==================== block 1
Fig. 1: block 1, signal metal coverage by tile
18 x 18 tiles, from dark blue (low) to red (high), scaled to the fullest tile. Values are wire area over tile area, all layers added.
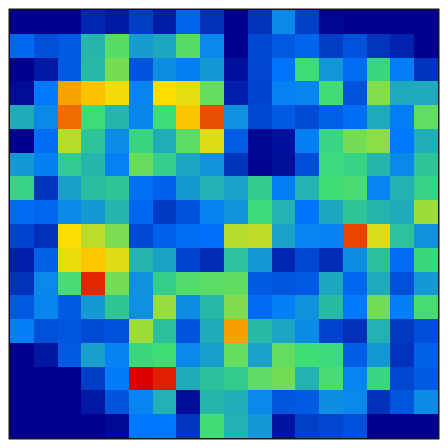

[src/rtl/fetch_ctrl.sv]
// fetch_ctrl: instruction fetch sequencer between the PC register (setPc),
// the instruction memory and the instruction consumer.
//
// Ports
//   i_clk        clock, all state updates on the rising edge
//   i_reset      asynchronous active-low reset
//   i_run        fetch enable; 0 parks the block in IDLE once the current transaction is done
//   i_pcOut      current PC from setPc
//   o_incPc      one-cycle request to increment the PC
//   o_loadPc     one-cycle request to load o_pcIn into the PC
//   o_pcIn       PC load value, 0 whenever o_loadPc is 0
//   o_memReq     instruction memory read request
//   o_memAddr    read address, captured from i_pcOut when the request starts
//   i_memAck     read complete, i_memData valid this cycle
//   i_memData    instruction word from memory
//   o_instValid  instruction available to the consumer
//   o_instr      fetched instruction
//   o_instPc     address of o_instr
//   i_instReady  consumer accepts the instruction while o_instValid is 1
//   i_jump       one-cycle redirect request
//   i_jumpAddr   redirect target, sampled with i_jump
module fetch_ctrl #(
    parameter int unsigned ADDR_W = 8,
    parameter int unsigned DATA_W = 16
) (
    input  logic              i_clk,
    input  logic              i_reset,
    input  logic              i_run,
    input  logic [ADDR_W-1:0] i_pcOut,
    output logic              o_incPc,
    output logic              o_loadPc,
    output logic [ADDR_W-1:0] o_pcIn,
    output logic              o_memReq,
    output logic [ADDR_W-1:0] o_memAddr,
    input  logic              i_memAck,
    input  logic [DATA_W-1:0] i_memData,
    output logic              o_instValid,
    output logic [DATA_W-1:0] o_instr,
    output logic [ADDR_W-1:0] o_instPc,
    input  logic              i_instReady,
    input  logic              i_jump,
    input  logic [ADDR_W-1:0] i_jumpAddr
);

    typedef enum logic [1:0] {
        IDLE   = 2'd0,
        FETCH  = 2'd1,
        HOLD   = 2'd2,
        UPDATE = 2'd3
    } stateT;

    stateT             state;
    stateT             stateNxt;
    // UPDATE spans the inc/load pulse cycle plus one cycle in which the new
    // i_pcOut is visible; settled marks the second of the two.
    logic              settled;
    logic              settledNxt;
    // A jump seen while a read is outstanding is parked here until the ack.
    logic              flush;
    logic              flushNxt;
    logic [ADDR_W-1:0] flushAddr;
    logic [ADDR_W-1:0] flushAddrNxt;

    logic              incPcNxt;
    logic              loadPcNxt;
    logic [ADDR_W-1:0] pcInNxt;
    logic              memReqNxt;
    logic [ADDR_W-1:0] memAddrNxt;
    logic              instValidNxt;
    logic [DATA_W-1:0] instrNxt;
    logic [ADDR_W-1:0] instPcNxt;

    // State register and flush bookkeeping
    always_ff @(posedge i_clk or negedge i_reset) begin
        if (!i_reset) begin
            state     <= IDLE;
            settled   <= 1'b0;
            flush     <= 1'b0;
            flushAddr <= '0;
        end else begin
            state     <= stateNxt;
            settled   <= settledNxt;
            flush     <= flushNxt;
            flushAddr <= flushAddrNxt;
        end
    end

    // Next-state logic; a jump always wins over run/ready
    always_comb begin
        stateNxt     = state;
        settledNxt   = settled;
        flushNxt     = flush;
        flushAddrNxt = flushAddr;
        case (state)
            IDLE: begin
                if (i_jump) begin
                    stateNxt   = UPDATE;
                    settledNxt = 1'b0;
                end else if (i_run) begin
                    stateNxt = FETCH;
                end
            end
            FETCH: begin
                if (i_memAck) begin
                    stateNxt   = (flush || i_jump) ? UPDATE : HOLD;
                    settledNxt = 1'b0;
                    flushNxt   = 1'b0;
                end else if (i_jump) begin
                    flushNxt     = 1'b1;
                    flushAddrNxt = i_jumpAddr;
                end
            end
            HOLD: begin
                if (i_jump || i_instReady) begin
                    stateNxt   = UPDATE;
                    settledNxt = 1'b0;
                end
            end
            UPDATE: begin
                if (i_jump) begin
                    settledNxt = 1'b0;
                end else if (!settled) begin
                    settledNxt = 1'b1;
                end else begin
                    stateNxt = i_run ? FETCH : IDLE;
                end
            end
            default: stateNxt = IDLE;
        endcase
    end

    // Output logic, computed one cycle ahead and registered below
    always_comb begin
        incPcNxt     = 1'b0;
        loadPcNxt    = 1'b0;
        pcInNxt      = '0;
        memAddrNxt   = o_memAddr;
        instrNxt     = o_instr;
        instPcNxt    = o_instPc;
        memReqNxt    = (stateNxt == FETCH);
        instValidNxt = (stateNxt == HOLD);
        case (state)
            IDLE: begin
                if (i_jump) begin
                    loadPcNxt = 1'b1;
                    pcInNxt   = i_jumpAddr;
                end else if (i_run) begin
                    memAddrNxt = i_pcOut;
                end
            end
            FETCH: begin
                if (i_memAck) begin
                    // Acked data of a redirected fetch is dropped; newest target wins
                    if (i_jump) begin
                        loadPcNxt = 1'b1;
                        pcInNxt   = i_jumpAddr;
                    end else if (flush) begin
                        loadPcNxt = 1'b1;
                        pcInNxt   = flushAddr;
                    end else begin
                        instrNxt  = i_memData;
                        instPcNxt = o_memAddr;
                    end
                end
            end
            HOLD: begin
                if (i_jump) begin
                    loadPcNxt = 1'b1;
                    pcInNxt   = i_jumpAddr;
                end else if (i_instReady) begin
                    incPcNxt = 1'b1;
                end
            end
            UPDATE: begin
                if (i_jump) begin
                    loadPcNxt = 1'b1;
                    pcInNxt   = i_jumpAddr;
                end else if (settled && i_run) begin
                    memAddrNxt = i_pcOut;
                end
            end
            default: ;
        endcase
    end

    // Output registers
    always_ff @(posedge i_clk or negedge i_reset) begin
        if (!i_reset) begin
            o_incPc     <= 1'b0;
            o_loadPc    <= 1'b0;
            o_pcIn      <= '0;
            o_memReq    <= 1'b0;
            o_memAddr   <= '0;
            o_instValid <= 1'b0;
            o_instr     <= '0;
            o_instPc    <= '0;
        end else begin
            o_incPc     <= incPcNxt;
            o_loadPc    <= loadPcNxt;
            o_pcIn      <= pcInNxt;
            o_memReq    <= memReqNxt;
            o_memAddr   <= memAddrNxt;
            o_instValid <= instValidNxt;
            o_instr     <= instrNxt;
            o_instPc    <= instPcNxt;
        end
    end

endmodule

[config.mk]
export PLATFORM = sky130hd
export DESIGN_NAME = fetch_ctrl
export DESIGN_NICKNAME = d
export VERILOG_FILES = /design/src/rtl/fetch_ctrl.sv
export SDC_FILE = /design/constraint.sdc
export NUM_CORES = 1
export LEC_CHECK = 0
export ABC_AREA = 1
export CAP_MARGIN = 0
export CORE_MARGIN = 2
export CORE_UTILIZATION = 30
export DETAILED_ROUTE_END_ITERATION = 8
export PLACE_DENSITY_LB_ADDON = 0.08
export SLEW_MARGIN = 20
export SYNTH_ARGS = -nofsm -noshare
export SYNTH_HDL_FRONTEND = slang
export SYNTH_SLANG_ARGS = --single-unit
[constraint.sdc]
create_clock -name i_clk -period 1.4 [get_ports i_clk]
set_input_delay 0.35 -clock i_clk [delete_from_list [all_inputs] [get_ports i_clk]]
set_output_delay 0.35 -clock i_clk [all_outputs]
set_load 0.05 [all_outputs]
==================== block 2
File: config.mk
export PLATFORM = sky130hd
export DESIGN_NAME = pipe_control_unit
export DESIGN_NICKNAME = d
export VERILOG_FILES = /design/src/rtl/pcu_pkg.sv /design/src/rtl/pcu_decode.sv /design/src/rtl/pipe_control_unit.sv
export SDC_FILE = /design/constraint.sdc
export NUM_CORES = 1
export LEC_CHECK = 0
export CAP_MARGIN = 20
export CORE_UTILIZATION = 48
export DETAILED_ROUTE_END_ITERATION = 16
export GPL_TIMING_DRIVEN = 0
export MAX_ROUTING_LAYER = met4
export PLACE_DENSITY = 0.78
export SLEW_MARGIN = 30
export SYNTH_ARGS = -nofsm -noshare
export SYNTH_HDL_FRONTEND = slang
export SYNTH_SLANG_ARGS = --single-unit
File: constraint.sdc
create_clock -name clk -period 2.47 [get_ports clk]
set_input_delay 0.494 -clock clk [delete_from_list [all_inputs] [get_ports clk]]
set_output_delay 0.494 -clock clk [all_outputs]
set_load 0.05 [all_outputs]
File: src/rtl/pcu_pkg.sv
// pcu_pkg: opcode/funct/ALUop/branch encodings, control word and FSM state for pipe_control_unit
package pcu_pkg;
  localparam logic [6:0] OP_R    = 7'h33;
  localparam logic [6:0] OP_IMM  = 7'h13;
  localparam logic [6:0] OP_ANDI = 7'h1B;
  localparam logic [6:0] OP_JALR = 7'h67;
  localparam logic [6:0] OP_LOAD = 7'h03;
  localparam logic [6:0] OP_BR   = 7'h63;
  localparam logic [6:0] OP_JAL  = 7'h6F;
  localparam logic [6:0] OP_LUI  = 7'h38;
  localparam logic [6:0] OP_ST   = 7'h23;
  localparam logic [6:0] OP_HALT = 7'h00;
  localparam logic [2:0] F3_ORI = 3'd7;
  localparam logic [2:0] F3_BNE = 3'd1;
  localparam logic [2:0] F3_LH  = 3'd2;
  localparam logic [2:0] F3_SB  = 3'd0;
  localparam logic [6:0] F7_BASE = 7'h00;
  localparam logic [6:0] F7_ADD  = 7'h20;
  localparam logic [6:0] F7_SUB  = 7'h22;
  localparam logic [3:0] ALU_AND = 4'd0;
  localparam logic [3:0] ALU_ADD = 4'd1;
  localparam logic [3:0] ALU_SUB = 4'd2;
  localparam logic [3:0] ALU_OR  = 4'd3;
  localparam logic [3:0] ALU_XOR = 4'd4;
  localparam logic [3:0] ALU_SLL = 4'd5;
  localparam logic [3:0] ALU_SRL = 4'd6;
  localparam logic [3:0] ALU_LUI = 4'd7;
  localparam logic [1:0] BR_NONE = 2'd0;
  localparam logic [1:0] BR_BEQ  = 2'd1;
  localparam logic [1:0] BR_BNE  = 2'd2;
  localparam logic [1:0] BR_JUMP = 2'd3;
  localparam logic [1:0] SRC_RS2 = 2'd0;
  localparam logic [1:0] SRC_IMM = 2'd1;
  localparam logic [1:0] SRC_PC  = 2'd2;
  typedef enum logic [1:0] {RUN, DRAIN, HALTED} state_t;
  typedef struct packed {
    logic       valid;
    logic       reg_write;
    logic       memto_reg;
    logic       mem_write;
    logic       sb;
    logic       lh;
    logic       ld;
    logic [1:0] branch;
    logic [1:0] alu_src;
    logic [3:0] alu_op;
  } ctrl_t;
  localparam ctrl_t BUBBLE = '0;
  // {hit, aluop}; a miss marks the R-type as illegal
  function automatic logic [4:0] r_lookup(input logic [2:0] f3, input logic [6:0] f7);
    case ({f3, f7})
      {3'd0, F7_BASE}: return {1'b1, ALU_AND};
      {3'd1, F7_ADD}:  return {1'b1, ALU_ADD};
      {3'd1, F7_SUB}:  return {1'b1, ALU_SUB};
      {3'd2, F7_BASE}: return {1'b1, ALU_OR};
      {3'd3, F7_BASE}: return {1'b1, ALU_XOR};
      {3'd4, F7_BASE}: return {1'b1, ALU_SLL};
      {3'd5, F7_BASE}: return {1'b1, ALU_SRL};
      default:         return 5'd0;
    endcase
  endfunction
  function automatic ctrl_t alu_wb(input logic [1:0] src, input logic [3:0] op);
    ctrl_t c;
    c = BUBBLE;
    c.valid = 1'b1;
    c.reg_write = 1'b1;
    c.memto_reg = 1'b1;
    c.alu_src = src;
    c.alu_op = op;
    return c;
  endfunction
endpackage

File: src/rtl/pcu_decode.sv
// pcu_decode: combinational instruction decode; halt and illegal instructions yield a bubble
module pcu_decode
  import pcu_pkg::*;
(
  input  logic [6:0] opCode,
  input  logic [2:0] funct3,
  input  logic [6:0] funct7,
  output ctrl_t      ctrl,
  output logic       is_halt
);
  logic [4:0] rl;
  always_comb begin
    ctrl = BUBBLE;
    rl = r_lookup(funct3, funct7);
    is_halt = opCode == OP_HALT;
    case (opCode)
      OP_R:    ctrl = rl[4] ? alu_wb(SRC_RS2, rl[3:0]) : BUBBLE;
      OP_IMM:  ctrl = alu_wb(SRC_IMM, funct3 == F3_ORI ? ALU_OR : ALU_ADD);
      OP_ANDI: ctrl = alu_wb(SRC_IMM, ALU_AND);
      OP_LUI:  ctrl = alu_wb(SRC_IMM, ALU_LUI);
      OP_JALR: begin
        ctrl = alu_wb(SRC_IMM, ALU_ADD);
        ctrl.branch = BR_JUMP;
      end
      OP_JAL: begin
        ctrl = alu_wb(SRC_PC, ALU_ADD);
        ctrl.branch = BR_JUMP;
      end
      OP_LOAD: begin
        ctrl = alu_wb(SRC_IMM, ALU_ADD);
        ctrl.memto_reg = 1'b0;
        ctrl.ld = 1'b1;
        ctrl.lh = funct3 == F3_LH;
      end
      OP_BR: begin
        ctrl.valid = 1'b1;
        ctrl.alu_op = ALU_SUB;
        ctrl.branch = funct3 == F3_BNE ? BR_BNE : BR_BEQ;
      end
      OP_ST: begin
        ctrl.valid = 1'b1;
        ctrl.mem_write = 1'b1;
        ctrl.sb = funct3 == F3_SB;
        ctrl.alu_src = SRC_IMM;
        ctrl.alu_op = ALU_ADD;
      end
      default: ctrl = BUBBLE;
    endcase
  end
endmodule

File: src/rtl/pipe_control_unit.sv
// pipe_control_unit: ID/EX control register, RUN/DRAIN/HALTED FSM and decode counter.
// Define PCU_ILLEGAL_TRAP_EN to make an accepted illegal instruction set illegal and drain like halt.
module pipe_control_unit
  import pcu_pkg::*;
#(
  parameter int ALUOP_W      = 4,
  parameter int CNT_W        = 16,
  parameter int DRAIN_CYCLES = 4
) (
  input  logic               clk,
  input  logic               rst_n,
  input  logic [6:0]         opCode,
  input  logic [2:0]         funct3,
  input  logic [6:0]         funct7,
  input  logic               inValid,
  input  logic               stall,
  input  logic               flush,
  output logic               exValid,
  output logic               regWrite,
  output logic               memtoReg,
  output logic               memWrite,
  output logic               sb,
  output logic               lh,
  output logic               ld,
  output logic [1:0]         branch,
  output logic [1:0]         ALUsrc,
  output logic [ALUOP_W-1:0] ALUop,
  output logic               halt,
  output logic               illegal,
  output logic [CNT_W-1:0]   decCount
);
  localparam int DW = DRAIN_CYCLES > 1 ? $clog2(DRAIN_CYCLES) : 1;
  localparam logic [DW-1:0] DLOAD = DW'(DRAIN_CYCLES > 0 ? DRAIN_CYCLES - 1 : 0);
  state_t state, state_nx;
  logic [DW-1:0] dcnt, dcnt_nx;
  ctrl_t d, q;
  logic is_halt, acc, trap;
  pcu_decode u_dec (.opCode(opCode), .funct3(funct3), .funct7(funct7), .ctrl(d), .is_halt(is_halt));
  assign acc = state == RUN && inValid && !stall && !flush;
`ifdef PCU_ILLEGAL_TRAP_EN
  logic ill_q;
  assign trap = acc && !d.valid;
  assign illegal = ill_q;
  always_ff @(posedge clk or negedge rst_n)
    if (!rst_n) ill_q <= 1'b0;
    else if (acc && !d.valid && !is_halt) ill_q <= 1'b1;
`else
  assign trap = acc && is_halt;
  assign illegal = 1'b0;
`endif
  always_comb begin
    state_nx = state;
    dcnt_nx = dcnt;
    if (trap) begin
      state_nx = DRAIN_CYCLES == 0 ? HALTED : DRAIN;
      dcnt_nx = DLOAD;
    end else if (state == DRAIN) begin
      state_nx = dcnt == '0 ? HALTED : DRAIN;
      dcnt_nx = dcnt == '0 ? dcnt : dcnt - DW'(1);
    end
  end
  always_ff @(posedge clk or negedge rst_n)
    if (!rst_n) begin
      state <= RUN;
      dcnt <= '0;
      q <= BUBBLE;
      decCount <= '0;
    end else begin
      state <= state_nx;
      dcnt <= dcnt_nx;
      if (flush) q <= BUBBLE;
      else if (!stall) q <= state == RUN && inValid ? d : BUBBLE;
      if (acc && d.valid && !(&decCount)) decCount <= decCount + CNT_W'(1);
    end
  assign exValid = q.valid;
  assign regWrite = q.reg_write;
  assign memtoReg = q.memto_reg;
  assign memWrite = q.mem_write;
  assign sb = q.sb;
  assign lh = q.lh;
  assign ld = q.ld;
  assign branch = q.branch;
  assign ALUsrc = q.alu_src;
  assign ALUop = ALUOP_W'(q.alu_op);
  assign halt = state == HALTED;
endmodule

==================== block 3
$ cat src/rtl/tow_round_ctrl.sv
// Tug-of-war round sequencer: arms the push latch, times a pseudo-random GO
// delay, scores the latched result onto the rope position and declares a winner.
module tow_round_ctrl #(
  parameter int unsigned POS_MAX    = 4,
  parameter int unsigned POS_W      = 4,
  parameter int unsigned MIN_DELAY  = 50,
  parameter int unsigned HOLD_TICKS = 500,
  parameter int unsigned CNT_W      = 10
) (
  input  logic             clk,
  input  logic             rst,
  input  logic             tick,
  input  logic             start,
  input  logic             push,
  input  logic             tie,
  input  logic             right,
  output logic             clear,
  output logic             go,
  output logic [POS_W-1:0] pos,
  output logic             false_start,
  output logic             round_done,
  output logic             winner_valid,
  output logic             winner_right
);

  typedef enum logic [2:0] {
    S_IDLE,
    S_ARM,
    S_WAIT,
    S_GO,
    S_SCORE,
    S_HOLD,
    S_WIN
  } state_t;

  localparam logic [POS_W-1:0] POS_MID = POS_W'(POS_MAX);
  localparam logic [POS_W-1:0] POS_TOP = POS_W'(2 * POS_MAX);

  state_t           state_q, state_d;
  logic [POS_W-1:0] pos_q, pos_d;
  logic [CNT_W-1:0] cnt_q, cnt_d;
  logic [7:0]       lfsr_q, lfsr_d;
  logic             clear_q, clear_d;
  logic             fs_q, fs_d;
  logic             rd_q, rd_d;
  logic             push_m_q, push_s_q;
  logic             tie_m_q, tie_s_q;
  logic             right_m_q, right_s_q;
  logic             step_up;

  always_ff @(posedge clk) begin
    if (rst) begin
      state_q   <= S_IDLE;
      pos_q     <= POS_MID;
      cnt_q     <= '0;
      lfsr_q    <= 8'h01;
      clear_q   <= 1'b1;
      fs_q      <= 1'b0;
      rd_q      <= 1'b0;
      push_m_q  <= 1'b0;
      push_s_q  <= 1'b0;
      tie_m_q   <= 1'b0;
      tie_s_q   <= 1'b0;
      right_m_q <= 1'b0;
      right_s_q <= 1'b0;
    end else begin
      state_q   <= state_d;
      pos_q     <= pos_d;
      cnt_q     <= cnt_d;
      lfsr_q    <= lfsr_d;
      clear_q   <= clear_d;
      fs_q      <= fs_d;
      rd_q      <= rd_d;
      push_m_q  <= push;
      push_s_q  <= push_m_q;
      tie_m_q   <= tie;
      tie_s_q   <= tie_m_q;
      right_m_q <= right;
      right_s_q <= right_m_q;
    end
  end

  always_comb begin
    state_d = state_q;
    pos_d   = pos_q;
    cnt_d   = cnt_q;
    fs_d    = fs_q;
    rd_d    = 1'b0;
    step_up = 1'b0;
    lfsr_d  = {lfsr_q[6:0], lfsr_q[7] ^ lfsr_q[5] ^ lfsr_q[4] ^ lfsr_q[3]};

    unique case (state_q)
      S_IDLE: if (start) state_d = S_ARM;
      S_ARM: begin
        cnt_d   = CNT_W'(MIN_DELAY) + CNT_W'(lfsr_q);
        state_d = S_WAIT;
      end
      S_WAIT: begin
        if (push_s_q) begin
          fs_d    = 1'b1;
          state_d = S_SCORE;
        end else if (cnt_q == '0) begin
          state_d = S_GO;
        end else if (tick) begin
          cnt_d = cnt_q - CNT_W'(1);
        end
      end
      S_GO: if (push_s_q) state_d = S_SCORE;
      S_SCORE: begin
        rd_d    = 1'b1;
        // A false start hands the step to the player who did not jump.
        step_up = right_s_q ^ fs_q;
        if (!tie_s_q) begin
          if (step_up) pos_d = (pos_q == POS_TOP) ? POS_TOP : pos_q + POS_W'(1);
          else         pos_d = (pos_q == '0) ? '0 : pos_q - POS_W'(1);
        end
        if (pos_d == '0 || pos_d == POS_TOP) begin
          state_d = S_WIN;
        end else begin
          cnt_d   = CNT_W'(HOLD_TICKS);
          state_d = S_HOLD;
        end
      end
      S_HOLD: begin
        if (cnt_q == '0) begin
          fs_d    = 1'b0;
          state_d = S_ARM;
        end else if (tick) begin
          cnt_d = cnt_q - CNT_W'(1);
        end
      end
      S_WIN: begin
        if (start) begin
          pos_d   = POS_MID;
          fs_d    = 1'b0;
          state_d = S_ARM;
        end
      end
      default: state_d = S_IDLE;
    endcase

    clear_d = (state_q == S_IDLE) || (state_q == S_ARM) ||
              (state_q == S_HOLD) || (state_q == S_WIN);
  end

  assign clear        = clear_q;
  assign go           = (state_q == S_GO);
  assign pos          = pos_q;
  assign false_start  = fs_q;
  assign round_done   = rd_q;
  assign winner_valid = (state_q == S_WIN);
  assign winner_right = (state_q == S_WIN) && (pos_q == POS_TOP);

endmodule

$ cat config.mk
export PLATFORM = sky130hd
export DESIGN_NAME = tow_round_ctrl
export DESIGN_NICKNAME = d
export VERILOG_FILES = /design/src/rtl/tow_round_ctrl.sv
export SDC_FILE = /design/constraint.sdc
export NUM_CORES = 1
export LEC_CHECK = 0
export CAP_MARGIN = 20
export CORE_ASPECT_RATIO = 0.5
export CORE_MARGIN = 3
export CORE_UTILIZATION = 45
export DETAILED_ROUTE_END_ITERATION = 10
export GPL_TIMING_DRIVEN = 0
export HOLD_SLACK_MARGIN = 0.03
export PLACE_DENSITY_LB_ADDON = 0.05
export SLEW_MARGIN = 10
export SYNTH_ARGS = -nofsm -noshare
export SYNTH_HDL_FRONTEND = slang
export SYNTH_SLANG_ARGS = --single-unit
$ cat constraint.sdc
create_clock -name clk -period 2.18 [get_ports clk]
set_input_delay 0.436 -clock clk [delete_from_list [all_inputs] [get_ports clk]]
set_output_delay 0.436 -clock clk [all_outputs]
set_load 0.03 [all_outputs]
==================== block 4
==> src/rtl/sfr_load_ctrl.sv <==
// -----------------------------------------------------------------------------
// sfr_load_ctrl
//   Sequencer for the serial shift register (sfr) chain. It takes a parallel
//   word over a valid/ready handshake and plays it out MSB-first as a gated
//   serial stream (o_sd qualified by o_shift_en). Once the last bit has been
//   shifted into the downstream register, o_done pulses for one cycle.
//
//   Handshake: a word is accepted on a rising i_clk edge where i_valid and
//   o_ready are both 1. The producer must hold i_data/i_valid until that edge.
//   i_valid while o_ready=0 is ignored.
//
//   Optional feature macro: SFR_LOAD_CTRL_PARITY_EN
//     defined   -> one extra shift cycle carries even parity (^word) on o_sd
//     undefined -> exactly WIDTH shift cycles, no parity logic
//
// Parameters
//   WIDTH       word width = shift bits per word (>= 2)
//   GAP_CYCLES  idle cycles forced after o_done before the next accept (0..15)
//
// Ports
//   i_clk       clock, all logic on posedge
//   i_rst_n     asynchronous active-low reset
//   i_data      parallel word to serialise
//   i_valid     i_data valid
//   o_ready     block can accept a word this cycle
//   o_sd        serial data to the shift register input
//   o_shift_en  downstream register shifts this cycle
//   o_busy      word in flight (any state but IDLE)
//   o_done      one-cycle pulse: register now holds the word
//   o_state     debug view of the FSM state
// -----------------------------------------------------------------------------
module sfr_load_ctrl #(
  parameter int WIDTH      = 4,
  parameter int GAP_CYCLES = 1
) (
  input  logic             i_clk,
  input  logic             i_rst_n,
  input  logic [WIDTH-1:0] i_data,
  input  logic             i_valid,
  output logic             o_ready,
  output logic             o_sd,
  output logic             o_shift_en,
  output logic             o_busy,
  output logic             o_done,
  output logic [1:0]       o_state
);

  localparam int CW = $clog2(WIDTH + 1);

`ifdef SFR_LOAD_CTRL_PARITY_EN
  localparam int SHIFT_LEN = WIDTH + 1;
`else
  localparam int SHIFT_LEN = WIDTH;
`endif

  localparam logic [CW-1:0] LAST_CNT = CW'(SHIFT_LEN - 1);
  localparam logic [3:0]    GAP_LAST = 4'((GAP_CYCLES > 0) ? (GAP_CYCLES - 1) : 0);

  typedef enum logic [1:0] {
    IDLE  = 2'd0,
    SHIFT = 2'd1,
    DONE  = 2'd2,
    GAP   = 2'd3
  } state_t;

  state_t           state, nxt_state;
  logic [CW-1:0]    cnt, nxt_cnt;
  logic [3:0]       gap_cnt, nxt_gap;
  logic [WIDTH-1:0] shadow, nxt_shadow;
  logic             accept;
  logic [CW-1:0]    bit_idx;
  logic [WIDTH-1:0] bit_sel;
  logic             data_bit;
  logic             nxt_sd;

  assign o_state = state;

  // Next-state, counters and the value every registered output takes after
  // the coming edge. Outputs are registered from the *next* state so that
  // they line up with the state they describe.
  always_comb begin
    nxt_state  = state;
    nxt_cnt    = cnt;
    nxt_gap    = gap_cnt;
    nxt_shadow = shadow;
    accept     = (state == IDLE) && o_ready && i_valid;

    case (state)
      IDLE: begin
        if (accept) begin
          nxt_shadow = i_data;
          nxt_cnt    = '0;
          nxt_state  = SHIFT;
        end
      end
      SHIFT: begin
        if (cnt == LAST_CNT) begin
          nxt_state = DONE;
        end else begin
          nxt_cnt = cnt + CW'(1);
        end
      end
      DONE: begin
        nxt_gap   = '0;
        nxt_state = (GAP_CYCLES > 0) ? GAP : IDLE;
      end
      GAP: begin
        if (gap_cnt == GAP_LAST) begin
          nxt_state = IDLE;
        end else begin
          nxt_gap = gap_cnt + 4'd1;
        end
      end
      default: nxt_state = IDLE;
    endcase

    // MSB first: counter value c selects shadow[WIDTH-1-c]. A one-hot mask
    // keeps the select free of out-of-range indexing when c reaches WIDTH.
    bit_idx  = CW'(WIDTH - 1) - nxt_cnt;
    bit_sel  = WIDTH'(1) << bit_idx;
    data_bit = |(nxt_shadow & bit_sel);

`ifdef SFR_LOAD_CTRL_PARITY_EN
    if (nxt_cnt == CW'(WIDTH)) begin
      data_bit = ^nxt_shadow;
    end
`endif

    nxt_sd = (nxt_state == SHIFT) ? data_bit : 1'b0;
  end

  always_ff @(posedge i_clk or negedge i_rst_n) begin
    if (!i_rst_n) begin
      state      <= IDLE;
      cnt        <= '0;
      gap_cnt    <= '0;
      shadow     <= '0;
      o_ready    <= 1'b0;
      o_sd       <= 1'b0;
      o_shift_en <= 1'b0;
      o_busy     <= 1'b0;
      o_done     <= 1'b0;
    end else begin
      state      <= nxt_state;
      cnt        <= nxt_cnt;
      gap_cnt    <= nxt_gap;
      shadow     <= nxt_shadow;
      // o_ready stays 0 in the first IDLE cycle after reset release, then
      // rises on the first edge.
      o_ready    <= (nxt_state == IDLE);
      o_sd       <= nxt_sd;
      o_shift_en <= (nxt_state == SHIFT);
      o_busy     <= (nxt_state != IDLE);
      o_done     <= (nxt_state == DONE);
    end
  end

endmodule
==> config.mk <==
export PLATFORM = sky130hd
export DESIGN_NAME = sfr_load_ctrl
export DESIGN_NICKNAME = d
export VERILOG_FILES = /design/src/rtl/sfr_load_ctrl.sv
export SDC_FILE = /design/constraint.sdc
export NUM_CORES = 1
export LEC_CHECK = 0
export CELL_PAD_IN_SITES_DETAIL_PLACEMENT = 1
export CELL_PAD_IN_SITES_GLOBAL_PLACEMENT = 1
export CORE_ASPECT_RATIO = 1.75
export CORE_MARGIN = 2
export CORE_UTILIZATION = 35
export CTS_BUF_LIST = sky130_fd_sc_hd__clkbuf_8
export DETAILED_ROUTE_END_ITERATION = 10
export HOLD_SLACK_MARGIN = 0.03
export PLACE_DENSITY_LB_ADDON = 0.1
export SYNTH_ARGS = -nofsm -noshare
export SYNTH_HDL_FRONTEND = slang
export SYNTH_SLANG_ARGS = --single-unit
==> constraint.sdc <==
create_clock -name i_clk -period 1.53 [get_ports i_clk]
set_clock_uncertainty 0.05 [all_clocks]
set_input_delay 0.153 -clock i_clk [delete_from_list [all_inputs] [get_ports i_clk]]
set_output_delay 0.153 -clock i_clk [all_outputs]
set_load 0.02 [all_outputs]
Fig. 2: block 4, the metal 2 layer
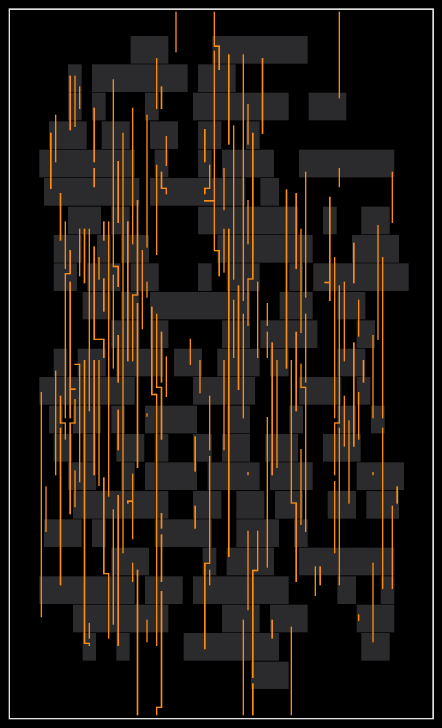
nets with wire on the layer: 109
share of all routed wire: 60%
DRT Wirelength: 2.01 mm
total number of vias: 687
global routing usage on met2: 35.3%

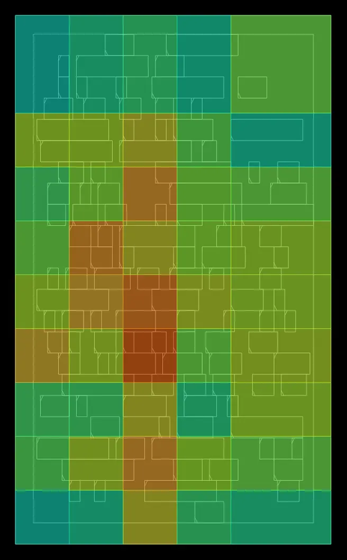
Fig. 3. Congestion heat map (block 4).
post-detailed-route wirelength per cell: 14.7 microns
M1 GR Usage: 17.9%
core utilization of the finished layout: 52.8%

==> flow_summary.rst, block 4 <==
Synthesis and place-and-route
=============================

.. list-table::
   :header-rows: 1

   * - Metric
     - Value
   * - Status
     - finished, violations left
   * - Violations in the final reports
     - setup timing
   * - Critical Path End Type
     - register
   * - Number of nets in the layout
     - around 120
   * - Worst path bufs/invs
     - 1
   * - Number of global-route vias before repair
     - 789
   * - DR pass1 iterations
     - 4
   * - Worst hold path type
     - in -> async
   * - Area share of and/or/nand/nor cells after synthesis
     - 19.3%
   * - Yosys cell count
     - between 70 and 80
   * - Synth Area in XOR/XNOR
     - 0%
   * - Cell-by-cell trace of the critical path
     - inv_1, ha_2, or3b_4, and3_4, a21bo_1, nand2_1, o31ai_1
   * - Data arrival time of the critical path
     - about 1700 ps
   * - Final critical path time including I/O delays and setup
     - around 1600 ps
   * - Kind of launch point of the worst setup path
     - register
   * - Share of the synthesized area in the top cell type
     - between 50% and 60%
   * - Final-report setup violation count
     - 4
   * - Reg clk slew, reported paths
     - roughly 70 ps
   * - Number of buffers created by CTS
     - 3
   * - Routed length on met1
     - between 600 and 700 microns
   * - Leakage power summed over all cells
     - about 0.60 nW
   * - FF-to-FF setup slack
     - -70 ps
   * - Count of pins over their slew limit
     - 0
   * - GRT overflow
     - 0
   * - Die height
     - a little under 70 microns
   * - Setup WS post-layout
     - -74.1 ps
   * - Busiest layer in global routing
     - met2
   * - Actual transition at the worst max-transition pin
     - roughly 240 ps
   * - Required time at the worst-slack endpoint
     - roughly 1600 ps
   * - Met3 capacity usage during global routing
     - under 10%
   * - Initial antenna violation count
     - 0
==> block 4: cell type report <==
cell class | count | area (sq um) | share of cell area (%)
Clock buffer | 4 | 55.1 | 4.65
Sequential cell | 18 | 453 | 38.2
Timing Repair Buffer | 30 | 263 | 22.2
Multi-Input combinational cell | 53 | 357 | 30.1
Inverter | 7 | 26.3 | 2.22
Tap cell | 25 | 31.3 | 2.64
==> block 4: sequential cells by signal (all words and copies together), names as in the netlist <==
signal      count
gap_cnt         4
shadow          4
cnt             3
o_state         2
o_busy          1
o_done          1
o_ready         1
o_sd            1
o_shift_en      1
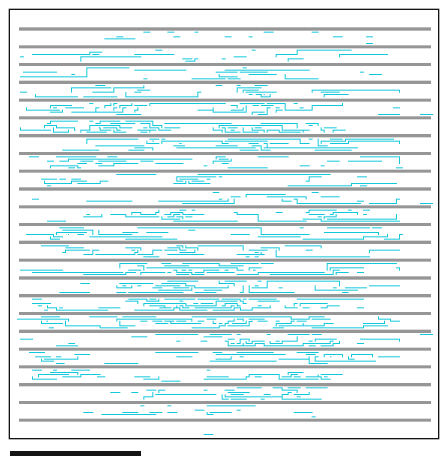
Fig. 4. Signal wires on met1 (block 2).
Bar = 20 microns. Supply wires on this layer in gray.
longest straight run: 20.2 microns
nets with wire on the layer: 251
wire length on this layer: 2010 microns
main direction: horizontal
M1 GR Usage: 31.0%
DRT Wirelength: 4.19 mm
total number of vias: 1697

==> flow_summary.rst, block 2 <==
Synthesis and place-and-route
=============================

.. list-table::
   :header-rows: 1

   * - Metric
     - Value
   * - Sequential share of cell area
     - between 30% and 40%
   * - Capturing point of the worst reg2reg path
     - lh
   * - Clock root cell
     - clkbuf_8
   * - Met3 routed wirelength
     - 180 microns
   * - Top non-seq family
     - simple AND/OR/NAND/NOR gates
   * - Final Non-Filler Cells
     - about 310
   * - Status
     - finished, final reports clean
   * - Dominant Register Cell
     - dfrtp_1
   * - Hold Buf Count CTS
     - 0
   * - Busiest layer in global routing
     - met2
   * - Final-layout non-clock buffer area share
     - between 20 and 25%
   * - CP endpoint
     - decCount[11]
   * - Final-report setup violation count
     - 0
   * - Instance area after placement
     - between 0.002 and 0.0025 sq mm
   * - Worst hold path type
     - in -> async
   * - Final worst path period share
     - about 94%
   * - Max-capacitance violation count
     - 0
   * - Clock tree from TritonCTS
     - built
   * - Number of core rows
     - 22
   * - Final hold violation count
     - 0
   * - Maximum number of pins on one net before global-route repair
     - 19
   * - Kind of launch point of the worst setup path
     - primary input
==> block 2: cell usage in the layout (no fill, tap or decap), types with 2 or more instances in the layout <==
master	count
a21o_1	3
clkdlybuf4s50_1	46
o21ai_0	6
dfrtp_1	34
clkbuf_2	2
buf_4	4
clkbuf_8	6
nand2_1	25
nand2b_1	3
buf_6	2
nor2b_1	4
conb_1	2
a211oi_1	2
nor2_1	17
buf_2	2
nor4_4	2
and2_1	2
nand4_1	6
xor2_1	6
and3_1	7
xnor2_1	10
a22o_1	5
clkbuf_1	3
ha_1	2
nor3_1	8
o31ai_1	4
a21oi_1	4
o211ai_1	2
nand3_1	14
inv_1	5
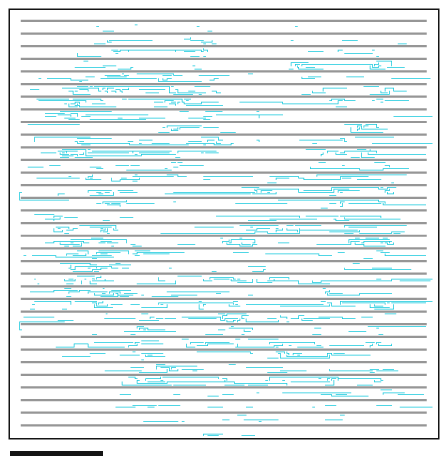
Fig. 5. Signal wires on met1 (block 1).
Bar = 20 microns. Supply wires on this layer in gray.
main direction: horizontal
share of all routed wire: 46%
wire length on this layer: 2760 microns
nets with wire on the layer: 333
longest straight run: 21.6 microns

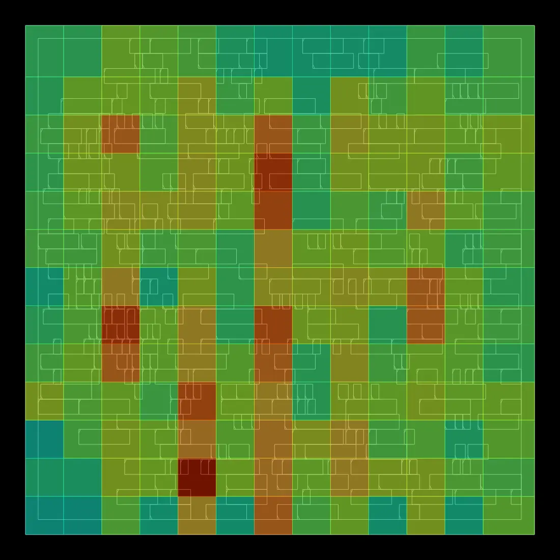
Fig. 6. Congestion heat map (block 1).
met3 capacity usage during global routing: 3.12%
post-detailed-route wirelength per cell: 13.2 microns
M1 GR Usage: 20.3%
global routing usage on met2: 24.4%

About Fig. 1:
nearly empty tiles: 9.3%
fullest tile: 0.36
mean over tiles: 0.11
tiles over half the peak: 18%
Total GRT Usage: 15.1%
total number of vias: 2045
DRT Wirelength: 5.99 mm

==> flow_summary.rst, block 1 <==
Synthesis and place-and-route
=============================

.. list-table::
   :header-rows: 1

   * - Metric
     - Value
   * - Final critical path time including I/O delays and setup
     - approximately 1300 ps
   * - Cell class ranked first by area
     - registers
   * - Worst-case setup slack after placement
     - -337 ps
   * - Area occupied by registers
     - ~0.0014 sq mm
   * - Yosys-reported design area after synthesis
     - 0.00233 sq mm
   * - DR pass1 iterations
     - 4
   * - Largest register by flop count
     - o_instr
   * - Layout cell share with drive strength beyond 1
     - 23.4%
   * - Multi-input gate area in the final layout
     - between 800 and 900 sq um
   * - Number of global-route vias before repair
     - ~2000
   * - Buffers, non-clock
     - around 96
   * - Sequential share of cell area
     - a little over a third
   * - Ant diodes
     - 0
   * - Status
     - finished, final reports clean
   * - Total non-filler cell area in the finished layout
     - 0.00394 sq mm
   * - Data arrival time of the critical path
     - ~1600 ps
   * - Clk latency late pin
     - 310 ps
   * - Clock Path Buffers
     - 2
   * - VDD IR max
     - 0.875 mV
   * - Ranking of synthesized cells by instance count
     - 94 x nand2_1, 56 x dfrtp_1, 38 x nand3_1
   * - Sequential fraction of the synthesis area
     - between 60% and 70%
   * - Power per Cell Area
     - between 2000 and 2500 mW/mm^2
   * - Logic share of the area
     - 21.4%
   * - Number of flip-flops under the largest register name
     - 16
   * - Leakage power summed over all cells
     - between 1.5 and 2 nW
   * - Logic power comb
     - 4.98 mW
   * - Worst setup skew after layout
     - between 7 and 8 ps
   * - RePlAce Congestion
     - about 0.84
   * - Reg clk slew, reported paths
     - 100 ps
   * - Most numerous logic cells after layout
     - 93 x nand2_1, 54 x dfrtp_1, 47 x buf_12
   * - Number of gates resized after cts
     - 0
   * - Power in the clock group
     - 1.14 mW
   * - Number of buffers created by CTS
     - 5
   * - Yosys cell count
     - 257
   * - Tapcell Cnt
     - 102
   * - Clock tree from TritonCTS
     - built
   * - Clock Sink Count
     - 56
   * - Clock network fraction of design power
     - around an eighth
   * - Dominant Register Cell
     - dfrtp_1
   * - Net switching power figure
     - ~3.8 mW
   * - Final worst path period share
     - between 90 and 100%
   * - Count of flip-flops with a built-in enable after synthesis
     - 0
   * - Setup TNS Final
     - 0 ps
   * - Actual transition at the worst max-transition pin
     - around 380 ps
   * - Worst hold slack across all endpoints
     - roughly 15 ps
   * - Portion of total power attributed to combinational logic
     - about 55%
==> block 1: metal layers <==
metal	vias to the layer above	share of wire, %	GRT usage, %
li1	1016	-	-
met2	59	48	24.4
met3	4	5.1	3.12
met4	0	0.98	4.73
met1	966	46	20.3
met5	-	0	0
==> block 1: critical path, stage by stage <==
cell and delay [ps]:
clkdlybuf4s50_1 480, inv_1 120, nor2_4 220, buf_12 200, nand3_1 90, nand2_1 80
==> block 1: cell families after synthesis <==
kind of cell	after synthesis	share of synthesized area, %
compound gates	32	7.47
flops	56	60.2
buf+inv	20	4.41
simple gates	149	27.9
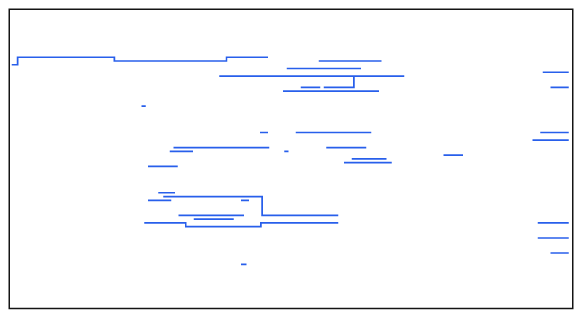
Fig. 7. Signal wires on met3 (block 3).
wire length on this layer: 329 microns
share of all routed wire: 6.3%
main direction: horizontal

==> flow_summary.rst, block 3 <==
Synthesis and place-and-route
=============================

.. list-table::
   :header-rows: 1

   * - Metric
     - Value
   * - Die height
     - 53.8 microns
   * - Status
     - finished, final reports clean
   * - Met3 routed wirelength
     - around 330 microns
   * - Final hold violation count
     - 0
   * - Vias per cell
     - ~5.8
   * - Relative slew slack
     - a little under three fifths
   * - Detail Placement HPWL
     - roughly 3.6 mm
   * - Final-layout non-clock buffer area share
     - around 13%
   * - Synthesized instance count
     - about 250
   * - Fraction of area in clock buffers and inverters
     - 3.21%
   * - Area growth from synthesis to layout
     - 25.4%
   * - Buffers, non-clock
     - slightly above 40
   * - Count of flip-flops with a built-in enable after synthesis
     - 0
   * - Ant diodes
     - 0
   * - Cell depth of the worst flop-to-flop path
     - 10
   * - Uppermost signal routing layer after detailed routing
     - met4
   * - Max Fanout on Critical Path
     - 5
   * - Sequential group power
     - about 0.84 mW
   * - Max-capacitance violation count
     - 0
   * - Arithmetic-cell share of the synthesized area counting full adders, half adders and majority gates
     - 3.05%
   * - Cell internal pwr
     - 1.72 mW
   * - Global routing usage on met2
     - about 36%
   * - Cell-by-cell trace of the critical path
     - inv_4, ha_4, or4b_4, nor4_4, buf_4, o2bb2ai_4, o21ba_4, buf_8, nor2_2, a211oi_2
   * - M1 GR Usage
     - approximately a quarter
   * - Total met2 wirelength after detailed routing
     - 2.42 mm
   * - Most numerous logic cells after layout
     - 29 x dfxtp_1, 22 x nor2_1, 20 x nor2b_1
   * - Ports placed on the boundary
     - 17
   * - DRC Markers
     - 0
   * - Instance count along the most critical hold path
     - 1
   * - Total number of vias
     - between 1500 and 2000
   * - VDD IR max
     - around 0.52 mV
   * - Number of distinct library cells after synthesis
     - 54
   * - Tool warning count
     - 30
   * - Critical path class
     - reg -> reg
   * - Area occupied by registers
     - just under 700 sq um
   * - Required time at the worst-slack endpoint
     - ~2300 ps
   * - Cell with the biggest individual delay on the critical path
     - or4b_4
   * - Sequential share of cell area
     - ~27%
   * - Multi-input gate area in the final layout
     - between 0.001 and 0.0015 sq mm
   * - Worst-case setup slack after placement
     - -348 ps
   * - Dominant Register Cell
     - dfxtp_1
   * - Worst path bufs/invs
     - 3
   * - Net Sw Frac
     - 40.9%
   * - Leakage power summed over all cells
     - between 1 and 1.5 nW
   * - Post-CTS Setup Inserts
     - 9
## block 3: path summary, 6_finish.rpt
check	from	endpoint
hold / removal	tie_m_q	tie_s_q
setup / recovery	cnt_q[0]	cnt_q[7]
setup reg to reg	cnt_q[0]	cnt_q[7]
hold reg to reg	tie_m_q	tie_s_q
## block 3: through the flow
step	total power [mW]	std cells	hold WS, ps
after CTS	2.81	339	447
after global placement	1.98	322	417
after global routing	3.09	339	466
final	2.91	339	440
after floorplan	1.74	252	414
after detailed placement	2.00	322	431
## block 3: flip-flops by register name (all words and copies together), names as in the netlist, 3 cells and up
register,count
cnt_q,10
lfsr_q,8
pos,4
state_q,3

==================== block 5
<file path="config.mk">
export PLATFORM = sky130hd
export DESIGN_NAME = axi_read_resp
export DESIGN_NICKNAME = d
export VERILOG_FILES = /design/src/rtl/axi_read_resp.sv
export SDC_FILE = /design/constraint.sdc
export NUM_CORES = 1
export LEC_CHECK = 0
export CAP_MARGIN = 40
export CORE_MARGIN = 2
export CORE_UTILIZATION = 45
export CTS_BUF_LIST = sky130_fd_sc_hd__clkbuf_2 sky130_fd_sc_hd__clkbuf_4 sky130_fd_sc_hd__clkbuf_8
export DETAILED_ROUTE_END_ITERATION = 8
export DONT_BUFFER_PORTS = 1
export GPL_TIMING_DRIVEN = 1
export PLACE_DENSITY_LB_ADDON = 0.05
export SLEW_MARGIN = 20
export SYNTH_ARGS = -nofsm -noshare
export SYNTH_HDL_FRONTEND = slang
export SYNTH_SLANG_ARGS = --single-unit
</file>
<file path="constraint.sdc">
create_clock -name clk -period 2.3 [get_ports clk]
set_input_delay 0.69 -clock clk [delete_from_list [all_inputs] [get_ports clk]]
set_output_delay 0.69 -clock clk [all_outputs]
set_load 0.01 [all_outputs]
</file>
<file path="src/rtl/axi_read_resp.sv">
// AXI4 read-channel subordinate: 4-deep AR queue feeding an in-order burst walker
// that reads a synchronous word memory one beat at a time and returns R beats.
module axi_read_resp #(
  parameter int ARID_WIDTH   = 4,
  parameter int ARADDR_WIDTH = 10,
  parameter int RDATA_WIDTH  = 64,
  parameter int MEM_WORDS    = 64
) (
  input  logic                                         clk,
  input  logic                                         rst_n,
  input  logic [ARID_WIDTH-1:0]                        ARID,
  input  logic [ARADDR_WIDTH-1:0]                      ARADDR,
  input  logic [7:0]                                   ARLEN,
  input  logic [2:0]                                   ARSIZE,
  input  logic [1:0]                                   ARBURST,
  input  logic                                         ARVALID,
  output logic                                         ARREADY,
  output logic [ARID_WIDTH-1:0]                        RID,
  output logic [RDATA_WIDTH-1:0]                       RDATA,
  output logic [1:0]                                   RRESP,
  output logic                                         RLAST,
  output logic                                         RVALID,
  input  logic                                         RREADY,
  output logic                                         mem_rd_en,
  output logic [ARADDR_WIDTH-$clog2(RDATA_WIDTH/8)-1:0] mem_rd_addr,
  input  logic [RDATA_WIDTH-1:0]                       mem_rd_data
);

  localparam int BPW   = RDATA_WIDTH / 8;
  localparam int WSH   = $clog2(BPW);
  localparam int IDX_W = ARADDR_WIDTH - WSH;
  localparam logic [2:0]     WSH_L       = 3'(WSH);
  localparam logic [IDX_W:0] MEM_WORDS_L = (IDX_W + 1)'(MEM_WORDS);

  typedef enum logic [1:0] {IDLE = 2'd0, FETCH = 2'd1, WAIT = 2'd2, SEND = 2'd3} state_t;

  function automatic logic [IDX_W-1:0] word_idx(input logic [ARADDR_WIDTH-1:0] a);
    return a[ARADDR_WIDTH-1:WSH];
  endfunction

  function automatic logic in_range(input logic [IDX_W-1:0] idx);
    return ({1'b0, idx} < MEM_WORDS_L);
  endfunction

  function automatic logic burst_err(input logic [2:0] size, input logic [1:0] burst);
    return (size > WSH_L) | burst[1];
  endfunction

  logic [ARID_WIDTH-1:0]   q_id_r    [4];
  logic [ARADDR_WIDTH-1:0] q_addr_r  [4];
  logic [7:0]              q_len_r   [4];
  logic [2:0]              q_size_r  [4];
  logic [1:0]              q_burst_r [4];
  logic [1:0]              wr_ptr_r, rd_ptr_r;
  logic [2:0]              count_r, count_nxt_s;
  logic                    avail_r, arready_r;
  logic                    push_s, pop_s, rd_ok_s;

  state_t                  state_r, state_nxt_s;
  logic [ARID_WIDTH-1:0]   cur_id_r, cur_id_nxt_s;
  logic [ARADDR_WIDTH-1:0] cur_addr_r, cur_addr_nxt_s;
  logic [7:0]              len_r, len_nxt_s, beat_r, beat_nxt_s;
  logic [2:0]              size_r, size_nxt_s;
  logic [1:0]              burst_r, burst_nxt_s;
  logic                    err_r, err_nxt_s;
  logic                    rvalid_r, rvalid_nxt_s, rlast_r, rlast_nxt_s;
  logic [RDATA_WIDTH-1:0]  rdata_r, rdata_nxt_s;
  logic [1:0]              rresp_r, rresp_nxt_s;
  logic [ARID_WIDTH-1:0]   rid_r, rid_nxt_s;
  logic                    mem_rd_en_r, mem_rd_en_nxt_s;
  logic [IDX_W-1:0]        mem_rd_addr_r, mem_rd_addr_nxt_s;

  assign push_s  = ARVALID & arready_r;
  // The FSM sees queue occupancy through avail_r, one cycle behind the push.
  assign pop_s   = (state_r == IDLE) & avail_r & (count_r != 3'd0);
  assign rd_ok_s = ~err_r & in_range(word_idx(cur_addr_r));

  assign ARREADY     = arready_r;
  assign RID         = rid_r;
  assign RDATA       = rdata_r;
  assign RRESP       = rresp_r;
  assign RLAST       = rlast_r;
  assign RVALID      = rvalid_r;
  assign mem_rd_en   = mem_rd_en_r;
  assign mem_rd_addr = mem_rd_addr_r;

  // Queue occupancy after this cycle's push/pop
  always_comb begin
    count_nxt_s = count_r;
    case ({push_s, pop_s})
      2'b10:   count_nxt_s = count_r + 3'd1;
      2'b01:   count_nxt_s = count_r - 3'd1;
      default: count_nxt_s = count_r;
    endcase
  end

  // Queue payload storage
  always_ff @(posedge clk) begin
    if (push_s) begin
      q_id_r[wr_ptr_r]    <= ARID;
      q_addr_r[wr_ptr_r]  <= ARADDR;
      q_len_r[wr_ptr_r]   <= ARLEN;
      q_size_r[wr_ptr_r]  <= ARSIZE;
      q_burst_r[wr_ptr_r] <= ARBURST;
    end
  end

  // Queue pointers, count and ready flag
  always_ff @(posedge clk or negedge rst_n) begin
    if (!rst_n) begin
      wr_ptr_r  <= 2'd0;
      rd_ptr_r  <= 2'd0;
      count_r   <= 3'd0;
      avail_r   <= 1'b0;
      arready_r <= 1'b1;
    end else begin
      if (push_s) wr_ptr_r <= wr_ptr_r + 2'd1;
      if (pop_s)  rd_ptr_r <= rd_ptr_r + 2'd1;
      count_r   <= count_nxt_s;
      avail_r   <= (count_r != 3'd0);
      arready_r <= (count_nxt_s != 3'd4);
    end
  end

  // Burst walker: next state, next burst context and next R/memory outputs
  always_comb begin
    state_nxt_s    = state_r;
    cur_id_nxt_s   = cur_id_r;
    cur_addr_nxt_s = cur_addr_r;
    len_nxt_s      = len_r;
    size_nxt_s     = size_r;
    burst_nxt_s    = burst_r;
    err_nxt_s      = err_r;
    beat_nxt_s     = beat_r;
    rvalid_nxt_s   = rvalid_r;
    rlast_nxt_s    = rlast_r;
    rdata_nxt_s    = rdata_r;
    rresp_nxt_s    = rresp_r;
    rid_nxt_s      = rid_r;
    case (state_r)
      IDLE: begin
        if (pop_s) begin
          cur_id_nxt_s   = q_id_r[rd_ptr_r];
          cur_addr_nxt_s = q_addr_r[rd_ptr_r];
          len_nxt_s      = q_len_r[rd_ptr_r];
          size_nxt_s     = q_size_r[rd_ptr_r];
          burst_nxt_s    = q_burst_r[rd_ptr_r];
          err_nxt_s      = burst_err(q_size_r[rd_ptr_r], q_burst_r[rd_ptr_r]);
          beat_nxt_s     = 8'd0;
          state_nxt_s    = FETCH;
        end else begin
          state_nxt_s = IDLE;
        end
      end
      FETCH: state_nxt_s = WAIT;
      WAIT: begin
        rdata_nxt_s  = rd_ok_s ? mem_rd_data : {RDATA_WIDTH{1'b0}};
        rresp_nxt_s  = rd_ok_s ? 2'b00 : 2'b10;
        rid_nxt_s    = cur_id_r;
        rlast_nxt_s  = (beat_r == len_r);
        rvalid_nxt_s = 1'b1;
        state_nxt_s  = SEND;
      end
      SEND: begin
        if (RREADY) begin
          rvalid_nxt_s = 1'b0;
          if (rlast_r) begin
            state_nxt_s = IDLE;
          end else begin
            beat_nxt_s = beat_r + 8'd1;
            if (burst_r == 2'b01) begin
              cur_addr_nxt_s = cur_addr_r + (ARADDR_WIDTH'(1) << size_r);
            end else begin
              cur_addr_nxt_s = cur_addr_r;
            end
            state_nxt_s = FETCH;
          end
        end else begin
          state_nxt_s = SEND;
        end
      end
      default: state_nxt_s = IDLE;
    endcase
    // Read strobe is registered so it is high exactly for the FETCH cycle
    mem_rd_addr_nxt_s = mem_rd_addr_r;
    if (state_nxt_s == FETCH) begin
      mem_rd_addr_nxt_s = word_idx(cur_addr_nxt_s);
      mem_rd_en_nxt_s   = ~err_nxt_s & in_range(word_idx(cur_addr_nxt_s));
    end else begin
      mem_rd_en_nxt_s = 1'b0;
    end
  end

  // Burst context, FSM state and registered outputs
  always_ff @(posedge clk or negedge rst_n) begin
    if (!rst_n) begin
      state_r       <= IDLE;
      cur_id_r      <= {ARID_WIDTH{1'b0}};
      cur_addr_r    <= {ARADDR_WIDTH{1'b0}};
      len_r         <= 8'd0;
      size_r        <= 3'd0;
      burst_r       <= 2'd0;
      err_r         <= 1'b0;
      beat_r        <= 8'd0;
      rvalid_r      <= 1'b0;
      rlast_r       <= 1'b0;
      rdata_r       <= {RDATA_WIDTH{1'b0}};
      rresp_r       <= 2'b00;
      rid_r         <= {ARID_WIDTH{1'b0}};
      mem_rd_en_r   <= 1'b0;
      mem_rd_addr_r <= {IDX_W{1'b0}};
    end else begin
      state_r       <= state_nxt_s;
      cur_id_r      <= cur_id_nxt_s;
      cur_addr_r    <= cur_addr_nxt_s;
      len_r         <= len_nxt_s;
      size_r        <= size_nxt_s;
      burst_r       <= burst_nxt_s;
      err_r         <= err_nxt_s;
      beat_r        <= beat_nxt_s;
      rvalid_r      <= rvalid_nxt_s;
      rlast_r       <= rlast_nxt_s;
      rdata_r       <= rdata_nxt_s;
      rresp_r       <= rresp_nxt_s;
      rid_r         <= rid_nxt_s;
      mem_rd_en_r   <= mem_rd_en_nxt_s;
      mem_rd_addr_r <= mem_rd_addr_nxt_s;
    end
  end

endmodule

</file>
==================== block 6
## config.mk

```make
export PLATFORM = sky130hd
export DESIGN_NAME = addsub_serial
export DESIGN_NICKNAME = d
export VERILOG_FILES = /design/src/rtl/addsub_serial.sv
export SDC_FILE = /design/constraint.sdc
export NUM_CORES = 1
export LEC_CHECK = 0
export ABC_AREA = 0
export CORE_MARGIN = 3
export CORE_UTILIZATION = 55
export CTS_CLUSTER_SIZE = 30
export DETAILED_ROUTE_END_ITERATION = 10
export PLACE_DENSITY_LB_ADDON = 0.2
export SLEW_MARGIN = 20
export SYNTH_ARGS = -nofsm -noshare
export SYNTH_HDL_FRONTEND = slang
export SYNTH_SLANG_ARGS = --single-unit
export TNS_END_PERCENT = 20
```

## constraint.sdc

```tcl
create_clock -name clk_i -period 4.6 [get_ports clk_i]
set_input_delay 0.92 -clock clk_i [delete_from_list [all_inputs] [get_ports clk_i]]
set_output_delay 0.92 -clock clk_i [all_outputs]
set_load 0.02 [all_outputs]
```

## src/rtl/addsub_serial.sv

```systemverilog
// Digit-serial two's-complement adder/subtractor with a start/busy/done handshake.
// DIGIT bits are summed per cycle and the carry between digits is kept in a register.
module addsub_serial #(
    parameter int WIDTH = 8,
    parameter int DIGIT = 1
) (
    input  logic             clk_i,
    input  logic             rst_i,
    input  logic             start_i,
    input  logic             op_i,
    input  logic [WIDTH-1:0] a_i,
    input  logic [WIDTH-1:0] b_i,
    output logic             busy_o,
    output logic             done_o,
    output logic [WIDTH-1:0] result_o,
    output logic             carry_o,
    output logic             overflow_o,
    output logic             zero_o,
    output logic             negative_o
);
    localparam int N  = WIDTH / DIGIT;
    localparam int CW = (N > 1) ? $clog2(N) : 1;
    localparam logic [CW-1:0] CNT_LAST = CW'(N - 1);
    localparam logic [CW-1:0] CNT_ONE  = CW'(1);

    typedef enum logic [1:0] {
        S_IDLE = 2'd0,
        S_RUN  = 2'd1,
        S_DONE = 2'd2
    } state_t;

    state_t           state_q;
    logic [CW-1:0]    cnt_q;
    logic             carry_q;
    logic [WIDTH-1:0] a_q;
    logic [WIDTH-1:0] b_q;
    logic [WIDTH-1:0] sum_q;

    int               base_s;
    logic [DIGIT-1:0] a_dig_s;
    logic [DIGIT-1:0] b_dig_s;
    logic [DIGIT:0]   dig_sum_s;
    logic [WIDTH-1:0] sum_d;

    // Current digit sum, merged into the partial result so the final edge sees the full sum
    always_comb begin
        base_s    = int'(cnt_q) * DIGIT;
        a_dig_s   = a_q[base_s +: DIGIT];
        b_dig_s   = b_q[base_s +: DIGIT];
        dig_sum_s = {1'b0, a_dig_s} + {1'b0, b_dig_s} + {{DIGIT{1'b0}}, carry_q};
        sum_d     = sum_q;
        sum_d[base_s +: DIGIT] = dig_sum_s[DIGIT-1:0];
    end

    // Sequencer, datapath registers and registered outputs
    always_ff @(posedge clk_i) begin
        if (rst_i) begin
            state_q    <= S_IDLE;
            cnt_q      <= {CW{1'b0}};
            carry_q    <= 1'b0;
            a_q        <= {WIDTH{1'b0}};
            b_q        <= {WIDTH{1'b0}};
            sum_q      <= {WIDTH{1'b0}};
            busy_o     <= 1'b0;
            done_o     <= 1'b0;
            result_o   <= {WIDTH{1'b0}};
            carry_o    <= 1'b0;
            overflow_o <= 1'b0;
            zero_o     <= 1'b0;
            negative_o <= 1'b0;
        end else begin
            case (state_q)
                S_IDLE: begin
                    done_o <= 1'b0;
                    if (start_i) begin
                        // Subtraction is a + ~b + 1; the +1 enters as the initial carry
                        a_q     <= a_i;
                        b_q     <= op_i ? ~b_i : b_i;
                        cnt_q   <= {CW{1'b0}};
                        carry_q <= op_i;
                        sum_q   <= {WIDTH{1'b0}};
                        busy_o  <= 1'b1;
                        state_q <= S_RUN;
                    end else begin
                        busy_o  <= 1'b0;
                        state_q <= S_IDLE;
                    end
                end
                S_RUN: begin
                    sum_q   <= sum_d;
                    carry_q <= dig_sum_s[DIGIT];
                    if (cnt_q == CNT_LAST) begin
                        state_q    <= S_DONE;
                        done_o     <= 1'b1;
                        result_o   <= sum_d;
                        carry_o    <= dig_sum_s[DIGIT];
                        overflow_o <= (a_q[WIDTH-1] == b_q[WIDTH-1]) &&
                                      (sum_d[WIDTH-1] != a_q[WIDTH-1]);
                        zero_o     <= (sum_d == {WIDTH{1'b0}});
                        negative_o <= sum_d[WIDTH-1];
                    end else begin
                        cnt_q <= cnt_q + CNT_ONE;
                    end
                end
                S_DONE: begin
                    done_o  <= 1'b0;
                    busy_o  <= 1'b0;
                    state_q <= S_IDLE;
                end
                default: begin
                    done_o  <= 1'b0;
                    busy_o  <= 1'b0;
                    state_q <= S_IDLE;
                end
            endcase
        end
    end
endmodule
```

==================== block 7
--- config.mk ---
export PLATFORM = sky130hd
export DESIGN_NAME = encoder_32to5_rr_flat
export DESIGN_NICKNAME = d
export VERILOG_FILES = /design/src/rtl/encoder_32to5_rr_if.sv /design/src/rtl/encoder_32to5_rr.sv /design/src/flat_wrapper.sv
export SDC_FILE = /design/constraint.sdc
export NUM_CORES = 1
export LEC_CHECK = 0
export CAP_MARGIN = 20
export CORE_ASPECT_RATIO = 0.8
export CORE_MARGIN = 2
export CORE_UTILIZATION = 40
export CTS_CLUSTER_DIAMETER = 40
export DETAILED_ROUTE_END_ITERATION = 16
export GPL_ROUTABILITY_DRIVEN = 0
export PLACE_DENSITY = 0.61
export SLEW_MARGIN = 30
export SYNTH_ARGS = -nofsm -noshare
export SYNTH_HDL_FRONTEND = slang
export SYNTH_SLANG_ARGS = --single-unit
--- constraint.sdc ---
create_clock -name clk -period 8.3 [get_ports clk]
set_clock_uncertainty 0.15 [all_clocks]
set_input_delay 1.66 -clock clk [delete_from_list [all_inputs] [get_ports clk]]
set_output_delay 1.66 -clock clk [all_outputs]
set_load 0.01 [all_outputs]
--- src/rtl/encoder_32to5_rr_if.sv ---
// Request/issue bundle for encoder_32to5_rr: request lines in, encoded index stream out.
interface encoder_32to5_rr_if;
  logic        en;
  logic [0:31] req;
  logic        out_ready;
  logic        out_valid;
  logic [0:4]  out_idx;
  logic [0:31] pending;
  logic        busy;

  modport master (output en, req, out_ready, input out_valid, out_idx, pending, busy);
  modport slave  (input en, req, out_ready, output out_valid, out_idx, pending, busy);
endinterface

--- src/rtl/encoder_32to5_rr.sv ---
// Sticky 32-line request set serialised into a 5-bit index stream over valid/ready,
// picked round-robin from a rotating pointer (RR=1) or lowest index first (RR=0).
module encoder_32to5_rr #(
  parameter bit RR = 1'b1
) (
  input  logic               clk,
  input  logic               reset,
  encoder_32to5_rr_if.slave  bus
);

  logic [0:31] pend_q;
  logic        valid_q;
  logic [0:4]  idx_q;
  logic [4:0]  ptr;

  logic [4:0]  sel;
  logic [4:0]  cand;
  logic        found;
  logic        free;
  logic        issue;
  logic [0:31] clr_mask;

  // Scan upward from the start point with natural 5-bit wrap; RR=0 always starts at 0.
  always_comb begin
    sel   = 5'd0;
    cand  = 5'd0;
    found = 1'b0;
    for (int off = 0; off < 32; off++) begin
      cand = (RR ? ptr : 5'd0) + 5'(off);
      if (!found && pend_q[cand]) begin
        sel   = cand;
        found = 1'b1;
      end
    end
  end

  assign free  = ~valid_q | bus.out_ready;
  assign issue = bus.en & free & found;

  always_comb begin
    clr_mask = '0;
    if (issue) clr_mask[sel] = 1'b1;
  end

  always_ff @(posedge clk) begin
    if (reset) begin
      pend_q  <= '0;
      valid_q <= 1'b0;
      idx_q   <= '0;
      ptr     <= 5'd0;
    end else begin
      // New requests win over the issue-clear so a re-request re-arms the line.
      pend_q <= (pend_q & ~clr_mask) | bus.req;
      if (issue) begin
        valid_q <= 1'b1;
        idx_q   <= sel;
        if (RR) ptr <= sel + 5'd1;
      end else if (free) begin
        valid_q <= 1'b0;
      end
    end
  end

  assign bus.pending   = pend_q;
  assign bus.out_valid = valid_q;
  assign bus.out_idx   = idx_q;
  assign bus.busy      = (|pend_q) | valid_q;

endmodule

--- src/flat_wrapper.sv ---
// flat-port wrapper written by rule: the top's interface ports become plain ports
module encoder_32to5_rr_flat 
#(
  parameter bit RR = 1'b1
)
  (clk, reset, bus_en, bus_req, bus_out_ready, bus_out_valid, bus_out_idx, bus_pending, bus_busy);
  encoder_32to5_rr_if bus_i ();
  input  logic clk;
  input  logic reset;
  input wire logic [$bits(bus_i.en)-1:0] bus_en;
  input wire logic [$bits(bus_i.req)-1:0] bus_req;
  input wire logic [$bits(bus_i.out_ready)-1:0] bus_out_ready;
  output wire logic [$bits(bus_i.out_valid)-1:0] bus_out_valid;
  output wire logic [$bits(bus_i.out_idx)-1:0] bus_out_idx;
  output wire logic [$bits(bus_i.pending)-1:0] bus_pending;
  output wire logic [$bits(bus_i.busy)-1:0] bus_busy;
  assign bus_i.en = bus_en;
  assign bus_i.req = bus_req;
  assign bus_i.out_ready = bus_out_ready;
  assign bus_out_valid = bus_i.out_valid;
  assign bus_out_idx = bus_i.out_idx;
  assign bus_pending = bus_i.pending;
  assign bus_busy = bus_i.busy;
  encoder_32to5_rr #(.RR(RR)) u_core (.clk(clk), .reset(reset), .bus(bus_i));
endmodule

==> screenshots <==
The metal 2 layer.
Plate I
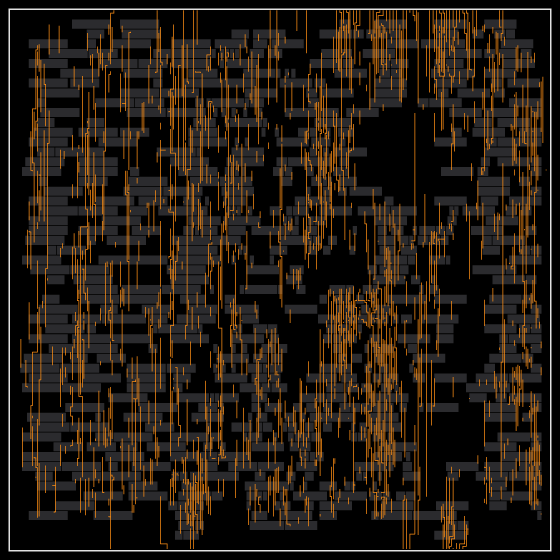
Plate II
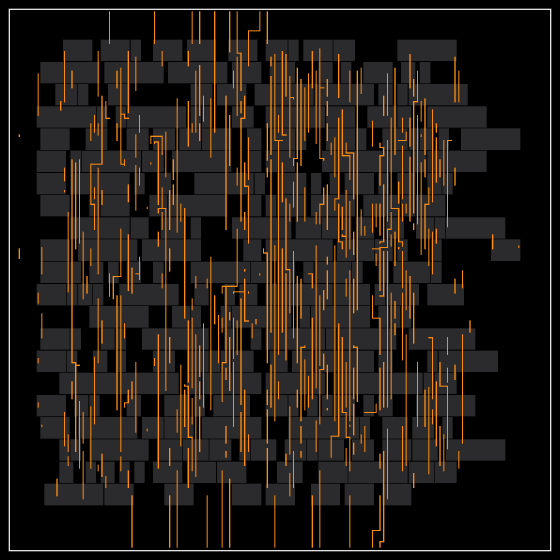
Plate III
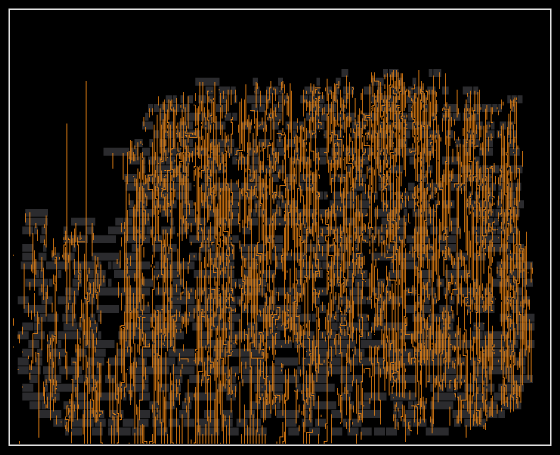
block 7 -> Plate III
block 6 -> Plate II
block 5 -> Plate I

Key to Plate I:
main direction: vertical
share of all routed wire: 45%
nets with wire on the layer: 685
longest straight run: 59.5 microns

Fig. 8: block 6, signal wires on met3
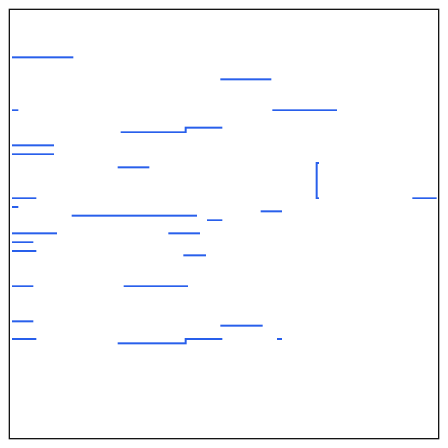
main direction: horizontal
nets with wire on the layer: 20
share of all routed wire: 3.7%
wire length on this layer: 161 microns
longest straight run: 19.1 microns

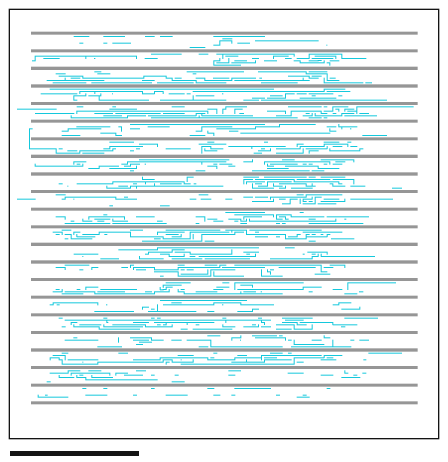
Fig. 9. Signal wires on met1 (block 6).
Bar = 20 microns. Supply wires on this layer in gray.
wire length on this layer: 2080 microns
nets with wire on the layer: 251
share of all routed wire: 48%
longest straight run: 34.5 microns
total number of vias: 1640
M1 GR Usage: 30.6%
DRT Wirelength: 4.34 mm

==> flow_summary.rst, block 6 <==
Synthesis and place-and-route
=============================

.. list-table::
   :header-rows: 1

   * - Metric
     - Value
   * - Mapped Avg Cell Area
     - 8.73 sq um
   * - Fraction of area in clock buffers and inverters
     - under 10%
   * - Hold Crit Endpoint
     - sum_q[7]
   * - Relative slew slack
     - around 50%
   * - Synth Area in XOR/XNOR
     - about 3.5%
   * - Synthesized instance count
     - 228
   * - Count of pins over their slew limit
     - 0
   * - Number of logic inverters in the finished layout
     - 5
   * - Arithmetic-cell share of the synthesized area counting full adders, half adders and majority gates
     - roughly 3.5%
   * - Status
     - finished, final reports clean
   * - Instance area after placement
     - ~0.0023 sq mm
   * - Total non-filler cell area in the finished layout
     - 0.00243 sq mm
   * - Area fraction in compound gates
     - 13.5%
   * - Yosys-reported design area after synthesis
     - 0.00199 sq mm
   * - Count of flip-flops with a built-in enable after synthesis
     - 0
   * - Top non-seq family
     - simple AND/OR/NAND/NOR gates
   * - Final antenna-violating net count
     - 0
   * - Maximum number of pins on one net before global-route repair
     - 38
   * - Leading cell type in the layout, fill and taps excluded
     - dfxtp_1
   * - Proportion of register bits with asynchronous set or reset after synthesis
     - 0%
   * - Tool warning count
     - 27
   * - Worst hold path type
     - reg -> reg
   * - Post-synthesis register bit count
     - about 43
   * - Cell with the most instances after synthesis
     - dfxtp_1
   * - Share of the synthesized area in the top cell type
     - 43.3%
   * - Setup WS post-layout
     - 1620 ps
   * - Critical Path End Type
     - register
   * - Final critical path time including I/O delays and setup
     - roughly 3000 ps
   * - CP endpoint
     - overflow_o
   * - Sequential fraction of the synthesis area
     - a little over two fifths
   * - Busiest layer in global routing
     - met2
   * - Chip area
     - around 0.0044 sq mm
   * - Total GRT Usage
     - a little over a fifth
   * - Area growth from synthesis to layout
     - 22.1%
-- block 6: kinds of logic (layout without fill, tap and decap cells) --
kind of cell	after synthesis	count (layout)
AND-OR/OR-AND	42	42
XOR/XNOR	8	8
multiplexers	14	14
flip-flops	43	43
AND/OR/NAND/NOR	95	95
adder cells (fa/ha/maj)	5	5
buffers and inverters	21	48
-- block 6: critical path: stages (launching register included) --
cell      delay [ps]
dfxtp_1          690
mux4_2           590
nand2_1           90
nand2_1           70
fa_1             680
mux2i_1          210
or3_1            340
a311oi_1         250
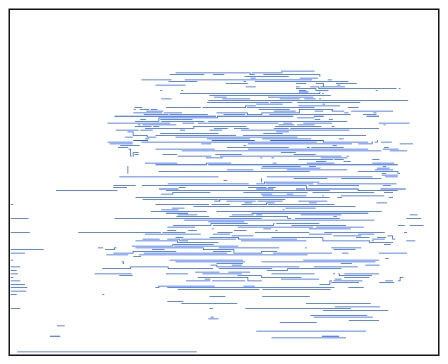
Fig. 10. Signal wires on met3 (block 7).
share of all routed wire: 16%
wire length on this layer: 5870 microns
main direction: horizontal
nets with wire on the layer: 250
met3 capacity usage during global routing: 13.9%
total number of vias: 9810
DRT Wirelength: 37.6 mm

==> flow_summary.rst, block 7 <==
Synthesis and place-and-route
=============================

.. list-table::
   :header-rows: 1

   * - Metric
     - Value
   * - Status
     - finished, final reports clean
   * - Ant diodes
     - 0
   * - Hold Buf Count CTS
     - 0
   * - Floorplan net count
     - around 1100
   * - Number of buffers created by CTS
     - 5
   * - Required time at the worst-slack endpoint
     - about 8300 ps
   * - Leading cell type in the layout, fill and taps excluded
     - nor2_1
   * - Capturing point of the worst reg2reg path
     - u_core.bus.pending[30]
   * - Worst hold path type
     - reg -> reg
   * - Area share of and/or/nand/nor cells after synthesis
     - 23.7%
   * - Total GRT Usage
     - 32.8%
   * - Total number of multi-input combinational cells
     - 900
   * - Setup TNS Final
     - 0 ps
   * - Post-CTS Setup Inserts
     - 0
   * - Yosys-reported design area after synthesis
     - ~0.0086 sq mm
   * - Top non-seq family
     - multiplexers
   * - Post-detailed-route wirelength per cell
     - roughly 28 microns
   * - Instance count along the most critical hold path
     - 2
   * - Hold path start
     - u_core.bus.out_idx[1]
   * - Final Non-Filler Cells
     - roughly 1400
   * - Final critical path time including I/O delays and setup
     - between 7000 and 8000 ps
   * - Die height
     - around 140 microns
   * - Area growth from synthesis to layout
     - 14.6%
   * - Number of buffers inserted by port buffering
     - 74
   * - Logic share of the area
     - ~75%
   * - Tally of yosys warning messages
     - 0
   * - Instance area after placement
     - 0.00968 sq mm
   * - Clock tree from TritonCTS
     - built
   * - Starting density of the core
     - 41.2%
   * - Cell class ranked first by area
     - multi-input combinational cells
   * - Area occupied by registers
     - 867 sq um
   * - Dominant Register Cell
     - dfxtp_1
   * - Cell depth of the worst flop-to-flop path
     - 18
   * - Initial antenna violation count
     - 0
   * - Synth Area in XOR/XNOR
     - 2.85%
   * - Clk latency late pin
     - around 300 ps
   * - Multi-input gate area in the final layout
     - ~0.0074 sq mm
   * - Area fraction in compound gates
     - 22.6%
[block 7: flip-flops by register name, summed over array words and instances (netlist names)]
| signal | cells |
|---|---|
| u_core.bus.pending | 32 |
| u_core.bus.out_valid | 1 |
| u_core.bus.out_idx | 5 |
| u_core.ptr | 5 |
[block 7: critical path, stage by stage, from the launching register on]
cell and delay, ps:
dfxtp_4 390, buf_4 540, ha_1 460, a21oi_1 130
xnor2_1 630, mux4_2 620, mux2i_1 160, buf_4 210
and4_1 350, nand4_1 580, buf_4 400, nor2_1 360
a22oi_1 180, o211a_1 160, a2111oi_0 430, o211ai_1 180
buf_4 210, nor3_2 580, a311oi_1 210
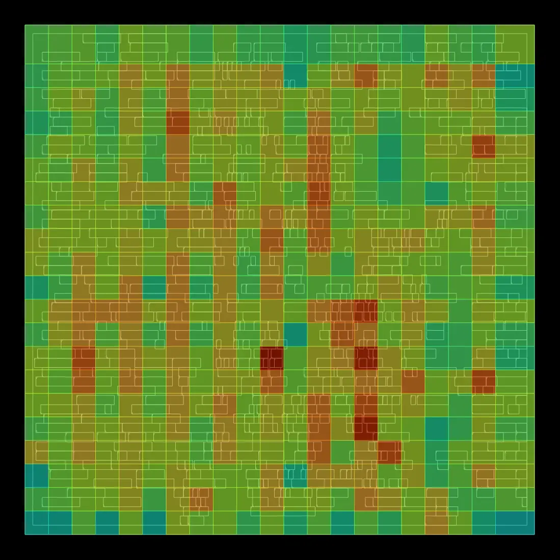
Fig. 11. Congestion heat map (block 5).
busiest layer in global routing: met2
core utilization of the finished layout: 53.0%
global routing usage on met2: 26.9%
met3 capacity usage during global routing: 5.88%

==> flow_summary.rst, block 5 <==
Synthesis and place-and-route
=============================

.. list-table::
   :header-rows: 1

   * - Metric
     - Value
   * - Status
     - finished, violations left
   * - Violations in the final reports
     - hold timing
   * - DR iter-0 viols
     - between 200 and 250
   * - DRT Wirelength
     - between 15 and 20 mm
   * - Worst hold path type
     - in -> async
   * - Final Non-Filler Cells
     - ~1000
   * - Reg2Reg Launch Point
     - size_r[2]
   * - M1 GR Usage
     - a little under a quarter
   * - Area growth from synthesis to layout
     - 16.4%
   * - Worst hold slack across all endpoints
     - -143 ps
   * - Yosys cell count
     - 646
   * - Clock Sink Count
     - around 230
   * - Number of flip-flops under the largest register name
     - about 64
   * - Final hold violation count
     - roughly 130
   * - Required time at the worst-slack endpoint
     - around 2700 ps
   * - Ant diodes
     - 0
block 5: worst max-delay path: stages, from the launching register on:
cell	delay [ps]
dfrtp_1	390
or3b_4	420
buf_6	130
fa_2	380
nor2b_4	160
o2111ai_4	150
and4_1	200
o31ai_2	210
a31oi_1	110

==================== block 8
Fig. 12: block 8, the metal 2 layer
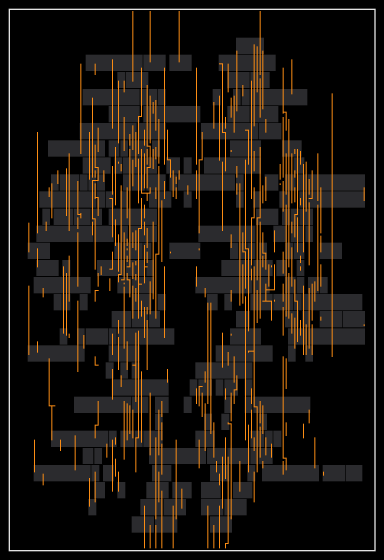

===== src/rtl/uart_pkg.sv =====
// Shared constants for the UART transmit/receive pair: state encodings, parity
// selectors and default widths.
package uart_pkg;

  localparam int DATA_W = 8;
  localparam int PRE_W  = 6;

  localparam logic PAR_EVEN = 1'b0;
  localparam logic PAR_ODD  = 1'b1;

  localparam logic [2:0] ST_IDLE   = 3'd0;
  localparam logic [2:0] ST_START  = 3'd1;
  localparam logic [2:0] ST_DATA   = 3'd2;
  localparam logic [2:0] ST_PARITY = 3'd3;
  localparam logic [2:0] ST_STOP   = 3'd4;
  localparam logic [2:0] ST_STOP2  = 3'd5;

endpackage


===== src/rtl/uart_bit_timer.sv =====
// Loadable down-counter; tc is high while the count sits at zero, so a bit loaded
// with N-1 expires after exactly N clocks.
module uart_bit_timer #(
  parameter int PRE_W = 6
) (
  input  logic             clk,
  input  logic             rst_n,
  input  logic             load,
  input  logic [PRE_W-1:0] load_val,
  output logic             tc
);

  logic [PRE_W-1:0] cnt_q;

  always_ff @(posedge clk or negedge rst_n) begin
    if (!rst_n) begin
      cnt_q <= '0;
    end else if (load) begin
      cnt_q <= load_val;
    end else if (cnt_q != '0) begin
      cnt_q <= cnt_q - PRE_W'(1);
    end
  end

  assign tc = (cnt_q == '0);

endmodule


===== src/rtl/uart_tx_frame.sv =====
// UART transmitter: start, W data bits LSB first, optional parity, stop bit(s).
// Define UART_TX_STOP2_EN to add the STOP2 port for an optional second stop bit.
module uart_tx_frame #(
  parameter int W     = uart_pkg::DATA_W,
  parameter int PRE_W = uart_pkg::PRE_W
) (
  input  logic             CLK,
  input  logic             RST,
  input  logic [PRE_W-1:0] PRESCALE,
  input  logic             PER_EN,
  input  logic             PAR_TYP,
  input  logic [W-1:0]     P_DATA,
`ifdef UART_TX_STOP2_EN
  input  logic             STOP2,
`endif
  input  logic             DATA_VALID,
  output logic             TX_OUT,
  output logic             BUSY
);
  import uart_pkg::*;

  localparam int IDX_W = (W > 1) ? $clog2(W) : 1;

  logic [2:0]       state_q, state_d;
  logic [W-1:0]     shreg_q, shreg_d;
  logic [IDX_W-1:0] idx_q, idx_d;
  logic             tx_q, tx_d;
  logic             busy_q, busy_d;
  logic [PRE_W-1:0] pre_q;
  logic             per_en_q, par_bit_q;
  logic             accept, tc, load;
  logic [PRE_W-1:0] load_val;

  assign accept   = (state_q == ST_IDLE) && DATA_VALID;
  assign load     = accept || ((state_q != ST_IDLE) && tc);
  // PRESCALE of 0 wraps to all-ones, giving 2**PRE_W clocks per bit.
  assign load_val = (accept ? PRESCALE : pre_q) - PRE_W'(1);

  uart_bit_timer #(
    .PRE_W(PRE_W)
  ) u_bit_timer (
    .clk     (CLK),
    .rst_n   (RST),
    .load    (load),
    .load_val(load_val),
    .tc      (tc)
  );

`ifdef UART_TX_STOP2_EN
  logic stop2_q;

  always_ff @(posedge CLK or negedge RST) begin
    if (!RST) begin
      stop2_q <= 1'b0;
    end else if (accept) begin
      stop2_q <= STOP2;
    end
  end
`endif

  always_comb begin
    state_d = state_q;
    shreg_d = shreg_q;
    idx_d   = idx_q;
    tx_d    = tx_q;
    busy_d  = busy_q;
    if (accept) begin
      state_d = ST_START;
      shreg_d = P_DATA;
      idx_d   = '0;
      tx_d    = 1'b0;
      busy_d  = 1'b1;
    end else if ((state_q != ST_IDLE) && tc) begin
      case (state_q)
        ST_START: begin
          state_d = ST_DATA;
          tx_d    = shreg_q[0];
          shreg_d = shreg_q >> 1;
        end
        ST_DATA: begin
          if (idx_q == IDX_W'(W - 1)) begin
            state_d = per_en_q ? ST_PARITY : ST_STOP;
            tx_d    = per_en_q ? par_bit_q : 1'b1;
          end else begin
            idx_d   = idx_q + IDX_W'(1);
            tx_d    = shreg_q[0];
            shreg_d = shreg_q >> 1;
          end
        end
        ST_PARITY: begin
          state_d = ST_STOP;
          tx_d    = 1'b1;
        end
        ST_STOP: begin
`ifdef UART_TX_STOP2_EN
          if (stop2_q) begin
            state_d = ST_STOP2;
          end else begin
            state_d = ST_IDLE;
            busy_d  = 1'b0;
          end
`else
          state_d = ST_IDLE;
          busy_d  = 1'b0;
`endif
        end
        default: begin
          state_d = ST_IDLE;
          tx_d    = 1'b1;
          busy_d  = 1'b0;
        end
      endcase
    end
  end

  always_ff @(posedge CLK or negedge RST) begin
    if (!RST) begin
      state_q   <= ST_IDLE;
      shreg_q   <= '0;
      idx_q     <= '0;
      tx_q      <= 1'b1;
      busy_q    <= 1'b0;
      pre_q     <= '0;
      per_en_q  <= 1'b0;
      par_bit_q <= 1'b0;
    end else begin
      state_q <= state_d;
      shreg_q <= shreg_d;
      idx_q   <= idx_d;
      tx_q    <= tx_d;
      busy_q  <= busy_d;
      if (accept) begin
        pre_q     <= PRESCALE;
        per_en_q  <= PER_EN;
        par_bit_q <= (PAR_TYP == PAR_ODD) ? ~^P_DATA : ^P_DATA;
      end
    end
  end

  assign TX_OUT = tx_q;
  assign BUSY   = busy_q;

endmodule


===== config.mk =====
export PLATFORM = sky130hd
export DESIGN_NAME = uart_tx_frame
export DESIGN_NICKNAME = d
export VERILOG_FILES = /design/src/rtl/uart_pkg.sv /design/src/rtl/uart_bit_timer.sv /design/src/rtl/uart_tx_frame.sv
export SDC_FILE = /design/constraint.sdc
export NUM_CORES = 1
export LEC_CHECK = 0
export CAP_MARGIN = 20
export CORE_ASPECT_RATIO = 1.5
export CORE_MARGIN = 1
export CORE_UTILIZATION = 35
export CTS_CLUSTER_SIZE = 10
export DETAILED_ROUTE_END_ITERATION = 6
export HOLD_SLACK_MARGIN = 0.1
export PLACE_DENSITY = 0.54
export SLEW_MARGIN = 30
export SYNTH_ARGS = -nofsm -noshare
export SYNTH_HDL_FRONTEND = slang
export SYNTH_SLANG_ARGS = --single-unit

===== constraint.sdc =====
create_clock -name CLK -period 5.1 [get_ports CLK]
set_input_delay 0.765 -clock CLK [delete_from_list [all_inputs] [get_ports CLK]]
set_output_delay 0.765 -clock CLK [all_outputs]
set_load 0.005 [all_outputs]

==================== block 9
<file path="src/rtl/swat_pkg.sv">
// Shared definitions for the SWAT_LE table loader: FSM state encoding and
// the positions of the control bits inside the 32-bit software register word.
package swat_pkg;

  typedef enum logic [1:0] {
    IDLE     = 2'd0,
    SETTLE   = 2'd1,
    WRITE    = 2'd2,
    WAIT_LOW = 2'd3
  } state_e;

  localparam int LE_BIT      = 31;
  localparam int AUTOINC_BIT = 30;

endpackage

</file>
<file path="src/rtl/swreg_stable_sync.sv">
// Two-flop capture of the software register word arriving from the OPB side.
// A word is only trusted once two consecutive samples agree, which filters a
// torn value that lasts a single cycle. The le bit of the last trusted word is
// remembered so that only a 0->1 transition of trusted le is reported.
module swreg_stable_sync
  import swat_pkg::*;
(
  input  logic        clk_i,
  input  logic        rst_i,
  input  logic [31:0] word_i,
  output logic [31:0] word_o,
  output logic        stable_o,
  output logic        le_o,
  output logic        le_rise_o
);

  logic [31:0] r1_q;
  logic [31:0] r2_q;
  logic        prev_le_q;
  logic        prev_le_d;
  logic        stable;

  assign stable = (r1_q == r2_q);

  // prev_le only follows words that have proven stable
  always_comb begin
    prev_le_d = prev_le_q;
    if (stable) begin
      prev_le_d = r2_q[LE_BIT];
    end
  end

  // Capture pipeline and remembered le; reset clears le history so a level
  // still high after reset re-arms one write.
  always_ff @(posedge clk_i or posedge rst_i) begin
    if (rst_i) begin
      r1_q      <= '0;
      r2_q      <= '0;
      prev_le_q <= 1'b0;
    end else begin
      r1_q      <= word_i;
      r2_q      <= r1_q;
      prev_le_q <= prev_le_d;
    end
  end

  assign word_o    = r2_q;
  assign stable_o  = stable;
  assign le_o      = r2_q[LE_BIT];
  assign le_rise_o = stable & r2_q[LE_BIT] & ~prev_le_q;

endmodule

</file>
<file path="src/rtl/swat_le_table_loader.sv">
// Consumes the SWAT_LE register word and turns each qualified rising edge of
// its le bit into exactly one valid/ready write into a lookup table. Tracks a
// completed-write counter and a sticky flag for edges lost while a write was
// still waiting for the table.
module swat_le_table_loader
  import swat_pkg::*;
#(
  parameter int ADDR_W = 9,
  parameter int DATA_W = 16,
  parameter int CNT_W  = 16
) (
  input  logic              user_clk,
  input  logic              user_rst,
  input  logic [31:0]       reg_data_in,
  input  logic              clr,
  output logic              tbl_valid,
  input  logic              tbl_ready,
  output logic [ADDR_W-1:0] tbl_addr,
  output logic [DATA_W-1:0] tbl_data,
  output logic              busy,
  output logic [CNT_W-1:0]  load_count,
  output logic              missed
);

  logic [31:0]       word;
  logic              stable;
  logic              le;
  logic              le_rise;
  logic              unused_word;

  state_e            state_q, state_d;
  logic [ADDR_W-1:0] addr_q, addr_d;
  logic [DATA_W-1:0] data_q, data_d;
  logic              ai_q, ai_d;
  logic [ADDR_W-1:0] ptr_q, ptr_d;
  logic [CNT_W-1:0]  cnt_q, cnt_d;
  logic              missed_q, missed_d;
  logic              skip_q, skip_d;
  logic              capture;
  logic              xfer;

  swreg_stable_sync u_sync (
    .clk_i     (user_clk),
    .rst_i     (user_rst),
    .word_i    (reg_data_in),
    .word_o    (word),
    .stable_o  (stable),
    .le_o      (le),
    .le_rise_o (le_rise)
  );

  // Bits between the autoinc flag and the address field carry no meaning here
  assign unused_word = &{1'b0, word};

  assign capture = (state_q == SETTLE) && stable && le;
  assign xfer    = (state_q == WRITE) && tbl_ready;

  // State register
  always_ff @(posedge user_clk or posedge user_rst) begin
    if (user_rst) begin
      state_q <= IDLE;
    end else begin
      state_q <= state_d;
    end
  end

  // Next-state logic: SETTLE demands one more stable cycle before committing
  always_comb begin
    state_d = state_q;
    unique case (state_q)
      IDLE:     if (le_rise)        state_d = SETTLE;
      SETTLE:   state_d = capture ? WRITE : IDLE;
      WRITE:    if (xfer)           state_d = WAIT_LOW;
      WAIT_LOW: if (stable && !le)  state_d = IDLE;
      default:  state_d = IDLE;
    endcase
  end

  // Outputs decoded from state; tbl_valid falls together with an async reset
  always_comb begin
    tbl_valid = (state_q == WRITE);
    busy      = (state_q != IDLE);
  end

  // Captured write, pointer, counter and sticky flags. clr wins over any
  // coincident increment; a write already pending when clr arrives still
  // completes but is not counted (skip).
  always_comb begin
    addr_d   = addr_q;
    data_d   = data_q;
    ai_d     = ai_q;
    ptr_d    = ptr_q;
    cnt_d    = cnt_q;
    missed_d = missed_q;
    skip_d   = skip_q;
    if (capture) begin
      ai_d   = word[AUTOINC_BIT];
      addr_d = word[AUTOINC_BIT] ? ptr_q : word[ADDR_W+DATA_W-1:DATA_W];
      data_d = word[DATA_W-1:0];
    end
    if (clr) begin
      ptr_d    = '0;
      cnt_d    = '0;
      missed_d = 1'b0;
    end else begin
      if (xfer && ai_q)                ptr_d    = ptr_q + ADDR_W'(1);
      if (xfer && !skip_q)             cnt_d    = cnt_q + CNT_W'(1);
      if ((state_q == WRITE) && le_rise) missed_d = 1'b1;
    end
    if (xfer) begin
      skip_d = 1'b0;
    end else if (clr && (state_q == WRITE)) begin
      skip_d = 1'b1;
    end
  end

  // Registered datapath and bookkeeping
  always_ff @(posedge user_clk or posedge user_rst) begin
    if (user_rst) begin
      addr_q   <= '0;
      data_q   <= '0;
      ai_q     <= 1'b0;
      ptr_q    <= '0;
      cnt_q    <= '0;
      missed_q <= 1'b0;
      skip_q   <= 1'b0;
    end else begin
      addr_q   <= addr_d;
      data_q   <= data_d;
      ai_q     <= ai_d;
      ptr_q    <= ptr_d;
      cnt_q    <= cnt_d;
      missed_q <= missed_d;
      skip_q   <= skip_d;
    end
  end

  assign tbl_addr   = addr_q;
  assign tbl_data   = data_q;
  assign load_count = cnt_q;
  assign missed     = missed_q;

endmodule

</file>
<file path="config.mk">
export PLATFORM = sky130hd
export DESIGN_NAME = swat_le_table_loader
export DESIGN_NICKNAME = d
export VERILOG_FILES = /design/src/rtl/swat_pkg.sv /design/src/rtl/swreg_stable_sync.sv /design/src/rtl/swat_le_table_loader.sv
export SDC_FILE = /design/constraint.sdc
export NUM_CORES = 1
export LEC_CHECK = 0
export CAP_MARGIN = 20
export CORE_MARGIN = 2
export CORE_UTILIZATION = 52
export CTS_CLUSTER_DIAMETER = 60
export DETAILED_ROUTE_END_ITERATION = 12
export PLACE_DENSITY = 0.86
export SETUP_SLACK_MARGIN = 0.2
export SLEW_MARGIN = 20
export SYNTH_ARGS = -nofsm -noshare
export SYNTH_HDL_FRONTEND = slang
export SYNTH_SLANG_ARGS = --single-unit
</file>
<file path="constraint.sdc">
create_clock -name user_clk -period 3.9 [get_ports user_clk]
set_input_delay 0.39 -clock user_clk [delete_from_list [all_inputs] [get_ports user_clk]]
set_output_delay 0.39 -clock user_clk [all_outputs]
set_load 0.01 [all_outputs]
</file>
==================== block 10
### src/rtl/victim_cache.sv
// rtl/victim_cache.sv - fully-associative victim cache with LRU replacement and dirty drain (optional stats: VIC_CACHE_STATS_EN)

typedef logic [11:0] vic_tag_t;
typedef logic [5:0]  vic_idx_t;
typedef logic [31:0] vic_data_t;

typedef struct packed {
  logic      valid;
  logic      dirty;
  vic_tag_t  tag;
  vic_data_t data;
} vic_line_t;

typedef struct packed {
  vic_line_t line;
  vic_idx_t  idx;
} VIC_CACHE_T;

module victim_cache #(
  parameter int NUM_WAYS = 4
) (
  input  logic       clock,
  input  logic       reset,
  input  VIC_CACHE_T dc_evict,
  input  logic       dc_evict_valid,
  input  logic       lookup_valid,
  input  vic_tag_t   lookup_tag,
  input  vic_idx_t   lookup_idx,
  input  logic       rb_full,
  input  logic       flush,
  output logic       hit,
  output VIC_CACHE_T hit_line,
  output logic       stall,
  output VIC_CACHE_T evicted,
  output logic       evicted_valid,
  output logic       flush_done
`ifdef VIC_CACHE_STATS_EN
  ,
  output logic [31:0] stat_hits,
  output logic [31:0] stat_inserts,
  output logic [31:0] stat_writebacks
`endif
);

  localparam int AGE_W = $clog2(NUM_WAYS);
  localparam logic [AGE_W-1:0] AGE_MAX = AGE_W'(NUM_WAYS - 1);

  localparam logic [1:0] ST_IDLE  = 2'd0;
  localparam logic [1:0] ST_FLUSH = 2'd1;
  localparam logic [1:0] ST_DONE  = 2'd2;

  VIC_CACHE_T       entries [NUM_WAYS];
  logic [AGE_W-1:0] ages    [NUM_WAYS];
  logic [1:0]       state;

  logic             hit_found;
  logic [AGE_W-1:0] hit_slot;
  logic             same_found;
  logic [AGE_W-1:0] same_slot;
  logic             inv_found;
  logic [AGE_W-1:0] inv_slot;
  logic [AGE_W-1:0] lru_slot;
  logic [AGE_W-1:0] lru_age;
  logic             drain_found;
  logic [AGE_W-1:0] drain_slot;
  logic             drain_fire;
  logic             dirty_left;

  logic             insert_req;
  logic             write_en;
  logic [AGE_W-1:0] write_slot;
  logic [AGE_W-1:0] prev_age;

  // Slot searches: lookup match, same-address match, first free, LRU victim, next dirty to drain
  always_comb begin
    hit_found   = 1'b0;
    hit_slot    = '0;
    same_found  = 1'b0;
    same_slot   = '0;
    inv_found   = 1'b0;
    inv_slot    = '0;
    lru_slot    = '0;
    lru_age     = ages[0];
    drain_found = 1'b0;
    drain_slot  = '0;
    for (int i = 0; i < NUM_WAYS; i++) begin
      if (!hit_found && lookup_valid && entries[i].line.valid &&
          entries[i].line.tag == lookup_tag && entries[i].idx == lookup_idx) begin
        hit_found = 1'b1;
        hit_slot  = AGE_W'(i);
      end
      if (!same_found && entries[i].line.valid &&
          entries[i].line.tag == dc_evict.line.tag && entries[i].idx == dc_evict.idx) begin
        same_found = 1'b1;
        same_slot  = AGE_W'(i);
      end
      if (!inv_found && !entries[i].line.valid) begin
        inv_found = 1'b1;
        inv_slot  = AGE_W'(i);
      end
      if (ages[i] > lru_age) begin
        lru_age  = ages[i];
        lru_slot = AGE_W'(i);
      end
      if (!drain_found && entries[i].line.valid && entries[i].line.dirty) begin
        drain_found = 1'b1;
        drain_slot  = AGE_W'(i);
      end
    end
    drain_fire = !reset && state == ST_FLUSH && drain_found && !rb_full;
    dirty_left = 1'b0;
    for (int i = 0; i < NUM_WAYS; i++) begin
      if (entries[i].line.valid && entries[i].line.dirty &&
          !(drain_fire && AGE_W'(i) == drain_slot)) begin
        dirty_left = 1'b1;
      end
    end
  end

  // Outputs and the insertion decision, all combinational from state and inputs
  always_comb begin
    insert_req    = !reset && state == ST_IDLE && dc_evict_valid && dc_evict.line.valid;
    hit           = !reset && state == ST_IDLE && hit_found;
    hit_line      = hit ? entries[hit_slot] : '0;
    write_en      = 1'b0;
    write_slot    = hit_slot;
    stall         = 1'b0;
    evicted       = '0;
    evicted_valid = 1'b0;
    flush_done    = 1'b0;
    if (!reset) begin
      case (state)
        ST_IDLE: begin
          if (insert_req) begin
            if (hit_found) begin
              write_en   = 1'b1;
              write_slot = hit_slot;
            end else if (same_found) begin
              write_en   = 1'b1;
              write_slot = same_slot;
            end else if (inv_found) begin
              write_en   = 1'b1;
              write_slot = inv_slot;
            end else if (entries[lru_slot].line.dirty) begin
              if (rb_full) begin
                stall = 1'b1;
              end else begin
                write_en      = 1'b1;
                write_slot    = lru_slot;
                evicted       = entries[lru_slot];
                evicted_valid = 1'b1;
              end
            end else begin
              write_en   = 1'b1;
              write_slot = lru_slot;
            end
          end
        end
        ST_FLUSH: begin
          stall = 1'b1;
          if (drain_fire) begin
            evicted       = entries[drain_slot];
            evicted_valid = 1'b1;
          end
        end
        ST_DONE: begin
          stall      = 1'b1;
          flush_done = 1'b1;
        end
        default: begin
          stall = 1'b0;
        end
      endcase
    end
    prev_age = entries[write_slot].line.valid ? ages[write_slot] : AGE_MAX;
  end

  // Entry, age and FSM update
  always_ff @(posedge clock) begin
    if (reset) begin
      for (int i = 0; i < NUM_WAYS; i++) begin
        entries[i] <= '0;
        ages[i]    <= '0;
      end
      state <= ST_IDLE;
    end else begin
      case (state)
        ST_IDLE: begin
          if (write_en) begin
            for (int i = 0; i < NUM_WAYS; i++) begin
              if (AGE_W'(i) != write_slot && entries[i].line.valid && ages[i] < prev_age) begin
                ages[i] <= ages[i] + 1'b1;
              end
            end
            entries[write_slot] <= dc_evict;
            ages[write_slot]    <= '0;
          end else if (hit) begin
            entries[hit_slot].line.valid <= 1'b0;
          end
          if (flush) begin
            state <= ST_FLUSH;
          end
        end
        ST_FLUSH: begin
          for (int i = 0; i < NUM_WAYS; i++) begin
            if (!entries[i].line.dirty || (drain_fire && AGE_W'(i) == drain_slot)) begin
              entries[i].line.valid <= 1'b0;
            end
          end
          if (!dirty_left) begin
            state <= ST_DONE;
          end
        end
        ST_DONE: begin
          state <= ST_DONE;
        end
        default: begin
          state <= ST_IDLE;
        end
      endcase
    end
  end

`ifdef VIC_CACHE_STATS_EN
  // Event counters, wrapping modulo 2^32
  always_ff @(posedge clock) begin
    if (reset) begin
      stat_hits       <= '0;
      stat_inserts    <= '0;
      stat_writebacks <= '0;
    end else begin
      if (hit) stat_hits <= stat_hits + 32'd1;
      if (write_en) stat_inserts <= stat_inserts + 32'd1;
      if (evicted_valid) stat_writebacks <= stat_writebacks + 32'd1;
    end
  end
`endif

endmodule

### config.mk
export PLATFORM = sky130hd
export DESIGN_NAME = victim_cache
export DESIGN_NICKNAME = d
export VERILOG_FILES = /design/src/rtl/victim_cache.sv
export SDC_FILE = /design/constraint.sdc
export NUM_CORES = 1
export LEC_CHECK = 0
export ABC_AREA = 1
export CAP_MARGIN = 20
export CORE_UTILIZATION = 45
export CTS_BUF_LIST = sky130_fd_sc_hd__clkbuf_8
export DETAILED_ROUTE_END_ITERATION = 7
export PLACE_DENSITY = 0.74
export SYNTH_ARGS = -nofsm -noshare
export SYNTH_HDL_FRONTEND = slang
export SYNTH_SLANG_ARGS = --single-unit
### constraint.sdc
create_clock -name clock -period 17.5 [get_ports clock]
set_clock_uncertainty 0.1 [all_clocks]
set_input_delay 3.5 -clock clock [delete_from_list [all_inputs] [get_ports clock]]
set_output_delay 3.5 -clock clock [all_outputs]
set_load 0.005 [all_outputs]

==> layout pictures side by side <==
Signal wires on met3.
(a)
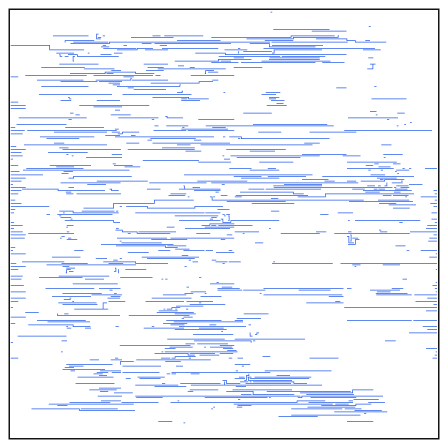
(b)
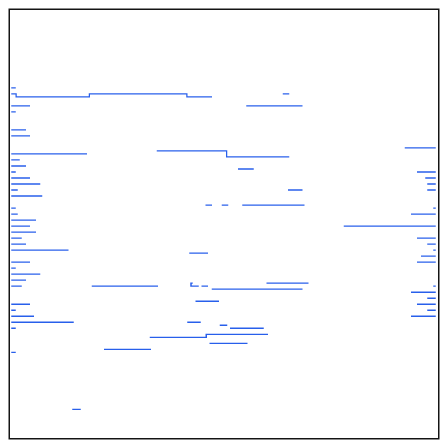
(c)
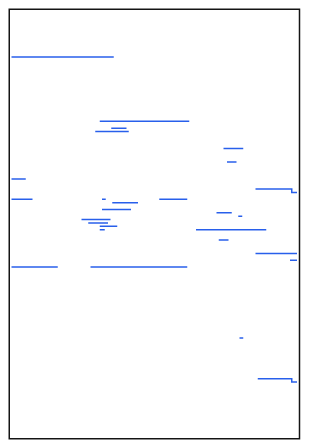
block 8: (c)
block 10: (a)
block 9: (b)

Key to (a):
nets with wire on the layer: 319
longest straight run: 70.8 microns
share of all routed wire: 12%
wire length on this layer: 7960 microns

Fig. 13: block 10, metal 4
Supply wires on this layer in gray.
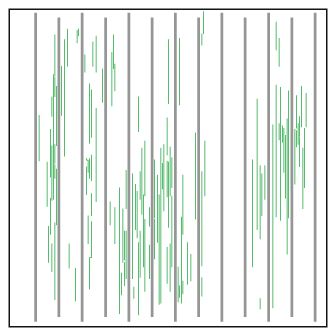
share of all routed wire: 5.3%
nets with wire on the layer: 73
main direction: vertical
total number of vias: 16268
DRT Wirelength: 66.6 mm

==> flow_summary.rst, block 10 <==
Synthesis and place-and-route
=============================

.. list-table::
   :header-rows: 1

   * - Metric
     - Value
   * - Status
     - finished, final reports clean
   * - Number of distinct library cells after synthesis
     - 34
   * - Cell-by-cell trace of the critical path
     - clkdlybuf4s50_1, inv_1, nand2_1, nand2_1, nor2_1, nand2_1, nor2_1, nand3_1, nand2_1, nand2_1, nand2_4, buf_4, inv_1, nand2_1, o211ai_1, a21oi_1, clkdlybuf4s50_1
   * - Number of nets in the layout
     - 2203
   * - Library cell with the largest summed area after synthesis
     - edfxtp_1
   * - Number of global-route vias before repair
     - ~16000
   * - Worst path bufs/invs
     - 5
   * - Kind of cell adding the most delay to the critical path
     - buffers and inverters
   * - Number of gates resized after cts
     - 0
   * - Share of the synthesized area in the top cell type
     - around two fifths
   * - Vias per cell
     - approximately 6.3
   * - Detail Placement HPWL
     - roughly 42 mm
   * - Leading cell type in the layout, fill and taps excluded
     - nor2_1
   * - Yosys-reported design area after synthesis
     - between 0.01 and 0.015 sq mm
   * - Critical path depth
     - 17
   * - Worst setup path start
     - lookup_tag[9]
   * - Instance count along the most critical hold path
     - 2
   * - Proportion of register bits with asynchronous set or reset after synthesis
     - 0%
   * - Floorplan net count
     - roughly 2100
   * - Die height
     - around 180 microns
   * - Clk latency late pin
     - 570 ps
   * - Final Non-Filler Cells
     - 2588
   * - Relative slew slack
     - 20.2%
   * - Leakage power summed over all cells
     - 7.04 nW
   * - RePlAce Congestion
     - a little over 1
   * - Busiest layer in global routing
     - met2
   * - Largest registers
     - entries (208), ages (8), state (2)
   * - Global routing usage on met2
     - about three fifths
   * - Setup WS post-layout
     - around 5400 ps
   * - Buffers, non-clock
     - 199
   * - Core Area
     - ~0.033 sq mm
   * - Number of sequential cells in the layout
     - ~220
   * - Clock root cell
     - clkbuf_8
   * - Actual transition at the worst max-transition pin
     - around 1200 ps
   * - Ant diodes
     - 1
## block 10: cell families (layout without fill, tap and decap cells)
| family | count (synthesis) | in the layout | synth area share (%) |
|---|---|---|---|
| and+or+nand+nor | 656 | 656 | 17.7 |
| adders and majority gates | 12 | 12 | 1.01 |
| xor gates and xnor gates | 41 | 41 | 2.41 |
| DFF | 218 | 218 | 43.2 |
| buffers and inverters | 369 | 519 | 9.51 |
| AOI/OAI and AO/OA | 699 | 699 | 26.2 |
| other | 0 | 1 | 0 |
## block 10: power by group
part           internal (mW)  switching [mW]
combinational          0.100           0.208
clock                  0.249           0.227
sequential             0.605          0.0395
total                  0.954           0.475
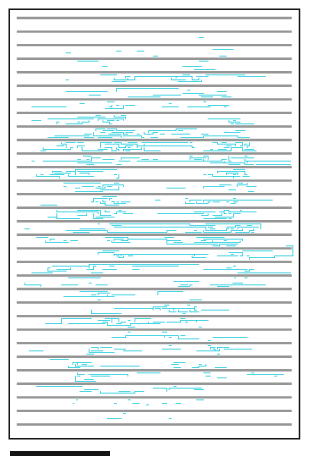
Fig. 14. Signal wires on met1 (block 8).
Bar = 20 microns. Supply wires on this layer in gray.
nets with wire on the layer: 204
longest straight run: 22.1 microns
main direction: horizontal
M1 GR Usage: 19.6%
DRT Wirelength: 3.54 mm
total number of vias: 1369

## Picture notes: Fig. 12
longest straight run: 41.8 microns
nets with wire on the layer: 188

==> flow_summary.rst, block 8 <==
Synthesis and place-and-route
=============================

.. list-table::
   :header-rows: 1

   * - Metric
     - Value
   * - Cell depth of the worst flop-to-flop path
     - 6
   * - Ant diodes
     - 0
   * - Area occupied by registers
     - about 750 sq um
   * - Total non-filler cell area in the finished layout
     - 0.00195 sq mm
   * - Area fraction in compound gates
     - between 10 and 15%
   * - Worst hold path type
     - reg -> reg
   * - Sequential fraction of the synthesis area
     - 45.7%
   * - Starting density of the core
     - roughly 37%
   * - Status
     - finished, violations left
   * - Yosys-reported design area after synthesis
     - 0.00164 sq mm
   * - Kind of launch point of the worst setup path
     - primary input
   * - Synthesized instance count
     - between 150 and 200
   * - RSZ-0062 raised after global routing
     - no
   * - Clock network fraction of design power
     - 19.9%
   * - Fraction of area in clock buffers and inverters
     - around 4.7%
   * - Proportion of register bits with asynchronous set or reset after synthesis
     - 100%
   * - DRC Markers
     - 2
   * - Share of the synthesized area in the top cell type
     - ~44%
   * - Maximum number of pins on one net before global-route repair
     - 31
   * - Met3 capacity usage during global routing
     - 4.52%
   * - Floorplan net count
     - 210
   * - Cell class ranked first by area
     - multi-input combinational cells
   * - Capturing point of the worst reg2reg path
     - u_bit_timer.cnt_q[5]
   * - Violations in the final reports
     - DRC
   * - Count of flip-flops with a built-in enable after synthesis
     - 0
   * - Post-CTS Setup Inserts
     - 0
   * - Number of flip-flops under the largest register name
     - 8
   * - Library cell with the largest summed area after synthesis
     - dfrtp_1
   * - Logic power comb
     - about 0.34 mW
   * - Required time at the worst-slack endpoint
     - about 5200 ps
   * - Busiest layer in global routing
     - met2
   * - Leakage power summed over all cells
     - ~0.83 nW
   * - Tally of yosys warning messages
     - 0
   * - Setup TNS Final
     - 0 ps
   * - Net switching power figure
     - about 0.36 mW
   * - Total GRT Usage
     - 16.8%
   * - Top non-seq family
     - simple AND/OR/NAND/NOR gates
   * - Arithmetic-cell share of the synthesized area counting full adders, half adders and majority gates
     - under 10%
   * - Number of buffers inserted by port buffering
     - 20
   * - Count of pins over their slew limit
     - 0
   * - Die width
     - a little under 60 microns
   * - Cell with the most instances after synthesis
     - nand2_1
   * - Flop pwr share
     - around 45%
   * - Tapcell Cnt
     - 48
   * - Portion of total power attributed to combinational logic
     - between 30% and 40%
   * - Worst hold slack across all endpoints
     - approximately 490 ps
-- block 8: layout by cell type (no fill, tap or decap), types with 2 or more instances in the layout --
cell	instances
o21ai_0	6
nor3_1	2
inv_1	6
o22ai_1	5
o22ai_2	2
clkbuf_8	6
nand2_1	43
nor3b_1	2
xnor2_1	12
a21oi_1	5
nor2b_1	2
nor2_1	30
clkdlybuf4s50_1	20
mux2i_1	3
dfrtp_1	29
and2_1	2
a311oi_1	5
a31oi_1	6
ha_1	3
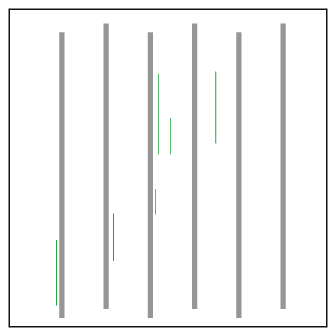
Fig. 15. Metal 4 (block 9).
Supply wires on this layer in gray.
wire length on this layer: 98.6 microns
longest straight run: 24.5 microns
main direction: vertical
total number of vias: 2831
DRT Wirelength: 9.05 mm

==> flow_summary.rst, block 9 <==
Synthesis and place-and-route
=============================

.. list-table::
   :header-rows: 1

   * - Metric
     - Value
   * - Status
     - finished, final reports clean
   * - Worst hold slack across all endpoints
     - around 310 ps
   * - Area fraction in compound gates
     - 2.74%
   * - Instance area after placement
     - between 0.005 and 0.006 sq mm
   * - Area share of and/or/nand/nor cells after synthesis
     - under 10%
   * - Clock Path Buffers
     - 2
   * - Final antenna-violating net count
     - 0
   * - Dominant Register Cell
     - dfrtp_1
   * - Number of global-route vias before repair
     - ~3000
   * - Portion of total power attributed to combinational logic
     - under 10%
   * - Yosys cell count
     - ~320
   * - Number of distinct library cells after synthesis
     - 31
   * - Instance count along the most critical hold path
     - 1
   * - Max-capacitance violation count
     - 0
   * - Number of nets in the layout
     - roughly 450
   * - Maximum cell stage delay along the critical path
     - ~620 ps
   * - Reg clk slew, reported paths
     - 60 ps
   * - Ant diodes
     - 0
   * - Worst setup skew after layout
     - 11.2 ps
   * - Met3 routed wirelength
     - between 400 and 500 microns
   * - Actual transition at the worst max-transition pin
     - ~960 ps
   * - Logic share of the area
     - a little under a quarter
   * - Final critical path time including I/O delays and setup
     - between 2000 and 3000 ps
   * - Layout cell share with drive strength beyond 1
     - between 10% and 20%
   * - Multiplexer area fraction after synthesis
     - 9.49%
   * - Die height
     - between 90 and 100 microns
   * - Top non-seq family
     - multiplexers
   * - Flop pwr share
     - roughly 44%
   * - Post-synthesis register bit count
     - between 100 and 150
   * - GRT overflow
     - 0
   * - Final hold violation count
     - 0
## block 9: sequential cells by signal, indices dropped and copies added (netlist names), named ones only
signal            count
u_sync.word_o        32
ptr_q                 9
load_count           16
ai_q                  1
u_sync.prev_le_q      1
tbl_data             16
skip_q                1
tbl_addr              9
state_q               1
u_sync.r1_q          32
missed                1
## block 9: power groups by stage
stage | logic (mW) | clock network, mW | registers [mW]
finish | 0.113 | 1.53 | 1.31
global route | 0.126 | 1.62 | 1.31
floorplan | 0.0625 | 0 | 1.32
CTS | 0.116 | 1.55 | 1.31
detailed placement | 0.113 | 0 | 1.33
global placement | 0.111 | 0 | 1.33

==================== block 11
Fig. 16: block 11, signal wires on met1
Bar = 20 microns. Supply wires on this layer in gray.
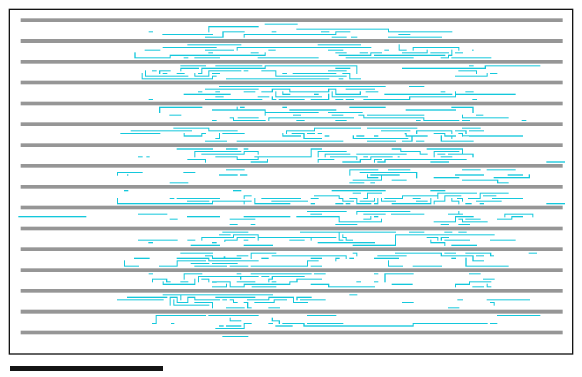
Fig. 17: block 11, the metal 2 layer
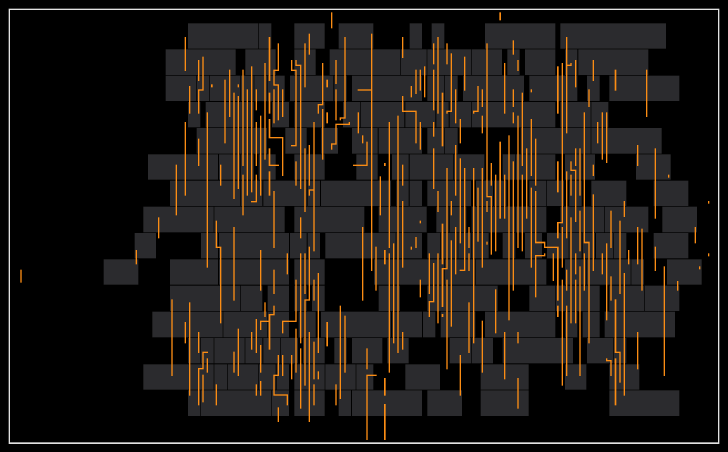
--- src/rtl/fan_speed_ctrl.sv ---
// Fan/motor speed-mode controller: button synchronizer and debouncer, three-level
// mode FSM, soft-ramped PWM duty and an emergency STOP.
module fan_speed_ctrl #(
    parameter int unsigned DEBOUNCE_CYCLES = 4,
    parameter int unsigned RAMP_PERIODS    = 2,
    parameter int unsigned DUTY_MID        = 8,
    parameter int unsigned DUTY_MAX        = 15
) (
    input  logic       CLK,
    input  logic       CLEAR,
    input  logic       BTN,
    input  logic       STOP,
    output logic [1:0] SPEED,
    output logic [3:0] DUTY,
    output logic       PWM,
    output logic       BUSY,
    output logic       PRESS
);

    localparam logic [7:0] DB_LAST  = 8'(DEBOUNCE_CYCLES - 1);
    localparam logic [7:0] RP_LAST  = 8'(RAMP_PERIODS - 1);
    localparam logic [3:0] TGT_MID  = 4'(DUTY_MID);
    localparam logic [3:0] TGT_MAX  = 4'(DUTY_MAX);

    typedef enum logic [1:0] {
        OFF  = 2'b00,
        LOW  = 2'b01,
        HIGH = 2'b11
    } mode_t;

    mode_t      mode;
    logic       s1;
    logic       btn_s;
    logic       db;
    logic       db_prev;
    logic [7:0] db_cnt;
    logic [3:0] cnt;
    logic [7:0] pc;
    logic [3:0] target;

    always_comb begin
        target = '0;
        case (mode)
            LOW:     target = TGT_MID;
            HIGH:    target = TGT_MAX;
            default: target = '0;
        endcase
    end

    always_ff @(posedge CLK) begin
        if (CLEAR) begin
            s1      <= 1'b0;
            btn_s   <= 1'b0;
            db      <= 1'b0;
            db_prev <= 1'b0;
            db_cnt  <= '0;
            PRESS   <= 1'b0;
            cnt     <= '0;
            pc      <= '0;
            DUTY    <= '0;
            mode    <= OFF;
        end else begin
            s1    <= BTN;
            btn_s <= s1;

            // A single matching sample restarts the mismatch streak.
            if (btn_s == db) begin
                db_cnt <= '0;
            end else if (db_cnt == DB_LAST) begin
                db     <= btn_s;
                db_cnt <= '0;
            end else begin
                db_cnt <= db_cnt + 8'd1;
            end

            db_prev <= db;
            PRESS   <= db & ~db_prev;

            cnt <= cnt + 4'd1;
            if (cnt == 4'hF) begin
                pc <= (pc == RP_LAST) ? '0 : pc + 8'd1;
            end

            if (STOP) begin
                mode <= OFF;
                DUTY <= '0;
            end else begin
                case (mode)
                    OFF:     if (PRESS) mode <= LOW;
                    LOW:     if (PRESS) mode <= HIGH;
                    HIGH:    if (PRESS) mode <= OFF;
                    default: mode <= OFF;
                endcase

                if (cnt == 4'hF && pc == RP_LAST) begin
                    if (DUTY < target) begin
                        DUTY <= DUTY + 4'd1;
                    end else if (DUTY > target) begin
                        DUTY <= DUTY - 4'd1;
                    end
                end
            end
        end
    end

    assign SPEED = mode;
    assign PWM   = (cnt < DUTY);
    assign BUSY  = (DUTY != target);

endmodule
--- config.mk ---
export PLATFORM = sky130hd
export DESIGN_NAME = fan_speed_ctrl
export DESIGN_NICKNAME = d
export VERILOG_FILES = /design/src/rtl/fan_speed_ctrl.sv
export SDC_FILE = /design/constraint.sdc
export NUM_CORES = 1
export LEC_CHECK = 0
export CAP_MARGIN = 20
export CORE_ASPECT_RATIO = 0.6
export CORE_UTILIZATION = 50
export DETAILED_ROUTE_END_ITERATION = 8
export GPL_TIMING_DRIVEN = 1
export PLACE_DENSITY = 0.8
export SLEW_MARGIN = 20
export SYNTH_ARGS = -nofsm -noshare
export SYNTH_HDL_FRONTEND = slang
export SYNTH_SLANG_ARGS = --single-unit
--- constraint.sdc ---
create_clock -name CLK -period 3.47 [get_ports CLK]
set_input_delay 0.5205 -clock CLK [delete_from_list [all_inputs] [get_ports CLK]]
set_output_delay 0.5205 -clock CLK [all_outputs]
set_load 0.005 [all_outputs]
==> flow_summary.rst <==
Synthesis and place-and-route
=============================

.. list-table::
   :header-rows: 1

   * - Metric
     - Value
   * - Cell-by-cell trace of the critical path
     - inv_1, ha_1, nand2b_1, a21o_1, nand2_1, ha_1, a21oi_1, nand2_1, a2111oi_0, o21ai_0, o211ai_1
   * - Post-detailed-route wirelength per cell
     - approximately 13 microns
   * - Ports placed on the boundary
     - 13
   * - Flop pwr share
     - 48.0%
   * - Data arrival time of the critical path
     - just under 3000 ps
   * - Ant diodes
     - 0
   * - Mapped Avg Cell Area
     - ~9.1 sq um
   * - Status
     - finished, final reports clean
   * - Power in the clock group
     - roughly 0.37 mW
   * - Reg clk slew, reported paths
     - 70 ps
   * - Area occupied by registers
     - between 600 and 700 sq um
   * - Worst setup skew after layout
     - 7.53 ps
   * - Number of global-route vias before repair
     - roughly 1100
   * - Worst hold slack across all endpoints
     - 394 ps
   * - Cell internal pwr
     - about 0.6 mW
   * - Cell area after technology mapping
     - ~0.0015 sq mm
   * - Multiplexer area fraction after synthesis
     - 0.654%
   * - Hold path start
     - db_prev
   * - Multi-input gate area in the final layout
     - around 850 sq um
   * - Detail Placement HPWL
     - around 2.1 mm
   * - Floorplan net count
     - 186
   * - Starting density of the core
     - 52.9%
   * - Instance area after placement
     - roughly 0.0017 sq mm
   * - Count of flip-flops with a built-in enable after synthesis
     - 0
   * - Number of sequential cells in the layout
     - 31
   * - Maximum number of pins on one net before global-route repair
     - 12
   * - Net switching power figure
     - 0.153 mW
   * - Die height
     - ~45 microns
   * - Setup WS post-layout
     - roughly 740 ps
   * - Layout cell share with drive strength beyond 1
     - about 6.0%
   * - CLK BUF
     - 6
   * - Number of core rows
     - 15
   * - Final worst path period share
     - around four fifths
   * - Met3 capacity usage during global routing
     - 5.36%
   * - Area fraction in compound gates
     - 7.03%
   * - Core utilization of the finished layout
     - 62.1%
   * - Yosys-reported design area after synthesis
     - ~0.0015 sq mm
   * - Cell with the most instances after synthesis
     - dfxtp_1
   * - Worst path bufs/invs
     - 1
   * - Capturing point of the worst reg2reg path
     - DUTY[3]
   * - Hold Crit Endpoint
     - PRESS
   * - Net Sw Frac
     - ~20%
   * - Max-capacitance violation count
     - 0
   * - Arithmetic-cell share of the synthesized area counting full adders, half adders and majority gates
     - between 10% and 20%
   * - Setup TNS Final
     - 0 ps
   * - Required time at the worst-slack endpoint
     - 3680 ps
   * - Synthesized instance count
     - around 170
   * - Kind of launch point of the worst setup path
     - register
   * - Uppermost signal routing layer after detailed routing
     - met4
   * - Cell with the biggest individual delay on the critical path
     - dfxtp_1
   * - Total met2 wirelength after detailed routing
     - 1.27 mm
Notes on Fig. 16 above:
main direction: horizontal
longest straight run: 21.6 microns
share of all routed wire: 52%
M1 GR Usage: 25.9%
DRT Wirelength: 2.95 mm
total number of vias: 1181

Notes on Fig. 17 above:
main direction: vertical
wire length on this layer: 1270 microns
longest straight run: 24.5 microns
nets with wire on the layer: 164

## state kept, by name, indices dropped and copies added, names as in the netlist, 2 cells and up
name	cells
db_cnt	8
DUTY	4
SPEED	2
pc	8
cnt	4
## worst max path at each step
stage               startpoint       to  slack [ps]  depth (start not counted)
floorplan             SPEED[1]  DUTY[3]        1220                         11
global placement       DUTY[0]  DUTY[3]        1070                         11
detailed placement     DUTY[0]  DUTY[3]         840                         11
CTS                    DUTY[0]  DUTY[3]         810                         11
global route          SPEED[0]  DUTY[3]         400                         10
finish                 DUTY[0]  DUTY[3]         740                         11


==> gallery <==
Congestion heat map.
shot_01.png
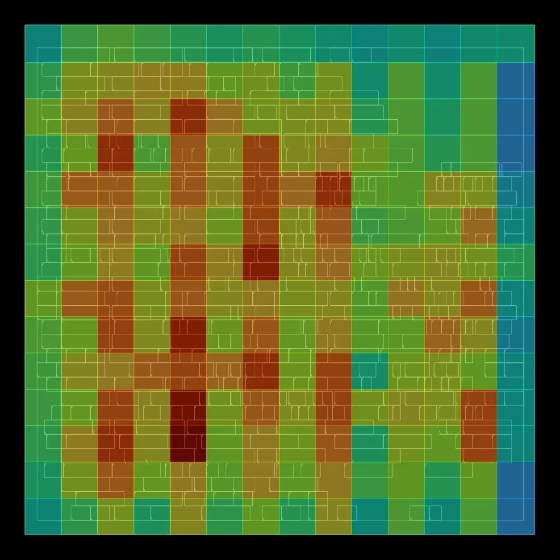
shot_02.png
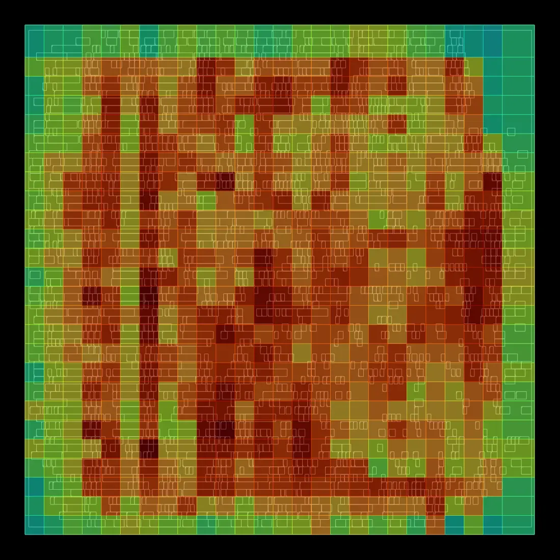
shot_03.png
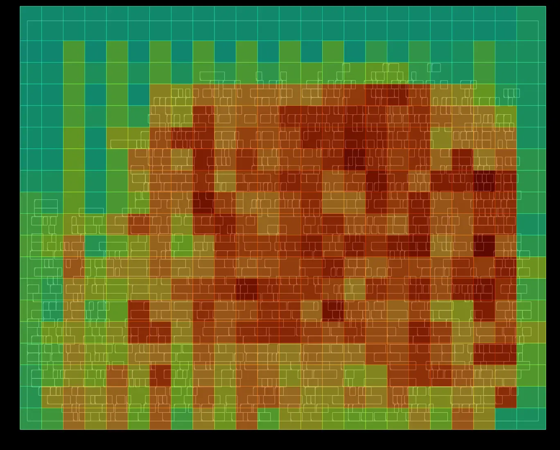
shot_04.png
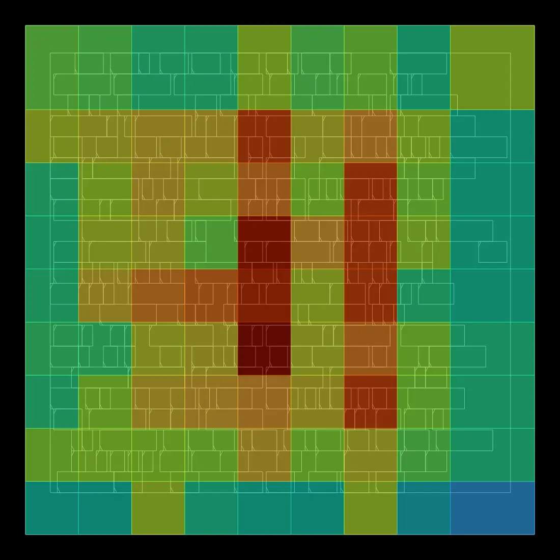
shot_05.png
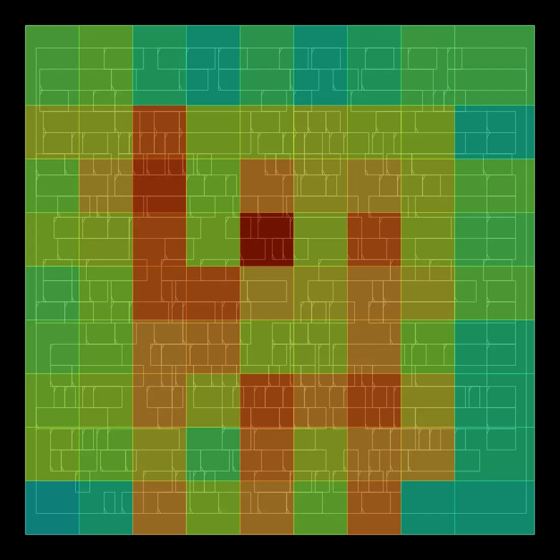
shot_06.png
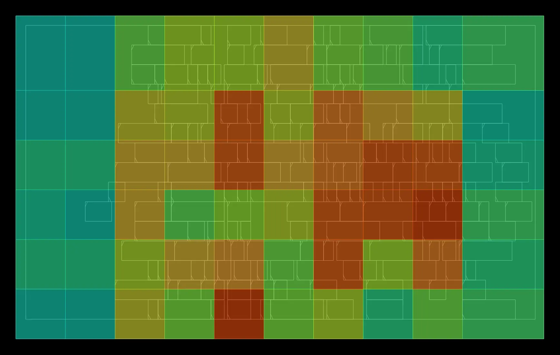
block 11: shot_06.png
block 7: shot_03.png
block 2: shot_05.png
block 9: shot_01.png
block 10: shot_02.png
block 6: shot_04.png


## Gallery

Signal wires on met1.
panel A
Bar = 50 microns. Supply wires on this layer in gray.
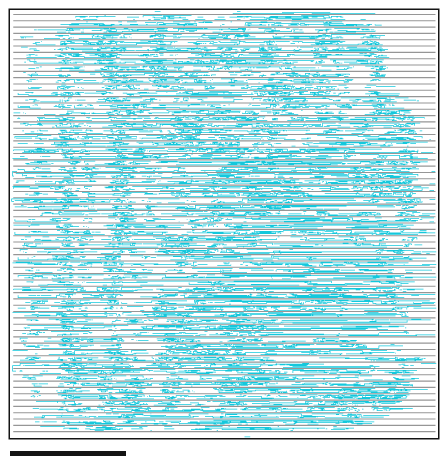
panel B
Bar = 20 microns. Supply wires on this layer in gray.
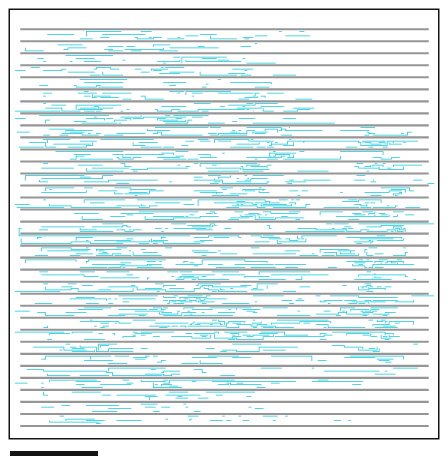
panel C
Bar = 20 microns. Supply wires on this layer in gray.
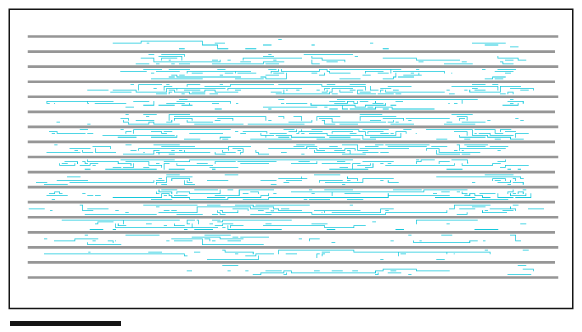
panel D
Bar = 50 microns. Supply wires on this layer in gray.
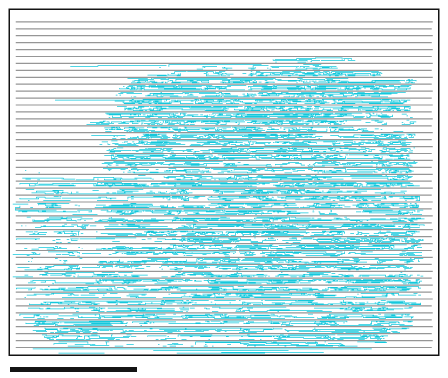
panel E
Bar = 50 microns. Supply wires on this layer in gray.
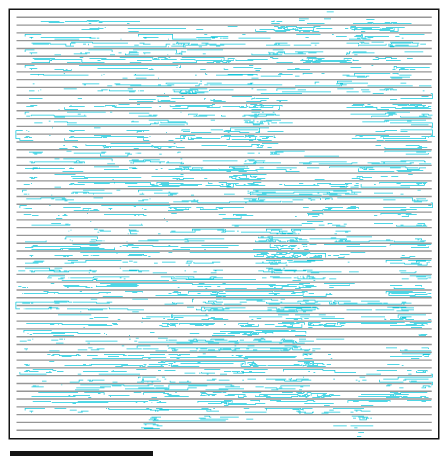
panel F
Bar = 10 microns. Supply wires on this layer in gray.
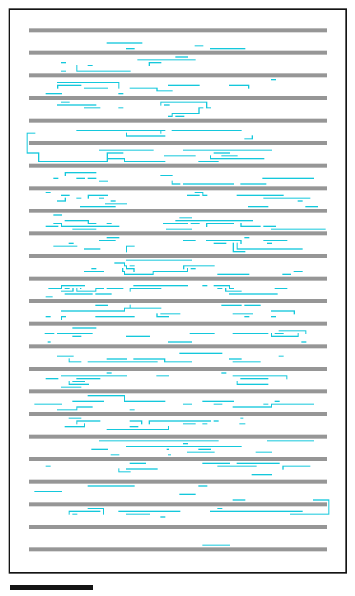
Block 5 is panel E.
Block 9 is panel B.
Block 10 is panel A.
Block 7 is panel D.
Block 4 is panel F.
Block 3 is panel C.
- smallest die: panel F

Power figures rest on the tool's default switching activity, not on a simulated workload.
